=== timer_deadtime ===
Fig. 1: timer_deadtime, placed standard cells
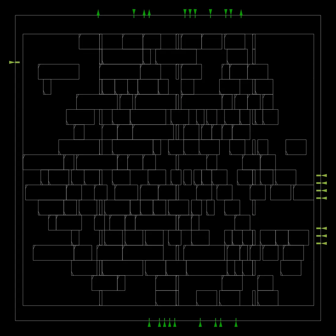

File: config.mk
export PLATFORM = sky130hd
export DESIGN_NAME = timer_deadtime
export DESIGN_NICKNAME = d
export VERILOG_FILES = /design/src/rtl/timer_deadtime.sv
export SDC_FILE = /design/constraint.sdc
export NUM_CORES = 1
export LEC_CHECK = 0
export CAP_MARGIN = 20
export CORE_UTILIZATION = 40
export DETAILED_ROUTE_END_ITERATION = 7
export PLACE_DENSITY = 0.76
export SLEW_MARGIN = 20
export SYNTH_ARGS = -nofsm -noshare
export SYNTH_HDL_FRONTEND = slang
export SYNTH_SLANG_ARGS = --single-unit
File: constraint.sdc
create_clock -name clk -period 3.45 [get_ports clk]
set_input_delay 0.69 -clock clk [delete_from_list [all_inputs] [get_ports clk]]
set_output_delay 0.69 -clock clk [all_outputs]
set_load 0.05 [all_outputs]
File: src/rtl/timer_deadtime.sv
// Complementary PWM dead-time generator: splits the timer PWM into a high/low gate-drive
// pair with programmable dead time on each transition and a sticky fault shutdown.
module timer_deadtime #(
    parameter int unsigned DT_WIDTH = 8
) (
    input  logic                clk,
    input  logic                rst,
    input  logic                en_i,
    input  logic                pwm_i,
    input  logic [DT_WIDTH-1:0] dt_rise_i,
    input  logic [DT_WIDTH-1:0] dt_fall_i,
    input  logic                pol_h_i,
    input  logic                pol_l_i,
    input  logic                fault_i,
    input  logic                fault_clr_i,
    output logic                pwm_h_o,
    output logic                pwm_l_o,
    output logic                fault_o,
    output logic                busy_o
);

    localparam logic [2:0] IDLE  = 3'd0;
    localparam logic [2:0] LOW   = 3'd1;
    localparam logic [2:0] DT_H  = 3'd2;
    localparam logic [2:0] HIGH  = 3'd3;
    localparam logic [2:0] DT_L  = 3'd4;
    localparam logic [2:0] FAULT = 3'd5;

    logic [2:0]          state;
    logic [2:0]          state_next;
    logic [DT_WIDTH-1:0] cnt;
    logic [DT_WIDTH-1:0] cnt_next;
    logic                pwm_q;
    logic                h_act;
    logic                l_act;
    logic                fault_q;
    logic                busy_q;

    always_comb begin
        state_next = state;
        cnt_next   = cnt;

        if (fault_i) begin
            state_next = FAULT;
        end else if (state == FAULT) begin
            if (fault_clr_i) begin
                state_next = IDLE;
            end
        end else if (!en_i) begin
            state_next = IDLE;
        end else begin
            case (state)
                IDLE, LOW: begin
                    if (pwm_q) begin
                        // Zero dead time hands over directly on the same edge.
                        if (dt_rise_i == '0) begin
                            state_next = HIGH;
                        end else begin
                            state_next = DT_H;
                            cnt_next   = dt_rise_i - DT_WIDTH'(1);
                        end
                    end else begin
                        state_next = LOW;
                    end
                end
                DT_H: begin
                    if (!pwm_q) begin
                        state_next = LOW;
                    end else if (cnt == '0) begin
                        state_next = HIGH;
                    end else begin
                        cnt_next = cnt - DT_WIDTH'(1);
                    end
                end
                HIGH: begin
                    if (!pwm_q) begin
                        if (dt_fall_i == '0) begin
                            state_next = LOW;
                        end else begin
                            state_next = DT_L;
                            cnt_next   = dt_fall_i - DT_WIDTH'(1);
                        end
                    end
                end
                DT_L: begin
                    if (pwm_q) begin
                        state_next = HIGH;
                    end else if (cnt == '0) begin
                        state_next = LOW;
                    end else begin
                        cnt_next = cnt - DT_WIDTH'(1);
                    end
                end
                default: begin
                    state_next = IDLE;
                end
            endcase
        end

        // An abandoned interval leaves nothing behind for the next one.
        if (state_next != DT_H && state_next != DT_L) begin
            cnt_next = '0;
        end
    end

    always_ff @(posedge clk) begin
        if (rst) begin
            state   <= IDLE;
            cnt     <= '0;
            pwm_q   <= 1'b0;
            h_act   <= 1'b0;
            l_act   <= 1'b0;
            fault_q <= 1'b0;
            busy_q  <= 1'b0;
        end else begin
            state   <= state_next;
            cnt     <= cnt_next;
            pwm_q   <= pwm_i;
            h_act   <= (state_next == HIGH);
            l_act   <= (state_next == LOW);
            fault_q <= (state_next == FAULT);
            busy_q  <= (state_next == DT_H) || (state_next == DT_L);
        end
    end

    assign pwm_h_o = h_act ^ pol_h_i;
    assign pwm_l_o = l_act ^ pol_l_i;
    assign fault_o = fault_q;
    assign busy_o  = busy_q;

endmodule

=== hwag_coil_scheduler_flat ===
===== src/rtl/hwag_coil_scheduler_if.sv =====
// Bus between the hwag angle base / config master and the coil scheduler.
// The master drives angle, sync, enables and config writes; the scheduler drives coil and status.
interface hwag_coil_scheduler_if #(
  parameter int CH      = 4,
  parameter int ANGLE_W = 16
);
  logic               hwag_start;
  logic [ANGLE_W-1:0] angle;
  logic               rev_pulse;
  logic [CH-1:0]      ch_enable;
  logic               cfg_we;
  logic [2:0]         cfg_ch;
  logic               cfg_sel;
  logic [ANGLE_W-1:0] cfg_data;
  logic               fault_clr;
  logic [CH-1:0]      coil;
  logic [CH-1:0]      dwell_fault;
  logic               cfg_err;

  modport master (
    output hwag_start, angle, rev_pulse, ch_enable,
    output cfg_we, cfg_ch, cfg_sel, cfg_data, fault_clr,
    input  coil, dwell_fault, cfg_err
  );

  modport slave (
    input  hwag_start, angle, rev_pulse, ch_enable,
    input  cfg_we, cfg_ch, cfg_sel, cfg_data, fault_clr,
    output coil, dwell_fault, cfg_err
  );
endinterface


===== src/rtl/hwag_coil_scheduler.sv =====
// Per-channel ignition coil sequencer: charges each coil while the crank angle lies in
// [charge, fire), with revolution-aligned config updates and a dwell-time watchdog.
module hwag_coil_scheduler #(
  parameter int                 CH        = 4,
  parameter int                 ANGLE_W   = 16,
  parameter int                 ANGLE_MAX = 3839,
  parameter int                 DWELL_W   = 24,
  parameter logic [DWELL_W-1:0] DWELL_MAX = DWELL_W'(2000000)
) (
  input  logic                   clk,
  input  logic                   rst,
  hwag_coil_scheduler_if.slave   bus
);

  typedef enum logic [1:0] {
    S_IDLE,
    S_ARMED,
    S_CHARGE,
    S_DONE
  } state_t;

  localparam logic [ANGLE_W-1:0] ANGLE_LAST = ANGLE_W'(ANGLE_MAX);
  localparam logic [DWELL_W-1:0] DWELL_LAST = DWELL_MAX - DWELL_W'(1);

  state_t             r_state    [CH];
  logic [ANGLE_W-1:0] r_sh_chg   [CH];
  logic [ANGLE_W-1:0] r_sh_fire  [CH];
  logic [ANGLE_W-1:0] r_act_chg  [CH];
  logic [ANGLE_W-1:0] r_act_fire [CH];
  logic [DWELL_W-1:0] r_dwell    [CH];
  logic [CH-1:0]      r_pending;
  logic [CH-1:0]      r_coil;
  logic [CH-1:0]      r_fault;
  logic               r_cfg_err;

  logic               w_wr_ok;
  logic [CH-1:0]      w_wr_hit;
  logic [CH-1:0]      w_in_win;
  logic [CH-1:0]      w_leave;
  logic [CH-1:0]      w_copy;
  logic [CH-1:0]      w_fault_set;

  // Unsigned window test; a wrapped window (chg > fire) spans the gap point.
  function automatic logic in_window(input logic [ANGLE_W-1:0] a,
                                     input logic [ANGLE_W-1:0] chg,
                                     input logic [ANGLE_W-1:0] fire);
    if (chg <= fire) return (a >= chg) && (a < fire);
    else             return (a >= chg) || (a < fire);
  endfunction

  always_comb begin
    // NOTE: every always_comb output gets a default before any branch, so no latch is inferred.
    w_wr_ok     = bus.cfg_we && (bus.cfg_data <= ANGLE_LAST) && (int'(bus.cfg_ch) < CH);
    w_wr_hit    = '0;
    w_in_win    = '0;
    w_leave     = '0;
    w_copy      = '0;
    w_fault_set = '0;
    for (int i = 0; i < CH; i++) begin
      w_wr_hit[i]    = w_wr_ok && (int'(bus.cfg_ch) == i);
      w_in_win[i]    = in_window(bus.angle, r_act_chg[i], r_act_fire[i]);
      // CHARGE exit condition; a charging channel picks up new angles only when it leaves.
      w_leave[i]     = !bus.hwag_start || !bus.ch_enable[i] || !w_in_win[i] ||
                       (r_dwell[i] == DWELL_LAST);
      w_copy[i]      = (r_state[i] == S_CHARGE) ? w_leave[i] : bus.rev_pulse;
      w_fault_set[i] = (r_state[i] == S_CHARGE) && bus.hwag_start && bus.ch_enable[i] &&
                       w_in_win[i] && (r_dwell[i] == DWELL_LAST);
    end
  end

  always_ff @(posedge clk or negedge rst) begin
    if (!rst) begin
      // NOTE: the angle arrays are reset on purpose; every channel must come up with an empty window.
      for (int i = 0; i < CH; i++) begin
        r_state[i]    <= S_IDLE;
        r_sh_chg[i]   <= '0;
        r_sh_fire[i]  <= '0;
        r_act_chg[i]  <= '0;
        r_act_fire[i] <= '0;
        r_dwell[i]    <= '0;
      end
      r_pending <= '0;
      r_coil    <= '0;
      r_fault   <= '0;
      r_cfg_err <= 1'b0;
    end else begin
      // NOTE: sequential state uses non-blocking assignments only, so every read sees pre-edge values.
      r_cfg_err <= bus.cfg_we && !w_wr_ok;
      for (int i = 0; i < CH; i++) begin
        if (w_wr_hit[i]) begin
          if (bus.cfg_sel) r_sh_fire[i] <= bus.cfg_data;
          else             r_sh_chg[i]  <= bus.cfg_data;
        end
        // Copy takes the pre-write shadow; a same-clock write keeps pending set.
        if (w_copy[i] && r_pending[i]) begin
          r_act_chg[i]  <= r_sh_chg[i];
          r_act_fire[i] <= r_sh_fire[i];
        end
        r_pending[i] <= w_wr_hit[i] || (r_pending[i] && !w_copy[i]);
        r_fault[i]   <= w_fault_set[i] || (r_fault[i] && !bus.fault_clr);

        if (!bus.hwag_start || !bus.ch_enable[i]) begin
          r_state[i] <= S_IDLE;
          r_coil[i]  <= 1'b0;
        end else begin
          unique case (r_state[i])
            S_IDLE: begin
              if (!w_in_win[i]) r_state[i] <= S_ARMED;
            end
            S_ARMED: begin
              if (w_in_win[i]) begin
                r_state[i] <= S_CHARGE;
                r_coil[i]  <= 1'b1;
                r_dwell[i] <= '0;
              end
            end
            S_CHARGE: begin
              if (w_leave[i]) begin
                r_state[i] <= S_DONE;
                r_coil[i]  <= 1'b0;
              end else if (r_dwell[i] != '1) begin
                r_dwell[i] <= r_dwell[i] + 1'b1;
              end
            end
            S_DONE: begin
              if (!w_in_win[i]) r_state[i] <= S_ARMED;
            end
            default: begin
              r_state[i] <= S_IDLE;
              r_coil[i]  <= 1'b0;
            end
          endcase
        end
      end
    end
  end

  assign bus.coil        = r_coil;
  assign bus.dwell_fault = r_fault;
  assign bus.cfg_err     = r_cfg_err;

endmodule

===== src/flat_wrapper.sv =====
// flat-port wrapper written by rule: the top's interface ports become plain ports
module hwag_coil_scheduler_flat 
#(
  parameter int                 CH        = 4,
  parameter int                 ANGLE_W   = 16,
  parameter int                 ANGLE_MAX = 3839,
  parameter int                 DWELL_W   = 24,
  parameter logic [DWELL_W-1:0] DWELL_MAX = DWELL_W'(2000000)
)
  (clk, rst, bus_hwag_start, bus_angle, bus_rev_pulse, bus_ch_enable, bus_cfg_we, bus_cfg_ch, bus_cfg_sel, bus_cfg_data, bus_fault_clr, bus_coil, bus_dwell_fault, bus_cfg_err);
  hwag_coil_scheduler_if #(.CH(CH), .ANGLE_W(ANGLE_W)) bus_i ();
  input  logic clk;
  input  logic rst;
  input wire logic [$bits(bus_i.hwag_start)-1:0] bus_hwag_start;
  input wire logic [$bits(bus_i.angle)-1:0] bus_angle;
  input wire logic [$bits(bus_i.rev_pulse)-1:0] bus_rev_pulse;
  input wire logic [$bits(bus_i.ch_enable)-1:0] bus_ch_enable;
  input wire logic [$bits(bus_i.cfg_we)-1:0] bus_cfg_we;
  input wire logic [$bits(bus_i.cfg_ch)-1:0] bus_cfg_ch;
  input wire logic [$bits(bus_i.cfg_sel)-1:0] bus_cfg_sel;
  input wire logic [$bits(bus_i.cfg_data)-1:0] bus_cfg_data;
  input wire logic [$bits(bus_i.fault_clr)-1:0] bus_fault_clr;
  output wire logic [$bits(bus_i.coil)-1:0] bus_coil;
  output wire logic [$bits(bus_i.dwell_fault)-1:0] bus_dwell_fault;
  output wire logic [$bits(bus_i.cfg_err)-1:0] bus_cfg_err;
  assign bus_i.hwag_start = bus_hwag_start;
  assign bus_i.angle = bus_angle;
  assign bus_i.rev_pulse = bus_rev_pulse;
  assign bus_i.ch_enable = bus_ch_enable;
  assign bus_i.cfg_we = bus_cfg_we;
  assign bus_i.cfg_ch = bus_cfg_ch;
  assign bus_i.cfg_sel = bus_cfg_sel;
  assign bus_i.cfg_data = bus_cfg_data;
  assign bus_i.fault_clr = bus_fault_clr;
  assign bus_coil = bus_i.coil;
  assign bus_dwell_fault = bus_i.dwell_fault;
  assign bus_cfg_err = bus_i.cfg_err;
  hwag_coil_scheduler #(.CH(CH), .ANGLE_W(ANGLE_W), .ANGLE_MAX(ANGLE_MAX), .DWELL_W(DWELL_W), .DWELL_MAX(DWELL_MAX)) u_core (.clk(clk), .rst(rst), .bus(bus_i));
endmodule

===== config.mk =====
export PLATFORM = sky130hd
export DESIGN_NAME = hwag_coil_scheduler_flat
export DESIGN_NICKNAME = d
export VERILOG_FILES = /design/src/rtl/hwag_coil_scheduler_if.sv /design/src/rtl/hwag_coil_scheduler.sv /design/src/flat_wrapper.sv
export SDC_FILE = /design/constraint.sdc
export NUM_CORES = 1
export LEC_CHECK = 0
export ABC_AREA = 1
export CAP_MARGIN = 20
export CELL_PAD_IN_SITES_DETAIL_PLACEMENT = 1
export CELL_PAD_IN_SITES_GLOBAL_PLACEMENT = 1
export CORE_UTILIZATION = 51
export DETAILED_ROUTE_END_ITERATION = 8
export HOLD_SLACK_MARGIN = 0.15
export PLACE_DENSITY_LB_ADDON = 0.1
export SYNTH_ARGS = -nofsm -noshare
export SYNTH_HDL_FRONTEND = slang
export SYNTH_SLANG_ARGS = --single-unit
export TNS_END_PERCENT = 100

===== constraint.sdc =====
create_clock -name clk -period 4.2 [get_ports clk]
set_clock_uncertainty 0.2 [all_clocks]
set_input_delay 0.84 -clock clk [delete_from_list [all_inputs] [get_ports clk]]
set_output_delay 0.84 -clock clk [all_outputs]
set_load 0.05 [all_outputs]

Fig. 2: hwag_coil_scheduler_flat, port wiring
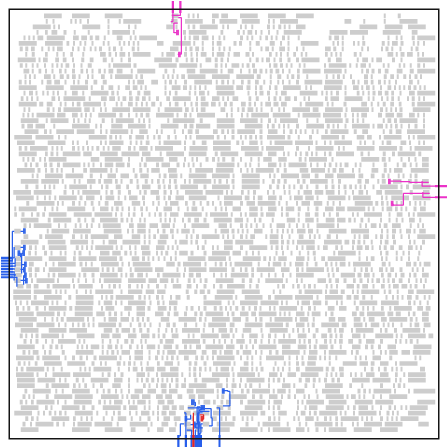
| port | colour | bits | direction | end cells | buffers | wire |
|---|---|---|---|---|---|---|
| bus_cfg_we | red | 1 | input | 1 | 1 | 17.0 um |
| bus_ch_enable | magenta | 4 | input | 4 | 4 | 106 um |
| bus_cfg_data | blue | 16 | input | 14 | 16 | 235 um |

Fig. 3: hwag_coil_scheduler_flat, placed standard cells
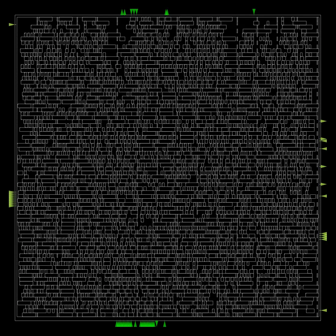
FP Rows: 76
core box area: 43080 um2
Core Util, Final: 0.5836

==> impl_metrics.env, hwag_coil_scheduler_flat <==
# yosys + openroad results
export IMPL_status="complete, no violations"
export IMPL_antenna_cells=0
export IMPL_fin_ws_ps=580.1
export IMPL_comb_power_uw=779
export IMPL_tightestPinTransition_ps=950.2
export IMPL_wl_met2_mm=33.97
export IMPL_cts_buffers=44
export IMPL_fillers=5366
export IMPL_p_leak_uw=0.01258
export IMPL_top_usage_layer="met2"
export IMPL_synth_cell_type_count=45
export IMPL_pg_seq_uw=3720
export IMPL_max_slew_margin=0.3665
export IMPL_die_area_um2=44500
export IMPL_ir_drop_mv=0.3190
export IMPL_startpoint="bus_angle[5]"
export IMPL_syn2layout_area_growth_pct=12.89
export IMPL_grt_max_degree=107
export IMPL_grtUsageMet3=0.03315
export IMPL_flop_cell="dfrtp_1"
export IMPL_crit_cells=18
export IMPL_cp_endpoint="u_core.r_act_chg[36]"
export IMPL_grt_pass1_vias=21271
export IMPL_synthesis_area_per_instance_um2=7.686
export IMPL_final_max_slew_viol_count=0
export IMPL_pwr_share_seq=0.444
export IMPL_cts_root_buf="clkbuf_16"
export IMPL_top_cells_by_area="dfrtp_1 (42%), nand2_1 (16%), ha_1 (11%), nand3_1 (6.3%), inv_1 (5.4%)"
export IMPL_wirelength_mm=67.73
[hwag_coil_scheduler_flat: area by class of cell]
cell class	instances	area share
inverter	330	0.04928
clock inverter	23	0.008909
timing repair buffer	122	0.04649
multi-input combinational	2103	0.4465
sequential	373	0.3713
clock buffer	56	0.04843
tap	585	0.02912
[hwag_coil_scheduler_flat: state kept, by name, summed over array words and instances (netlist names)]
signal,count
u_core.bus.coil,4
u_core.r_pending,4
u_core.r_sh_fire,64
u_core.r_act_chg,64
u_core.r_act_fire,64
u_core.bus.dwell_fault,4
u_core.r_state,8
u_core.bus.cfg_err,1
u_core.r_dwell,96
u_core.r_sh_chg,64
Fig. 4: timer_deadtime, signal wires by layer
Bar = 20 um.
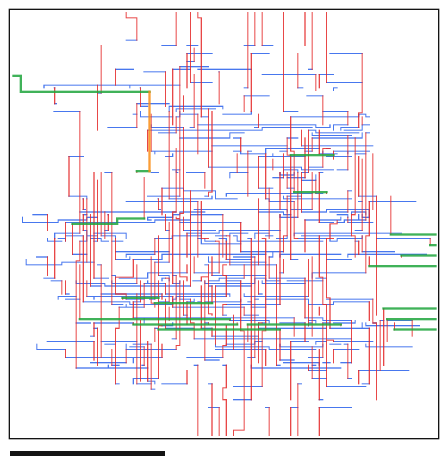
| layer | colour | wire length |
|---|---|---|
| M3 | green | 150 um |
| M1 | blue | 1250 um |
| M4 | orange | 10.2 um |
| M2 | red | 1260 um |

## Picture notes: Fig. 1
FP Rows: 18
Filler cells: 245
Seq area share: 0.2222
Seq cells: 16

==> impl_metrics.env, timer_deadtime <==
# yosys + openroad results
export IMPL_utilization=0.5614
export IMPL_cts_tree="built"
export IMPL_drc=0
export IMPL_critPathTopFamily="buffers and inverters"
export IMPL_finalClockPeriodUsage=0.8155
export IMPL_drtAntennaViolNets=0
export IMPL_async_reset_ff_frac=0
export IMPL_crit_path_frequent_cell="clkdlybuf4s50_1"
export IMPL_synthesis_area_per_instance_um2=8.662
export IMPL_ios=28
export IMPL_syn2layout_area_growth_pct=28.00
export IMPL_yosysWarnings=0
export IMPL_p_sw_frac=0.2981
export IMPL_fmax_ghz=0.3554
export IMPL_drive_gt1_frac=0.1282
export IMPL_yosysTopAreaCell="dfxtp_1"
export IMPL_slowest_stage="clkdlybuf4s50_1"
export IMPL_die_w_um=55.06
export IMPL_endpoint_kind="primary output"
export IMPL_core_area_um2=2567
export IMPL_comb_power_uw=143
export IMPL_ys_ff=16
export IMPL_drtPass1Iterations=4
export IMPL_finalSetupViolCount=0
export IMPL_cp_buffers_inverters=2
export IMPL_cts_hold_buf=0
export IMPL_synth_cells_yosys=130
export IMPL_p_leak_uw=0.0005037
export IMPL_edf_count=0
export IMPL_hold_viol=0
export IMPL_flop_cell="dfxtp_1"
export IMPL_r2r_end="cnt[6]"
export IMPL_clk_latency_ps=280
export IMPL_cts_root_buf="clkbuf_4"
export IMPL_hold_path_class="flip-flop to flip-flop"
export IMPL_wl_met2_mm=1.256
export IMPL_highest_layer="met4"
export IMPL_status="complete, no violations"
## timer_deadtime: state kept, by name (all words and copies together), names as in the netlist
name     cells
state        3
h_act        1
busy_o       1
l_act        1
fault_o      1
pwm_q        1
cnt          8
## timer_deadtime: final cells by class
cell class                 instances  area share
clock buffer                       4     0.02517
multi-input combinational        104      0.5182
inverter                           2    0.005208
sequential                        16      0.2222
tap                               30     0.02604
timing repair buffer              30      0.2031
## timer_deadtime: metrics by stage
step	power [uW]	setup WS [ps]
finish	462.9	636.6
global route	483.6	606.7
CTS	464.1	630.7
detailed placement	343.0	641.7
global placement	340.0	654.8
floorplan	293.3	1313

==> notes/layouts.md <==
Pictures saved along the way, in no particular order.

Ports around the boundary.
Pins as bars across the die edge, other pins in grey.
picture 1
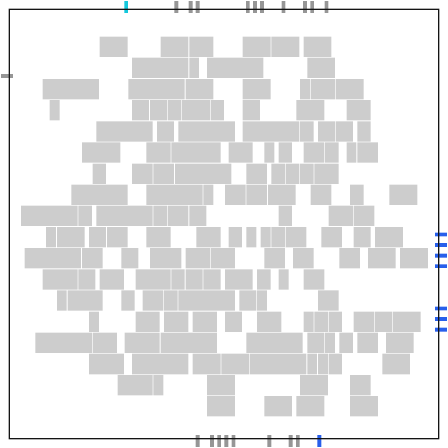
picture 2
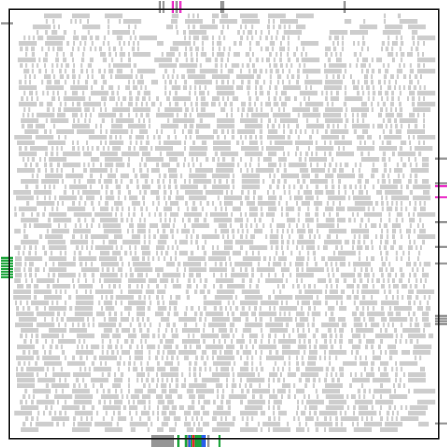
Of these, most pins: picture 2
For hwag_coil_scheduler_flat, see picture 2.
For timer_deadtime, see picture 1.

Key to picture 1:
| port | colour | pins | direction | edge |
|---|---|---|---|---|
| dt_fall_i | blue | 8 | input | 7 right, 1 bottom |
| busy_o | cyan | 1 | output | top |


=== regfile_sb_bypass_flat ===
Fig. 5: regfile_sb_bypass_flat, ports around the boundary
Pins as bars across the die edge, other pins in grey.
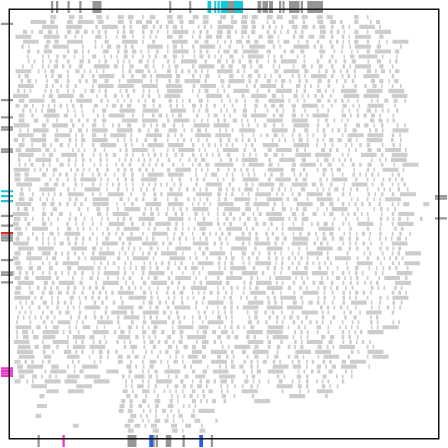

### config.mk
export PLATFORM = sky130hd
export DESIGN_NAME = regfile_sb_bypass_flat
export DESIGN_NICKNAME = d
export VERILOG_FILES = /design/src/rtl/regfile_sb_bypass_if.sv /design/src/rtl/regfile_sb_bypass.sv /design/src/flat_wrapper.sv
export SDC_FILE = /design/constraint.sdc
export NUM_CORES = 1
export LEC_CHECK = 0
export ABC_AREA = 1
export CAP_MARGIN = 20
export CELL_PAD_IN_SITES_DETAIL_PLACEMENT = 2
export CELL_PAD_IN_SITES_GLOBAL_PLACEMENT = 2
export CORE_UTILIZATION = 35
export DETAILED_ROUTE_END_ITERATION = 12
export PLACE_DENSITY = 0.87
export SLEW_MARGIN = 40
export SYNTH_ARGS = -nofsm -noshare
export SYNTH_HDL_FRONTEND = slang
export SYNTH_SLANG_ARGS = --single-unit
### constraint.sdc
create_clock -name clk -period 11.25 [get_ports clk]
set_input_delay 1.6875 -clock clk [delete_from_list [all_inputs] [get_ports clk]]
set_output_delay 1.6875 -clock clk [all_outputs]
set_load 0.02 [all_outputs]
### src/rtl/regfile_sb_bypass_if.sv
// Port bundle for the bypassed register file: two write ports, two read ports,
// reservation input and scoreboard status.
interface regfile_sb_bypass_if #(
  parameter int unsigned DATA_W = 16,
  parameter int unsigned ADDR_W = 4
);
  logic              wr_en_a;
  logic [ADDR_W-1:0] wr_addr_a;
  logic [DATA_W-1:0] wr_data_a;
  logic              wr_en_b;
  logic [ADDR_W-1:0] wr_addr_b;
  logic [DATA_W-1:0] wr_data_b;
  logic [ADDR_W-1:0] rd_addr_1;
  logic [DATA_W-1:0] rd_data_1;
  logic              rd_busy_1;
  logic [ADDR_W-1:0] rd_addr_2;
  logic [DATA_W-1:0] rd_data_2;
  logic              rd_busy_2;
  logic              rsv_en;
  logic [ADDR_W-1:0] rsv_addr;
  logic [ADDR_W:0]   pend_cnt;
  logic              wr_conflict;
  logic              rsv_err;

  modport master (
    output wr_en_a, wr_addr_a, wr_data_a,
    output wr_en_b, wr_addr_b, wr_data_b,
    output rd_addr_1, rd_addr_2, rsv_en, rsv_addr,
    input  rd_data_1, rd_busy_1, rd_data_2, rd_busy_2,
    input  pend_cnt, wr_conflict, rsv_err
  );

  modport slave (
    input  wr_en_a, wr_addr_a, wr_data_a,
    input  wr_en_b, wr_addr_b, wr_data_b,
    input  rd_addr_1, rd_addr_2, rsv_en, rsv_addr,
    output rd_data_1, rd_busy_1, rd_data_2, rd_busy_2,
    output pend_cnt, wr_conflict, rsv_err
  );
endinterface

### src/rtl/regfile_sb_bypass.sv
// Two-write / two-read register file with same-cycle write bypass and a
// per-register pending-write scoreboard for RAW hazard detection.
module regfile_sb_bypass #(
  parameter int unsigned DATA_W  = 16,
  parameter int unsigned ADDR_W  = 4,
  parameter bit          ZERO_R0 = 1'b1
) (
  input  logic                clk,
  input  logic                rst,
  regfile_sb_bypass_if.slave  bus
);

  localparam int unsigned NREG  = 2 ** ADDR_W;
  localparam int unsigned CNT_W = ADDR_W + 1;

  logic [DATA_W-1:0] mem_q [NREG];
  logic [NREG-1:0]   pend_q;
  logic [NREG-1:0]   pend_d;
  logic [CNT_W-1:0]  pend_cnt_q;
  logic [CNT_W-1:0]  pend_cnt_d;
  logic              wr_conflict_q;
  logic              rsv_err_q;
  logic              we_a;
  logic              we_b;
  logic              rsv_ok;

  // Register 0 is hardwired when ZERO_R0 is set.
  function automatic logic is_r0(input logic [ADDR_W-1:0] addr);
    return ZERO_R0 && (addr == '0);
  endfunction

  // Qualified enables: disabled ports short-circuit so X addresses cannot leak in.
  assign we_a   = bus.wr_en_a && !is_r0(bus.wr_addr_a);
  assign we_b   = bus.wr_en_b && !is_r0(bus.wr_addr_b);
  assign rsv_ok = bus.rsv_en  && !is_r0(bus.rsv_addr);

  function automatic logic [DATA_W-1:0] read_port(input logic [ADDR_W-1:0] addr);
    if (is_r0(addr))                      return '0;
    else if (we_b && bus.wr_addr_b == addr) return bus.wr_data_b;
    else if (we_a && bus.wr_addr_a == addr) return bus.wr_data_a;
    else                                  return mem_q[addr];
  endfunction

  assign bus.rd_data_1 = read_port(bus.rd_addr_1);
  assign bus.rd_data_2 = read_port(bus.rd_addr_2);
  assign bus.rd_busy_1 = is_r0(bus.rd_addr_1) ? 1'b0 : pend_q[bus.rd_addr_1];
  assign bus.rd_busy_2 = is_r0(bus.rd_addr_2) ? 1'b0 : pend_q[bus.rd_addr_2];

  // Writes clear pending bits, a same-edge reservation re-sets them.
  always_comb begin
    pend_d     = pend_q;
    pend_cnt_d = '0;
    for (int unsigned i = 0; i < NREG; i++) begin
      if (we_a && bus.wr_addr_a == ADDR_W'(i)) pend_d[i] = 1'b0;
      if (we_b && bus.wr_addr_b == ADDR_W'(i)) pend_d[i] = 1'b0;
      if (rsv_ok && bus.rsv_addr == ADDR_W'(i)) pend_d[i] = 1'b1;
      pend_cnt_d = pend_cnt_d + CNT_W'(pend_d[i]);
    end
  end

  // Array update; port B is written last so it wins an address collision.
  always_ff @(posedge clk or posedge rst) begin
    if (rst) begin
      for (int unsigned i = 0; i < NREG; i++) mem_q[i] <= '0;
    end else begin
      if (we_a) mem_q[bus.wr_addr_a] <= bus.wr_data_a;
      if (we_b) mem_q[bus.wr_addr_b] <= bus.wr_data_b;
    end
  end

  always_ff @(posedge clk or posedge rst) begin
    if (rst) begin
      pend_q        <= '0;
      pend_cnt_q    <= '0;
      wr_conflict_q <= 1'b0;
      rsv_err_q     <= 1'b0;
    end else begin
      pend_q        <= pend_d;
      pend_cnt_q    <= pend_cnt_d;
      wr_conflict_q <= we_a && we_b && (bus.wr_addr_a == bus.wr_addr_b);
      rsv_err_q     <= rsv_ok && pend_q[bus.rsv_addr];
    end
  end

  assign bus.pend_cnt    = pend_cnt_q;
  assign bus.wr_conflict = wr_conflict_q;
  assign bus.rsv_err     = rsv_err_q;

endmodule

### src/flat_wrapper.sv
// flat-port wrapper written by rule: the top's interface ports become plain ports
module regfile_sb_bypass_flat 
#(
  parameter int unsigned DATA_W  = 16,
  parameter int unsigned ADDR_W  = 4,
  parameter bit          ZERO_R0 = 1'b1
)
  (clk, rst, bus_wr_en_a, bus_wr_addr_a, bus_wr_data_a, bus_wr_en_b, bus_wr_addr_b, bus_wr_data_b, bus_rd_addr_1, bus_rd_addr_2, bus_rsv_en, bus_rsv_addr, bus_rd_data_1, bus_rd_busy_1, bus_rd_data_2, bus_rd_busy_2, bus_pend_cnt, bus_wr_conflict, bus_rsv_err);
  regfile_sb_bypass_if #(.DATA_W(DATA_W), .ADDR_W(ADDR_W)) bus_i ();
  input  logic clk;
  input  logic rst;
  input wire logic [$bits(bus_i.wr_en_a)-1:0] bus_wr_en_a;
  input wire logic [$bits(bus_i.wr_addr_a)-1:0] bus_wr_addr_a;
  input wire logic [$bits(bus_i.wr_data_a)-1:0] bus_wr_data_a;
  input wire logic [$bits(bus_i.wr_en_b)-1:0] bus_wr_en_b;
  input wire logic [$bits(bus_i.wr_addr_b)-1:0] bus_wr_addr_b;
  input wire logic [$bits(bus_i.wr_data_b)-1:0] bus_wr_data_b;
  input wire logic [$bits(bus_i.rd_addr_1)-1:0] bus_rd_addr_1;
  input wire logic [$bits(bus_i.rd_addr_2)-1:0] bus_rd_addr_2;
  input wire logic [$bits(bus_i.rsv_en)-1:0] bus_rsv_en;
  input wire logic [$bits(bus_i.rsv_addr)-1:0] bus_rsv_addr;
  output wire logic [$bits(bus_i.rd_data_1)-1:0] bus_rd_data_1;
  output wire logic [$bits(bus_i.rd_busy_1)-1:0] bus_rd_busy_1;
  output wire logic [$bits(bus_i.rd_data_2)-1:0] bus_rd_data_2;
  output wire logic [$bits(bus_i.rd_busy_2)-1:0] bus_rd_busy_2;
  output wire logic [$bits(bus_i.pend_cnt)-1:0] bus_pend_cnt;
  output wire logic [$bits(bus_i.wr_conflict)-1:0] bus_wr_conflict;
  output wire logic [$bits(bus_i.rsv_err)-1:0] bus_rsv_err;
  assign bus_i.wr_en_a = bus_wr_en_a;
  assign bus_i.wr_addr_a = bus_wr_addr_a;
  assign bus_i.wr_data_a = bus_wr_data_a;
  assign bus_i.wr_en_b = bus_wr_en_b;
  assign bus_i.wr_addr_b = bus_wr_addr_b;
  assign bus_i.wr_data_b = bus_wr_data_b;
  assign bus_i.rd_addr_1 = bus_rd_addr_1;
  assign bus_i.rd_addr_2 = bus_rd_addr_2;
  assign bus_i.rsv_en = bus_rsv_en;
  assign bus_i.rsv_addr = bus_rsv_addr;
  assign bus_rd_data_1 = bus_i.rd_data_1;
  assign bus_rd_busy_1 = bus_i.rd_busy_1;
  assign bus_rd_data_2 = bus_i.rd_data_2;
  assign bus_rd_busy_2 = bus_i.rd_busy_2;
  assign bus_pend_cnt = bus_i.pend_cnt;
  assign bus_wr_conflict = bus_i.wr_conflict;
  assign bus_rsv_err = bus_i.rsv_err;
  regfile_sb_bypass #(.DATA_W(DATA_W), .ADDR_W(ADDR_W), .ZERO_R0(ZERO_R0)) u_core (.clk(clk), .rst(rst), .bus(bus_i));
endmodule
=== mem_access_unit_flat ===
--- config.mk ---
export PLATFORM = sky130hd
export DESIGN_NAME = mem_access_unit_flat
export DESIGN_NICKNAME = d
export VERILOG_FILES = /design/src/rtl/mem_access_unit_if.sv /design/src/rtl/mem_access_unit.sv /design/src/flat_wrapper.sv
export SDC_FILE = /design/constraint.sdc
export NUM_CORES = 1
export LEC_CHECK = 0
export CAP_MARGIN = 20
export CORE_MARGIN = 2
export CORE_UTILIZATION = 45
export CTS_BUF_LIST = sky130_fd_sc_hd__clkbuf_16
export DETAILED_ROUTE_END_ITERATION = 8
export PLACE_DENSITY = 0.89
export REMOVE_ABC_BUFFERS = 1
export SLEW_MARGIN = 20
export SYNTH_ARGS = -nofsm -noshare
export SYNTH_HDL_FRONTEND = slang
export SYNTH_SLANG_ARGS = --single-unit
--- constraint.sdc ---
create_clock -name clk -period 3.5 [get_ports clk]
set_input_delay 0.525 -clock clk [delete_from_list [all_inputs] [get_ports clk]]
set_output_delay 0.525 -clock clk [all_outputs]
set_load 0.05 [all_outputs]
--- src/rtl/mem_access_unit_if.sv ---
`default_nettype none
// ============================================================================
//  Module   : mem_access_unit_if
//  Brief    : Data-memory req/ack bus between the MA stage and memory.
//  Revision : 1.0
// ============================================================================
interface mem_access_unit_if #(
    parameter int DATA_WIDTH = 32,
    parameter int ADDR_WIDTH = 32
);
    logic                      mem_req;
    logic                      mem_we;
    logic [ADDR_WIDTH-1:0]     mem_addr;
    logic [DATA_WIDTH-1:0]     mem_wdata;
    logic [DATA_WIDTH/8-1:0]   mem_be;
    logic                      mem_ack;
    logic [DATA_WIDTH-1:0]     mem_rdata;

    modport master (
        output mem_req, mem_we, mem_addr, mem_wdata, mem_be,
        input  mem_ack, mem_rdata
    );

    modport slave (
        input  mem_req, mem_we, mem_addr, mem_wdata, mem_be,
        output mem_ack, mem_rdata
    );
endinterface
`default_nettype wire

--- src/rtl/mem_access_unit.sv ---
`default_nettype none
// ============================================================================
//  Module   : mem_access_unit
//  Brief    : MA-stage load/store unit: lane alignment, extension, misalign
//             and bus-timeout detection over a req/ack memory interface.
//  Revision : 1.0
// ============================================================================
module mem_access_unit #(
    parameter int DATA_WIDTH     = 32,
    parameter int ADDR_WIDTH     = 32,
    parameter int TIMEOUT_CYCLES = 16
) (
    input  logic                   clk,
    input  logic                   rst,
    input  logic                   in_valid_i,
    input  logic                   in_is_load_i,
    input  logic                   in_is_store_i,
    input  logic [1:0]             in_size_i,
    input  logic                   in_unsigned_i,
    input  logic [ADDR_WIDTH-1:0]  in_addr_i,
    input  logic [DATA_WIDTH-1:0]  in_wdata_i,
    input  logic [4:0]             in_rd_i,
    input  logic                   in_rd_we_i,
    input  logic                   flush_i,
    output logic                   stall_o,
    mem_access_unit_if.master      mem_bus,
    output logic                   wb_valid_o,
    output logic [4:0]             wb_rd_o,
    output logic                   wb_we_o,
    output logic [DATA_WIDTH-1:0]  wb_data_o,
    output logic                   misalign_o,
    output logic                   timeout_err_o
);
    localparam int         BW            = DATA_WIDTH / 8;
    localparam int         OFFW          = $clog2(BW);
    localparam logic [7:0] TIMEOUT_LIMIT = 8'(TIMEOUT_CYCLES);
    localparam logic [7:0] DW8           = 8'(DATA_WIDTH);

    typedef enum logic [0:0] {
        IDLE = 1'b0,
        BUSY = 1'b1
    } state_t;

    state_t                  state_q;
    logic                    mem_req_q, mem_we_q;
    logic [ADDR_WIDTH-1:0]   mem_addr_q;
    logic [DATA_WIDTH-1:0]   mem_wdata_q;
    logic [BW-1:0]           mem_be_q;
    logic                    load_q, unsigned_q, rd_we_q, abort_q;
    logic [1:0]              size_q;
    logic [OFFW-1:0]         off_q;
    logic [4:0]              rd_q;
    logic [7:0]              tmo_cnt_q;
    logic                    wb_valid_q, wb_we_q, misalign_q, timeout_err_q;
    logic [4:0]              wb_rd_q;
    logic [DATA_WIDTH-1:0]   wb_data_q;

    logic                    is_mem, size_ok, aligned, accept, suppress;
    logic [OFFW-1:0]         in_off, align_mask;
    logic [BW-1:0]           be_base, be_new;
    logic [DATA_WIDTH-1:0]   wdata_rep, rshift, lmask, load_data;
    logic [7:0]              nbits;
    logic                    lsign;

    always_comb begin
        is_mem     = in_is_load_i | in_is_store_i;
        in_off     = in_addr_i[OFFW-1:0];
        align_mask = OFFW'((4'd1 << in_size_i) - 4'd1);
        // Double-word accesses only exist on a 64-bit bus; elsewhere they fault as misaligned.
        size_ok    = (in_size_i != 2'd3) || (DATA_WIDTH == 64);
        aligned    = size_ok && ((in_off & align_mask) == '0);
        accept     = (state_q == IDLE) && in_valid_i && is_mem && aligned && !flush_i;
        stall_o    = (state_q == BUSY) || accept;
        suppress   = abort_q || flush_i;

        be_base    = BW'((9'd1 << (4'd1 << in_size_i)) - 9'd1);
        be_new     = be_base << in_off;
        case (in_size_i)
            2'd0:    wdata_rep = {BW{in_wdata_i[7:0]}};
            2'd1:    wdata_rep = {(BW/2){in_wdata_i[15:0]}};
            2'd2:    wdata_rep = {(BW/4){in_wdata_i[31:0]}};
            default: wdata_rep = in_wdata_i;
        endcase

        // Sign bit is the top bit of the mask, isolated as mask ^ (mask >> 1).
        rshift    = mem_bus.mem_rdata >> {off_q, 3'b000};
        nbits     = 8'd8 << size_q;
        lmask     = {DATA_WIDTH{1'b1}} >> (DW8 - nbits);
        lsign     = |(rshift & (lmask ^ (lmask >> 1)));
        load_data = (rshift & lmask) | ((lsign && !unsigned_q) ? ~lmask : '0);
    end

    always_ff @(posedge clk) begin
        if (rst) begin
            state_q       <= IDLE;
            mem_req_q     <= 1'b0;
            mem_we_q      <= 1'b0;
            mem_addr_q    <= '0;
            mem_wdata_q   <= '0;
            mem_be_q      <= '0;
            load_q        <= 1'b0;
            unsigned_q    <= 1'b0;
            rd_we_q       <= 1'b0;
            abort_q       <= 1'b0;
            size_q        <= 2'd0;
            off_q         <= '0;
            rd_q          <= 5'd0;
            tmo_cnt_q     <= 8'd0;
            wb_valid_q    <= 1'b0;
            wb_we_q       <= 1'b0;
            misalign_q    <= 1'b0;
            timeout_err_q <= 1'b0;
            wb_rd_q       <= 5'd0;
            wb_data_q     <= '0;
        end else begin
            wb_valid_q    <= 1'b0;
            misalign_q    <= 1'b0;
            timeout_err_q <= 1'b0;
            case (state_q)
                IDLE: begin
                    if (in_valid_i && !flush_i) begin
                        if (!is_mem) begin
                            wb_valid_q <= 1'b1;
                            wb_rd_q    <= in_rd_i;
                            wb_we_q    <= in_rd_we_i;
                            wb_data_q  <= DATA_WIDTH'(in_addr_i);
                        end else if (!aligned) begin
                            wb_valid_q <= 1'b1;
                            misalign_q <= 1'b1;
                            wb_rd_q    <= in_rd_i;
                            wb_we_q    <= 1'b0;
                            wb_data_q  <= '0;
                        end else begin
                            state_q     <= BUSY;
                            mem_req_q   <= 1'b1;
                            mem_we_q    <= in_is_store_i;
                            mem_addr_q  <= {in_addr_i[ADDR_WIDTH-1:OFFW], {OFFW{1'b0}}};
                            mem_wdata_q <= wdata_rep;
                            mem_be_q    <= be_new;
                            load_q      <= in_is_load_i;
                            unsigned_q  <= in_unsigned_i;
                            size_q      <= in_size_i;
                            off_q       <= in_off;
                            rd_q        <= in_rd_i;
                            rd_we_q     <= in_rd_we_i;
                            abort_q     <= 1'b0;
                            tmo_cnt_q   <= 8'd0;
                        end
                    end
                end
                BUSY: begin
                    if (mem_bus.mem_ack) begin
                        state_q    <= IDLE;
                        mem_req_q  <= 1'b0;
                        wb_valid_q <= !suppress;
                        wb_rd_q    <= rd_q;
                        wb_we_q    <= !suppress && load_q && rd_we_q;
                        wb_data_q  <= load_q ? load_data : '0;
                    end else if (tmo_cnt_q + 8'd1 == TIMEOUT_LIMIT) begin
                        state_q       <= IDLE;
                        mem_req_q     <= 1'b0;
                        wb_valid_q    <= !suppress;
                        timeout_err_q <= !suppress;
                        wb_rd_q       <= rd_q;
                        wb_we_q       <= 1'b0;
                        wb_data_q     <= '0;
                    end else begin
                        tmo_cnt_q <= tmo_cnt_q + 8'd1;
                        if (flush_i) begin
                            abort_q <= 1'b1;
                        end
                    end
                end
                default: state_q <= IDLE;
            endcase
        end
    end

    assign mem_bus.mem_req   = mem_req_q;
    assign mem_bus.mem_we    = mem_we_q;
    assign mem_bus.mem_addr  = mem_addr_q;
    assign mem_bus.mem_wdata = mem_wdata_q;
    assign mem_bus.mem_be    = mem_be_q;
    assign wb_valid_o        = wb_valid_q;
    assign wb_rd_o           = wb_rd_q;
    assign wb_we_o           = wb_we_q;
    assign wb_data_o         = wb_data_q;
    assign misalign_o        = misalign_q;
    assign timeout_err_o     = timeout_err_q;
endmodule
`default_nettype wire

--- src/flat_wrapper.sv ---
// flat-port wrapper written by rule: the top's interface ports become plain ports
module mem_access_unit_flat 
#(
    parameter int DATA_WIDTH     = 32,
    parameter int ADDR_WIDTH     = 32,
    parameter int TIMEOUT_CYCLES = 16
)
  (clk, rst, in_valid_i, in_is_load_i, in_is_store_i, in_size_i, in_unsigned_i, in_addr_i, in_wdata_i, in_rd_i, in_rd_we_i, flush_i, stall_o, wb_valid_o, wb_rd_o, wb_we_o, wb_data_o, misalign_o, timeout_err_o, mem_bus_mem_req, mem_bus_mem_we, mem_bus_mem_addr, mem_bus_mem_wdata, mem_bus_mem_be, mem_bus_mem_ack, mem_bus_mem_rdata);
  mem_access_unit_if #(.DATA_WIDTH(DATA_WIDTH), .ADDR_WIDTH(ADDR_WIDTH)) mem_bus_i ();
  input  logic clk;
  input  logic rst;
  input  logic in_valid_i;
  input  logic in_is_load_i;
  input  logic in_is_store_i;
  input  logic [1:0] in_size_i;
  input  logic in_unsigned_i;
  input  logic [ADDR_WIDTH-1:0] in_addr_i;
  input  logic [DATA_WIDTH-1:0] in_wdata_i;
  input  logic [4:0] in_rd_i;
  input  logic in_rd_we_i;
  input  logic flush_i;
  output logic stall_o;
  output logic wb_valid_o;
  output logic [4:0] wb_rd_o;
  output logic wb_we_o;
  output logic [DATA_WIDTH-1:0] wb_data_o;
  output logic misalign_o;
  output logic timeout_err_o;
  output wire logic [$bits(mem_bus_i.mem_req)-1:0] mem_bus_mem_req;
  output wire logic [$bits(mem_bus_i.mem_we)-1:0] mem_bus_mem_we;
  output wire logic [$bits(mem_bus_i.mem_addr)-1:0] mem_bus_mem_addr;
  output wire logic [$bits(mem_bus_i.mem_wdata)-1:0] mem_bus_mem_wdata;
  output wire logic [$bits(mem_bus_i.mem_be)-1:0] mem_bus_mem_be;
  input wire logic [$bits(mem_bus_i.mem_ack)-1:0] mem_bus_mem_ack;
  input wire logic [$bits(mem_bus_i.mem_rdata)-1:0] mem_bus_mem_rdata;
  assign mem_bus_mem_req = mem_bus_i.mem_req;
  assign mem_bus_mem_we = mem_bus_i.mem_we;
  assign mem_bus_mem_addr = mem_bus_i.mem_addr;
  assign mem_bus_mem_wdata = mem_bus_i.mem_wdata;
  assign mem_bus_mem_be = mem_bus_i.mem_be;
  assign mem_bus_i.mem_ack = mem_bus_mem_ack;
  assign mem_bus_i.mem_rdata = mem_bus_mem_rdata;
  mem_access_unit #(.DATA_WIDTH(DATA_WIDTH), .ADDR_WIDTH(ADDR_WIDTH), .TIMEOUT_CYCLES(TIMEOUT_CYCLES)) u_core (.clk(clk), .rst(rst), .in_valid_i(in_valid_i), .in_is_load_i(in_is_load_i), .in_is_store_i(in_is_store_i), .in_size_i(in_size_i), .in_unsigned_i(in_unsigned_i), .in_addr_i(in_addr_i), .in_wdata_i(in_wdata_i), .in_rd_i(in_rd_i), .in_rd_we_i(in_rd_we_i), .flush_i(flush_i), .stall_o(stall_o), .mem_bus(mem_bus_i), .wb_valid_o(wb_valid_o), .wb_rd_o(wb_rd_o), .wb_we_o(wb_we_o), .wb_data_o(wb_data_o), .misalign_o(misalign_o), .timeout_err_o(timeout_err_o));
endmodule
=== seq_chunk_adder_flat ===
[src/rtl/seq_chunk_adder_if.sv]
// rtl/seq_chunk_adder_if.sv - start/busy/done operand and result bundle for seq_chunk_adder
interface seq_chunk_adder_if #(
    parameter int WIDTH = 8
);
    logic             start;
    logic [WIDTH-1:0] a;
    logic [WIDTH-1:0] b;
    logic             cin;
    logic             busy;
    logic             done;
    logic [WIDTH-1:0] sum;
    logic             cout;
    logic             overflow;

    modport master (
        output start, a, b, cin,
        input  busy, done, sum, cout, overflow
    );

    modport slave (
        input  start, a, b, cin,
        output busy, done, sum, cout, overflow
    );
endinterface

[src/rtl/seq_chunk_adder.sv]
// rtl/seq_chunk_adder.sv - multi-cycle ripple adder, CHUNK bits per clock, with signed overflow
module seq_chunk_adder #(
    parameter int WIDTH = 8,
    parameter int CHUNK = 2
) (
    input  logic               clk,
    input  logic               rst_n,
    seq_chunk_adder_if.slave   bus
);
    localparam int NCHUNK = WIDTH / CHUNK;
    localparam int IDXW   = (NCHUNK > 1) ? $clog2(NCHUNK) : 1;

    typedef enum logic [1:0] {IDLE, RUN, DONE} state_t;

    state_t           state_q, state_d;
    logic [WIDTH-1:0] a_q, a_d, b_q, b_d, sum_q, sum_d;
    logic [IDXW-1:0]  idx_q, idx_d;
    logic             carry_q, carry_d;
    logic             cout_q, cout_d;
    logic             ovf_q, ovf_d;
    logic             busy_q, busy_d;
    logic             done_q, done_d;

    logic [31:0]      shamt;
    logic [WIDTH-1:0] a_sh, b_sh, slice_mask, slice_val;
    logic [CHUNK-1:0] a_chunk, b_chunk;
    logic [CHUNK:0]   chunk_sum;
    logic             msb_carry, last_chunk;

    always_comb begin
        shamt      = 32'(idx_q) * 32'(CHUNK);
        a_sh       = a_q >> shamt;
        b_sh       = b_q >> shamt;
        a_chunk    = a_sh[CHUNK-1:0];
        b_chunk    = b_sh[CHUNK-1:0];
        chunk_sum  = {1'b0, a_chunk} + {1'b0, b_chunk} + {{CHUNK{1'b0}}, carry_q};
        // The sum bit is a^b^carry_in, so the carry into the chunk MSB falls out by XOR.
        msb_carry  = a_chunk[CHUNK-1] ^ b_chunk[CHUNK-1] ^ chunk_sum[CHUNK-1];
        slice_mask = WIDTH'({CHUNK{1'b1}}) << shamt;
        slice_val  = WIDTH'(chunk_sum[CHUNK-1:0]) << shamt;
        last_chunk = (idx_q == IDXW'(NCHUNK - 1));
    end

    always_comb begin
        state_d = state_q;
        a_d     = a_q;
        b_d     = b_q;
        sum_d   = sum_q;
        idx_d   = idx_q;
        carry_d = carry_q;
        cout_d  = cout_q;
        ovf_d   = ovf_q;
        case (state_q)
            IDLE, DONE: begin
                state_d = IDLE;
                if (bus.start) begin
                    a_d     = bus.a;
                    b_d     = bus.b;
                    carry_d = bus.cin;
                    idx_d   = '0;
                    state_d = RUN;
                end
            end
            RUN: begin
                sum_d   = (sum_q & ~slice_mask) | slice_val;
                carry_d = chunk_sum[CHUNK];
                idx_d   = idx_q + 1'b1;
                if (last_chunk) begin
                    cout_d  = chunk_sum[CHUNK];
                    ovf_d   = msb_carry ^ chunk_sum[CHUNK];
                    idx_d   = '0;
                    state_d = DONE;
                end
            end
            default: state_d = IDLE;
        endcase
        busy_d = (state_d == RUN);
        done_d = (state_d == DONE);
    end

    always_ff @(posedge clk) begin
        if (!rst_n) begin
            state_q <= IDLE;
            a_q     <= '0;
            b_q     <= '0;
            sum_q   <= '0;
            idx_q   <= '0;
            carry_q <= 1'b0;
            cout_q  <= 1'b0;
            ovf_q   <= 1'b0;
            busy_q  <= 1'b0;
            done_q  <= 1'b0;
        end else begin
            state_q <= state_d;
            a_q     <= a_d;
            b_q     <= b_d;
            sum_q   <= sum_d;
            idx_q   <= idx_d;
            carry_q <= carry_d;
            cout_q  <= cout_d;
            ovf_q   <= ovf_d;
            busy_q  <= busy_d;
            done_q  <= done_d;
        end
    end

    assign bus.busy     = busy_q;
    assign bus.done     = done_q;
    assign bus.sum      = sum_q;
    assign bus.cout     = cout_q;
    assign bus.overflow = ovf_q;
endmodule

[src/flat_wrapper.sv]
// flat-port wrapper written by rule: the top's interface ports become plain ports
module seq_chunk_adder_flat 
#(
    parameter int WIDTH = 8,
    parameter int CHUNK = 2
)
  (clk, rst_n, bus_start, bus_a, bus_b, bus_cin, bus_busy, bus_done, bus_sum, bus_cout, bus_overflow);
  seq_chunk_adder_if #(.WIDTH(WIDTH)) bus_i ();
  input  logic clk;
  input  logic rst_n;
  input wire logic [$bits(bus_i.start)-1:0] bus_start;
  input wire logic [$bits(bus_i.a)-1:0] bus_a;
  input wire logic [$bits(bus_i.b)-1:0] bus_b;
  input wire logic [$bits(bus_i.cin)-1:0] bus_cin;
  output wire logic [$bits(bus_i.busy)-1:0] bus_busy;
  output wire logic [$bits(bus_i.done)-1:0] bus_done;
  output wire logic [$bits(bus_i.sum)-1:0] bus_sum;
  output wire logic [$bits(bus_i.cout)-1:0] bus_cout;
  output wire logic [$bits(bus_i.overflow)-1:0] bus_overflow;
  assign bus_i.start = bus_start;
  assign bus_i.a = bus_a;
  assign bus_i.b = bus_b;
  assign bus_i.cin = bus_cin;
  assign bus_busy = bus_i.busy;
  assign bus_done = bus_i.done;
  assign bus_sum = bus_i.sum;
  assign bus_cout = bus_i.cout;
  assign bus_overflow = bus_i.overflow;
  seq_chunk_adder #(.WIDTH(WIDTH), .CHUNK(CHUNK)) u_core (.clk(clk), .rst_n(rst_n), .bus(bus_i));
endmodule
[config.mk]
export PLATFORM = sky130hd
export DESIGN_NAME = seq_chunk_adder_flat
export DESIGN_NICKNAME = d
export VERILOG_FILES = /design/src/rtl/seq_chunk_adder_if.sv /design/src/rtl/seq_chunk_adder.sv /design/src/flat_wrapper.sv
export SDC_FILE = /design/constraint.sdc
export NUM_CORES = 1
export LEC_CHECK = 0
export CELL_PAD_IN_SITES_DETAIL_PLACEMENT = 0
export CELL_PAD_IN_SITES_GLOBAL_PLACEMENT = 1
export CORE_MARGIN = 3
export CORE_UTILIZATION = 38
export DETAILED_ROUTE_END_ITERATION = 12
export HOLD_SLACK_MARGIN = 0.08
export PLACE_DENSITY = 0.8
export SYNTH_ARGS = -nofsm -noshare
export SYNTH_HDL_FRONTEND = slang
export SYNTH_SLANG_ARGS = --single-unit
[constraint.sdc]
create_clock -name clk -period 7.15 [get_ports clk]
set_input_delay 1.43 -clock clk [delete_from_list [all_inputs] [get_ports clk]]
set_output_delay 1.43 -clock clk [all_outputs]
set_load 0.01 [all_outputs]
=== video_frame_capture ===
[src/rtl/video_frame_capture_pkg.sv]
// Shared video timing definitions: FSM state encodings and default frame geometry.
// Also used by the generator side so both ends agree on the 2-bit state codes.
package video_frame_capture_pkg;

  typedef enum logic [1:0] {
    ST_IDLE    = 2'd0,
    ST_WAIT_VS = 2'd1,
    ST_CAPTURE = 2'd2,
    ST_DONE    = 2'd3
  } state_t;

  localparam int H_ACTIVE_DEF = 2448;
  localparam int V_ACTIVE_DEF = 2048;
  localparam int DATA_W_DEF   = 12;
  localparam int ADDR_W_DEF   = 23;
  localparam int CNT_W_DEF    = 13;

endpackage

[src/rtl/video_edge_detect.sv]
// Two-stage input register with rise/fall pulses taken between the stages.
// Latency: s1 one cycle after the pin, pulses valid alongside s1; no backpressure.
module video_edge_detect (
  input  logic clk,
  input  logic rst,
  input  logic d,
  output logic s1,
  output logic rise,
  output logic fall
);

  logic s2;

  always_ff @(posedge clk or posedge rst) begin
    if (rst) begin
      s1 <= 1'b0;
      s2 <= 1'b0;
    end else begin
      s1 <= d;
      s2 <= s1;
    end
  end

  assign rise = s1 & ~s2;
  assign fall = ~s1 & s2;

endmodule

[src/rtl/video_frame_capture.sv]
// Captures VSYNC/HSYNC-framed pixels into a linear frame-buffer write port and measures geometry.
// Latency: 2 cycles pin to wr_en/wr_data; no backpressure, the write port must accept every strobe.
module video_frame_capture
  import video_frame_capture_pkg::*;
#(
  parameter int H_ACTIVE = H_ACTIVE_DEF,
  parameter int V_ACTIVE = V_ACTIVE_DEF,
  parameter int DATA_W   = DATA_W_DEF,
  parameter int ADDR_W   = ADDR_W_DEF,
  parameter int CNT_W    = CNT_W_DEF
) (
  input  logic              clk,
  input  logic              rst,
  input  logic              arm,
  input  logic              continuous,
  input  logic              VSYNC,
  input  logic              HSYNC,
  input  logic [DATA_W-1:0] pix_in,
  output logic              wr_en,
  output logic [ADDR_W-1:0] wr_addr,
  output logic [DATA_W-1:0] wr_data,
  output logic              busy,
  output logic              frame_done,
  output logic [CNT_W-1:0]  h_meas,
  output logic [CNT_W-1:0]  v_meas,
  output logic              len_err,
  output logic              cnt_err,
  output logic              ovr_err
);

  localparam logic [CNT_W-1:0]  H_C     = CNT_W'(H_ACTIVE);
  localparam logic [CNT_W-1:0]  V_C     = CNT_W'(V_ACTIVE);
  localparam logic [ADDR_W-1:0] H_A     = ADDR_W'(H_ACTIVE);
  localparam logic [CNT_W-1:0]  CNT_MAX = '1;

  state_t              state;
  logic                vs_s1, vs_rise, vs_fall;
  logic                hs_s1, hs_fall, unused_hs_rise;
  logic [DATA_W-1:0]   pix_s1;
  logic [CNT_W-1:0]    x, y;
  logic [ADDR_W-1:0]   addr, line_base;

  video_edge_detect u_vs (
    .clk  (clk),
    .rst  (rst),
    .d    (VSYNC),
    .s1   (vs_s1),
    .rise (vs_rise),
    .fall (vs_fall)
  );

  video_edge_detect u_hs (
    .clk  (clk),
    .rst  (rst),
    .d    (HSYNC),
    .s1   (hs_s1),
    .rise (unused_hs_rise),
    .fall (hs_fall)
  );

  always_ff @(posedge clk or posedge rst) begin
    if (rst) begin
      state      <= ST_IDLE;
      pix_s1     <= '0;
      x          <= '0;
      y          <= '0;
      addr       <= '0;
      line_base  <= '0;
      wr_en      <= 1'b0;
      wr_addr    <= '0;
      wr_data    <= '0;
      busy       <= 1'b0;
      frame_done <= 1'b0;
      h_meas     <= '0;
      v_meas     <= '0;
      len_err    <= 1'b0;
      cnt_err    <= 1'b0;
      ovr_err    <= 1'b0;
    end else begin
      pix_s1     <= pix_in;
      wr_en      <= 1'b0;
      frame_done <= 1'b0;
      case (state)
        ST_IDLE: begin
          if (arm) begin
            state <= ST_WAIT_VS;
            busy  <= 1'b1;
          end
        end
        // Only a rising VSYNC starts a capture, so a frame already in flight is skipped.
        ST_WAIT_VS: begin
          if (vs_rise) begin
            state     <= ST_CAPTURE;
            x         <= '0;
            y         <= '0;
            addr      <= '0;
            line_base <= '0;
            len_err   <= 1'b0;
            cnt_err   <= 1'b0;
            ovr_err   <= 1'b0;
          end
        end
        ST_CAPTURE: begin
          if (vs_s1 && hs_s1) begin
            if (x < H_C && y < V_C) begin
              wr_en   <= 1'b1;
              wr_addr <= addr;
              wr_data <= pix_s1;
              addr    <= addr + 1'b1;
            end else begin
              ovr_err <= 1'b1;
            end
            x <= (x == CNT_MAX) ? x : x + 1'b1;
          end else if (hs_fall || (vs_fall && hs_s1)) begin
            // Closing here before the DONE hop lets v_meas count a line ending with VSYNC.
            h_meas    <= x;
            len_err   <= len_err | (x != H_C);
            y         <= (y == CNT_MAX) ? y : y + 1'b1;
            x         <= '0;
            line_base <= line_base + H_A;
            addr      <= line_base + H_A;
          end
          if (vs_fall) state <= ST_DONE;
        end
        ST_DONE: begin
          frame_done <= 1'b1;
          v_meas     <= y;
          cnt_err    <= (y != V_C);
          if (continuous) begin
            state <= ST_WAIT_VS;
          end else begin
            state <= ST_IDLE;
            busy  <= 1'b0;
          end
        end
        default: begin
          state <= ST_IDLE;
          busy  <= 1'b0;
        end
      endcase
    end
  end

endmodule

[config.mk]
export PLATFORM = sky130hd
export DESIGN_NAME = video_frame_capture
export DESIGN_NICKNAME = d
export VERILOG_FILES = /design/src/rtl/video_frame_capture_pkg.sv /design/src/rtl/video_edge_detect.sv /design/src/rtl/video_frame_capture.sv
export SDC_FILE = /design/constraint.sdc
export NUM_CORES = 1
export LEC_CHECK = 0
export CAP_MARGIN = 20
export CORE_UTILIZATION = 40
export CTS_BUF_LIST = sky130_fd_sc_hd__clkbuf_16
export DETAILED_ROUTE_END_ITERATION = 8
export PLACE_DENSITY = 0.71
export SLEW_MARGIN = 10
export SYNTH_ARGS = -nofsm -noshare
export SYNTH_HDL_FRONTEND = slang
export SYNTH_SLANG_ARGS = --single-unit
[constraint.sdc]
create_clock -name clk -period 4.65 [get_ports clk]
set_input_delay 0.93 -clock clk [delete_from_list [all_inputs] [get_ports clk]]
set_output_delay 0.93 -clock clk [all_outputs]
set_load 0.05 [all_outputs]
Fig. 6: video_frame_capture, placed standard cells
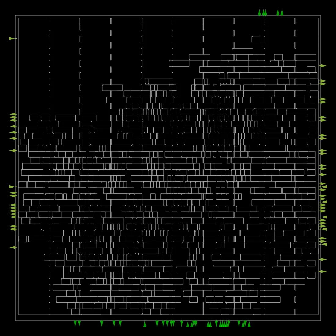
Tap Count: 229
Seq cells: 153
Core Util, Final: 0.4894
Layout Cells excl Fill: 978
Filler cells: 1636

Fig. 7: video_frame_capture, ports around the boundary
Pins as bars across the die edge, other pins in grey.
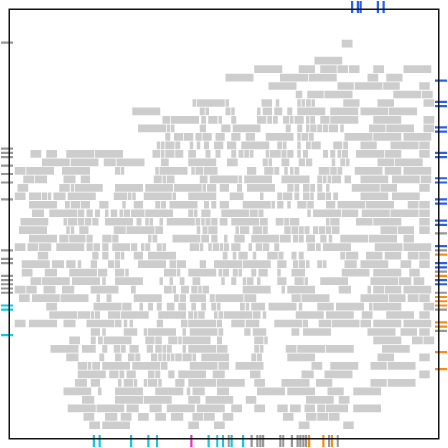
| port | colour | pins | direction | edge |
|---|---|---|---|---|
| wr_addr | blue | 23 | output | 18 right, 5 top |
| wr_data | orange | 12 | output | 9 right, 3 bottom |
| VSYNC | magenta | 1 | input | bottom |
| v_meas | cyan | 13 | output | 10 bottom, 3 left |
all pins by edge: 33 right, 28 bottom, 19 left, 5 top

==> impl_metrics.env, video_frame_capture <==
# yosys + openroad results
export IMPL_num_rows=49
export IMPL_worst_path_largest_cell_delay_ps=1040
export IMPL_cp_cell_sequence="inv_1, ha_1, nand2_1, and2b_2, mux2_2"
export IMPL_hold_path_depth=1
export IMPL_fp_utilization=0.4074
export IMPL_inverters=22
export IMPL_crit_cells=5
export IMPL_hold_worst_slack_ps=478.9
export IMPL_flop_cell="dfrtp_1"
export IMPL_ys_sh_simple=0.1472
export IMPL_drtAntennaViolNets=0
export IMPL_dp_cells=947
export IMPL_logic_area_um2=3211
export IMPL_met1Wirelength_mm=7.783
export IMPL_grt_pass1_wl_mm=26.03
export IMPL_status="complete, no violations"
export IMPL_antenna_cells=0
export IMPL_r2r_end="wr_data[9]"
export IMPL_netlist_area_leader_share=0.5232
export IMPL_gp_congestion=0.8537
export IMPL_synth_xor_area_share=0.04787
export IMPL_cts_clk_slew_worst_paths_ps=60
export IMPL_ff2ff_path_depth=5
export IMPL_cp_buffers_inverters=1
export IMPL_p_int_uw=2908
export IMPL_wl_met3_um=800
export IMPL_crit_required_ps=4950
export IMPL_cts_hold_buf=0
export IMPL_p_total_uw=4727
export IMPL_critPathTopFamily="simple AND/OR/NAND/NOR gates"
export IMPL_synth_cells=664
export IMPL_ys_sh_aoi=0.1176
export IMPL_grt_use_total=0.1794
export IMPL_max_cap_viol_count=0
-- video_frame_capture: cell usage after synthesis, types with 3 or more instances --
cell       number
xnor2_1        21
and4_1          5
nand3_1        22
a21o_1         10
o2bb2ai_1       7
a31oi_1         4
mux2_2         32
buf_12          3
and2_1          5
nor3_1         14
o31ai_1         7
nor4_1         13
mux2_4         29
inv_1          22
nand2_1        53
nand2b_1        3
xor2_1         19
a32o_1          4
o22ai_1         4
ha_1           10
o21ai_1         3
clkbuf_1       16
a22o_1          6
nand4_1        14
and3_1         20
buf_2          10
a21oi_1        25
o21ai_0        44
nor2_1         49
dfrtp_1       153
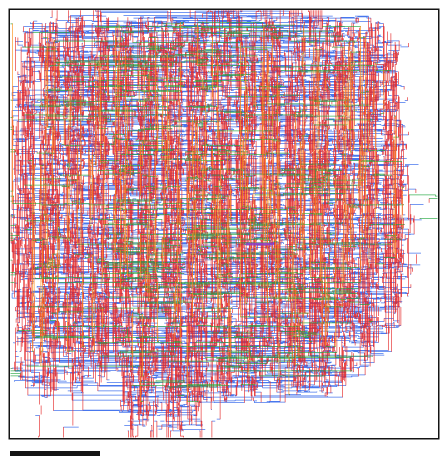
Fig. 8. Signal wires by layer (regfile_sb_bypass_flat).
Bar = 50 um.
| layer | colour | wire length |
|---|---|---|
| M1 | blue | 42.1 mm |
| M3 | green | 8550 um |
| M4 | orange | 8300 um |
| M5 | purple | 13.8 um |
| M2 | red | 50.0 mm |

About Fig. 5:
| port | colour | pins | direction | edge |
|---|---|---|---|---|
| bus_pend_cnt | magenta | 5 | output | 4 left, 1 bottom |
| bus_wr_addr_a | blue | 4 | input | bottom |
| bus_rd_busy_1 | red | 1 | output | left |
| bus_rd_data_2 | cyan | 16 | output | 13 top, 3 left |

==> impl_metrics.env, regfile_sb_bypass_flat <==
# yosys + openroad results
export IMPL_p_total_uw=4054
export IMPL_logic_area_um2=10320
export IMPL_edf_count=0
export IMPL_cp_endpoint="bus_rd_data_1[1]"
export IMPL_critPathTopFamily="buffers and inverters"
export IMPL_cts_htree_levels=2
export IMPL_max_cap_viol_count=0
export IMPL_comb_cell_share=0.4749
export IMPL_ff2ff_path_depth=15
export IMPL_holdCritStartpoint="u_core.mem_q[248]"
export IMPL_startpoint_type="input pin"
export IMPL_largest_class="logic gates"
export IMPL_p_comb_frac=0.345
export IMPL_hold_worst_slack_ps=377.4
export IMPL_cts_tree="built"
export IMPL_overflow=0
export IMPL_use_met2=0.6171
export IMPL_cts_setup_buffers=0
export IMPL_logic_family="simple AND/OR/NAND/NOR gates"
export IMPL_wl_met3_mm=8.554
export IMPL_fin_skew_ps=13.74
export IMPL_netlist_area_leader_share=0.3628
export IMPL_flop_cell="dfrtp_1"
export IMPL_status="complete, no violations"
export IMPL_cp_buffers_inverters=5
export IMPL_p_int_uw=2451
export IMPL_antenna_cells=2
export IMPL_async_reset_ff_frac=1.000
export IMPL_finalSetupViolCount=0
export IMPL_taps=696
export IMPL_ff_count=279
export IMPL_cp_data_arrival_time_ps=5710
-- regfile_sb_bypass_flat: kinds of logic (layout without fill, tap and decap cells) --
family / Yosys count / in the layout
and+or+nand+nor: 1317 / 1317
AOI/OAI and AO/OA: 734 / 734
buffers and inverters: 508 / 462
DFF: 279 / 279
adders and majority gates: 15 / 15
xor gates and xnor gates: 9 / 9
other: 0 / 2
-- regfile_sb_bypass_flat: power groups by stage --
stage	Combinational, uW	Clock, uW	Sequential (uW)
final	1400	1230	1420
after global routing	1530	1260	1430
after CTS	1380	1230	1410
after detailed placement	1340	0	1420
after global placement	1230	0	1400
after floorplan	886	0	1370
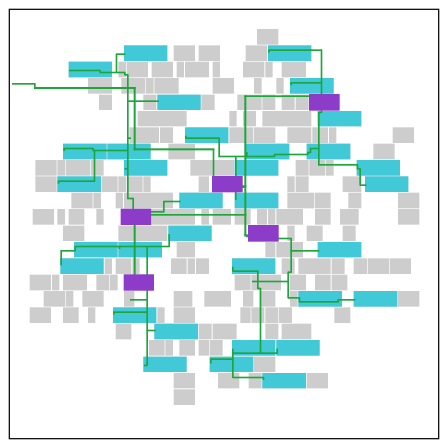
Fig. 9. Routed clock nets over the placement (seq_chunk_adder_flat).
[clock wires] green | length: 414 um
[clock-net drivers] purple | count: 5
[flip-flops] cyan | count: 33
routed clock nets: 6
Clock power frac: 0.366
clock-net power: 153 uW

Fig. 10: seq_chunk_adder_flat, ports around the boundary
Pins as bars across the die edge, other pins in grey.
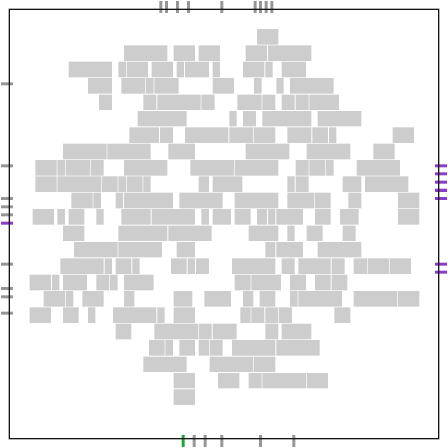
| port | colour | pins | direction | edge |
|---|---|---|---|---|
| bus_sum | purple | 8 | output | 7 right, 1 left |
| rst_n | green | 1 | input | bottom |
all pins by edge: 10 left, 9 top, 7 right, 6 bottom
IO buf count: 31
Die Span Y: 71.10 um
Die Width: 71.10 um

==> impl_metrics.env, seq_chunk_adder_flat <==
# yosys + openroad results
export IMPL_ff_count=33
export IMPL_syn2layout_area_growth_pct=23.23
export IMPL_synth_cell_type_count=35
export IMPL_ys_sh_adder=0.06371
export IMPL_drive_gt1_frac=0.1902
export IMPL_crit_required_ps=7330
export IMPL_finalSetupViolCount=0
export IMPL_fmax_ghz=0.3283
export IMPL_status="complete, no violations"
export IMPL_place_area_um2=1883
export IMPL_dp_cells=226
export IMPL_cts_buffer_depth=2
export IMPL_synth_cells_yosys=156
export IMPL_synthMuxAreaShare=0.05594
export IMPL_synth_chip_area_um2=1610
export IMPL_comb_cell_share=0.4243
export IMPL_layout_min_cycle_time_ps=3046
export IMPL_via_count=1160
==> seq_chunk_adder_flat: path summary, 6_finish.rpt <==
kind	start	to	slack [ps]	depth (start not counted)
worst min-delay path	u_core.a_q[2]	u_core.a_q[2]	450	2
worst min register to register	u_core.a_q[2]	u_core.a_q[2]	450	2
worst max-delay path	bus_start	u_core.idx_q[0]	4100	4
worst max register to register	u_core.idx_q[0]	u_core.bus.overflow	4200	6
==> seq_chunk_adder_flat: critical path: stages <==
cell	delay, ps
clkdlybuf4s50_1	480
nor2b_1	970
nor3_1	120
o21a_1	220
Fig. 11: mem_access_unit_flat, placed standard cells
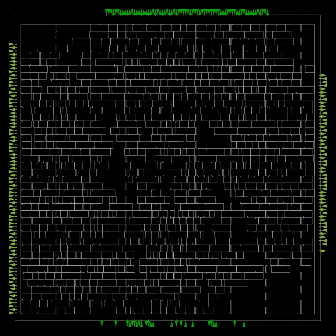
Core Util, Final: 0.6795
Filler cells: 1057

==> impl_metrics.env, mem_access_unit_flat <==
# yosys + openroad results
export IMPL_status="complete, no violations"
export IMPL_startpoint_type="input pin"
export IMPL_final_max_slew_viol_count=0
export IMPL_die_w_um=120.7
export IMPL_clkbuf_count=17
export IMPL_drtPass1Iterations=5
export IMPL_logic_area_um2=3186
export IMPL_yosysTopAreaCell="dfxtp_1"
export IMPL_antenna_found_initial=0
export IMPL_pwr_share_seq=0.394
export IMPL_dp_cells=1027
export IMPL_holdCritStartpoint="u_core.mem_bus.mem_wdata[12]"
export IMPL_taps=176
export IMPL_antenna_cells=0
export IMPL_fmax_ghz=0.3344
export IMPL_cp_data_arrival_time_ps=2470
export IMPL_ys_ff=131
export IMPL_startpoint="in_size_i[1]"
export IMPL_syn2layout_area_growth_pct=46.96
export IMPL_max_cap_viol_count=0
export IMPL_gp_congestion=0.9060
export IMPL_synthesis_area_per_instance_um2=9.112
export IMPL_synth_xor_area_share=0.001430
export IMPL_worstSetupPathType="input pin to primary output"
export IMPL_drc=0
export IMPL_cts_tree="built"
export IMPL_netlist_area_um2=6123
export IMPL_ios=224
export IMPL_overflow=0
export IMPL_wl_met3_mm=1.961
export IMPL_highest_layer="met4"
export IMPL_bufAreaShareNonClock=0.2672
export IMPL_grt_pass1_wl_mm=31.43
export IMPL_cp_buffers_inverters=2
export IMPL_ys_sh_adder=0.02023
export IMPL_place_area_um2=8471
export IMPL_cts_setup_buffers=0
export IMPL_wl_per_cell_um=18.75
export IMPL_hold_path_class="flip-flop to flip-flop"
export IMPL_seq_share=0.2914
export IMPL_instances_no_fill=1056
export IMPL_async_reset_ff_frac=0
export IMPL_ir_drop_mv=0.3240
export IMPL_critPathTopFamily="simple AND/OR/NAND/NOR gates"
export IMPL_ff_count=131
export IMPL_design_area_um2=8999
mem_access_unit_flat: worst paths after layout:
kind | end | cells past startpoint
setup / recovery | stall_o | 7
setup reg to reg | u_core.wb_data_o[13] | 5
hold / removal | u_core.mem_bus.mem_wdata[12] | 2
hold reg to reg | u_core.mem_bus.mem_wdata[12] | 2
mem_access_unit_flat: tightest hold or removal path, delay by kind of cell, from the launching register on:
| family | cells | cell delay (ps) |
|---|---|---|
| AOI/OAI and AO/OA | 1 | 40 |
| DFF | 1 | 320 |
| and+or+nand+nor | 1 | 60 |


==> layout pictures side by side <==
Signal wires by layer.
image #1
Bar = 50 um.
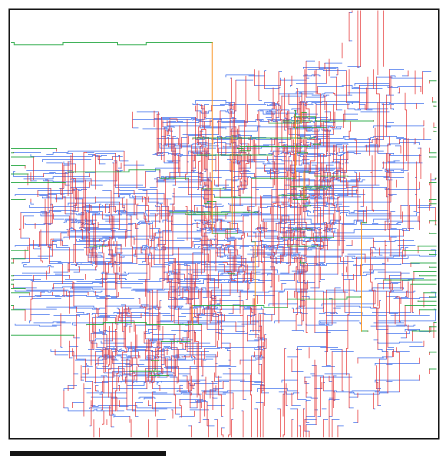
image #2
Bar = 20 um.
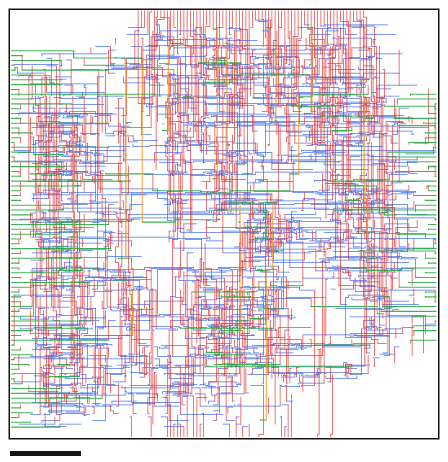
image #3
Bar = 20 um.
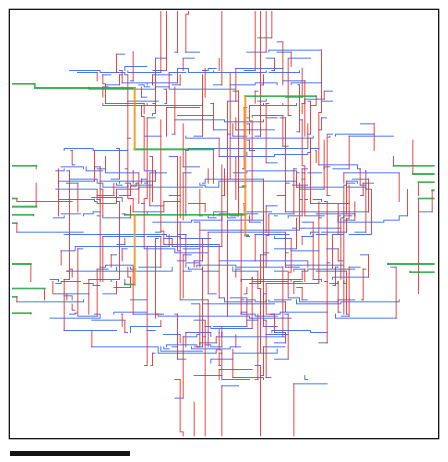
image #4
Bar = 50 um.
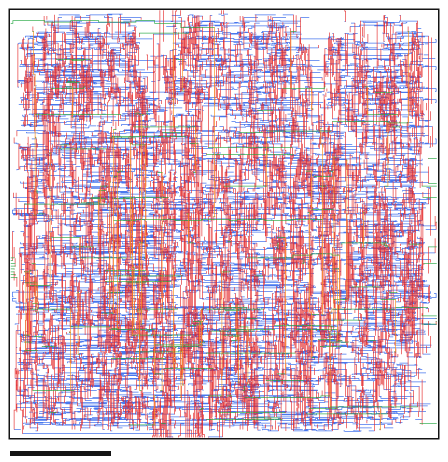
hwag_coil_scheduler_flat -> image #4
seq_chunk_adder_flat -> image #3
mem_access_unit_flat -> image #2
video_frame_capture -> image #1


==> screenshots <==
Port wiring.
(a)
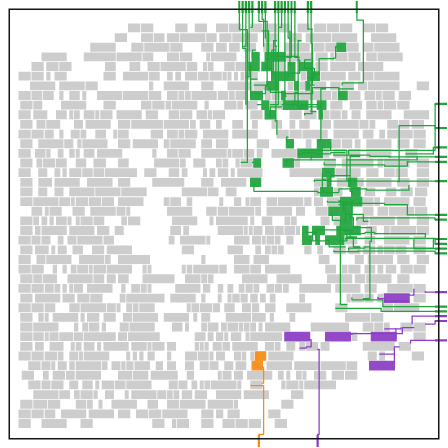
(b)
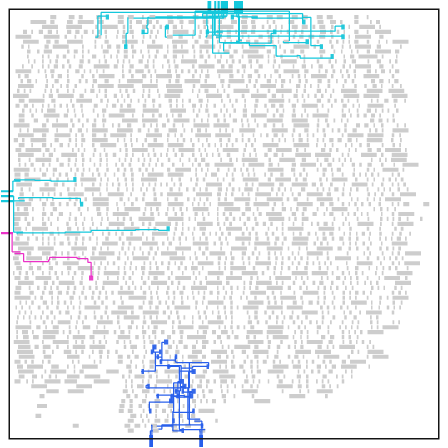
(c)
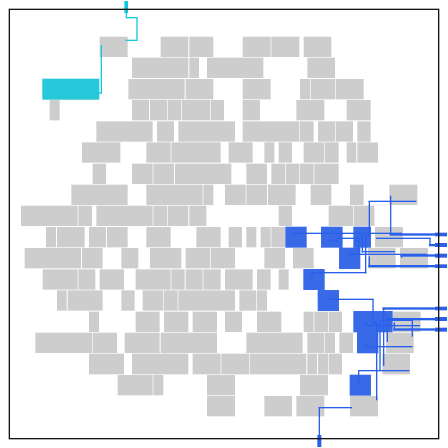
(d)
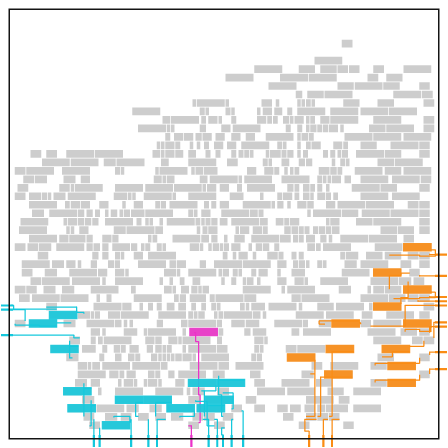
(e)
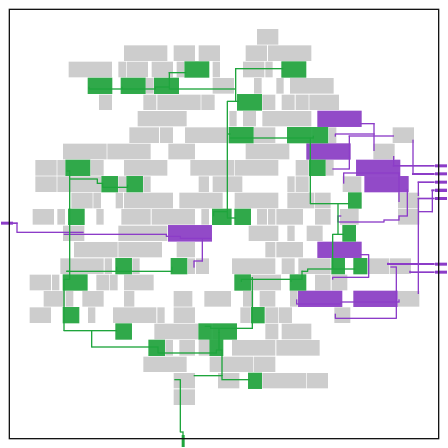
- fewest cells: (c)
- most cells: (b)
For seq_chunk_adder_flat, see (e).
For mem_access_unit_flat, see (a).
For regfile_sb_bypass_flat, see (b).
For timer_deadtime, see (c).
For video_frame_capture, see (d).

No activity file was given, so power comes from the tool's default toggle rates.
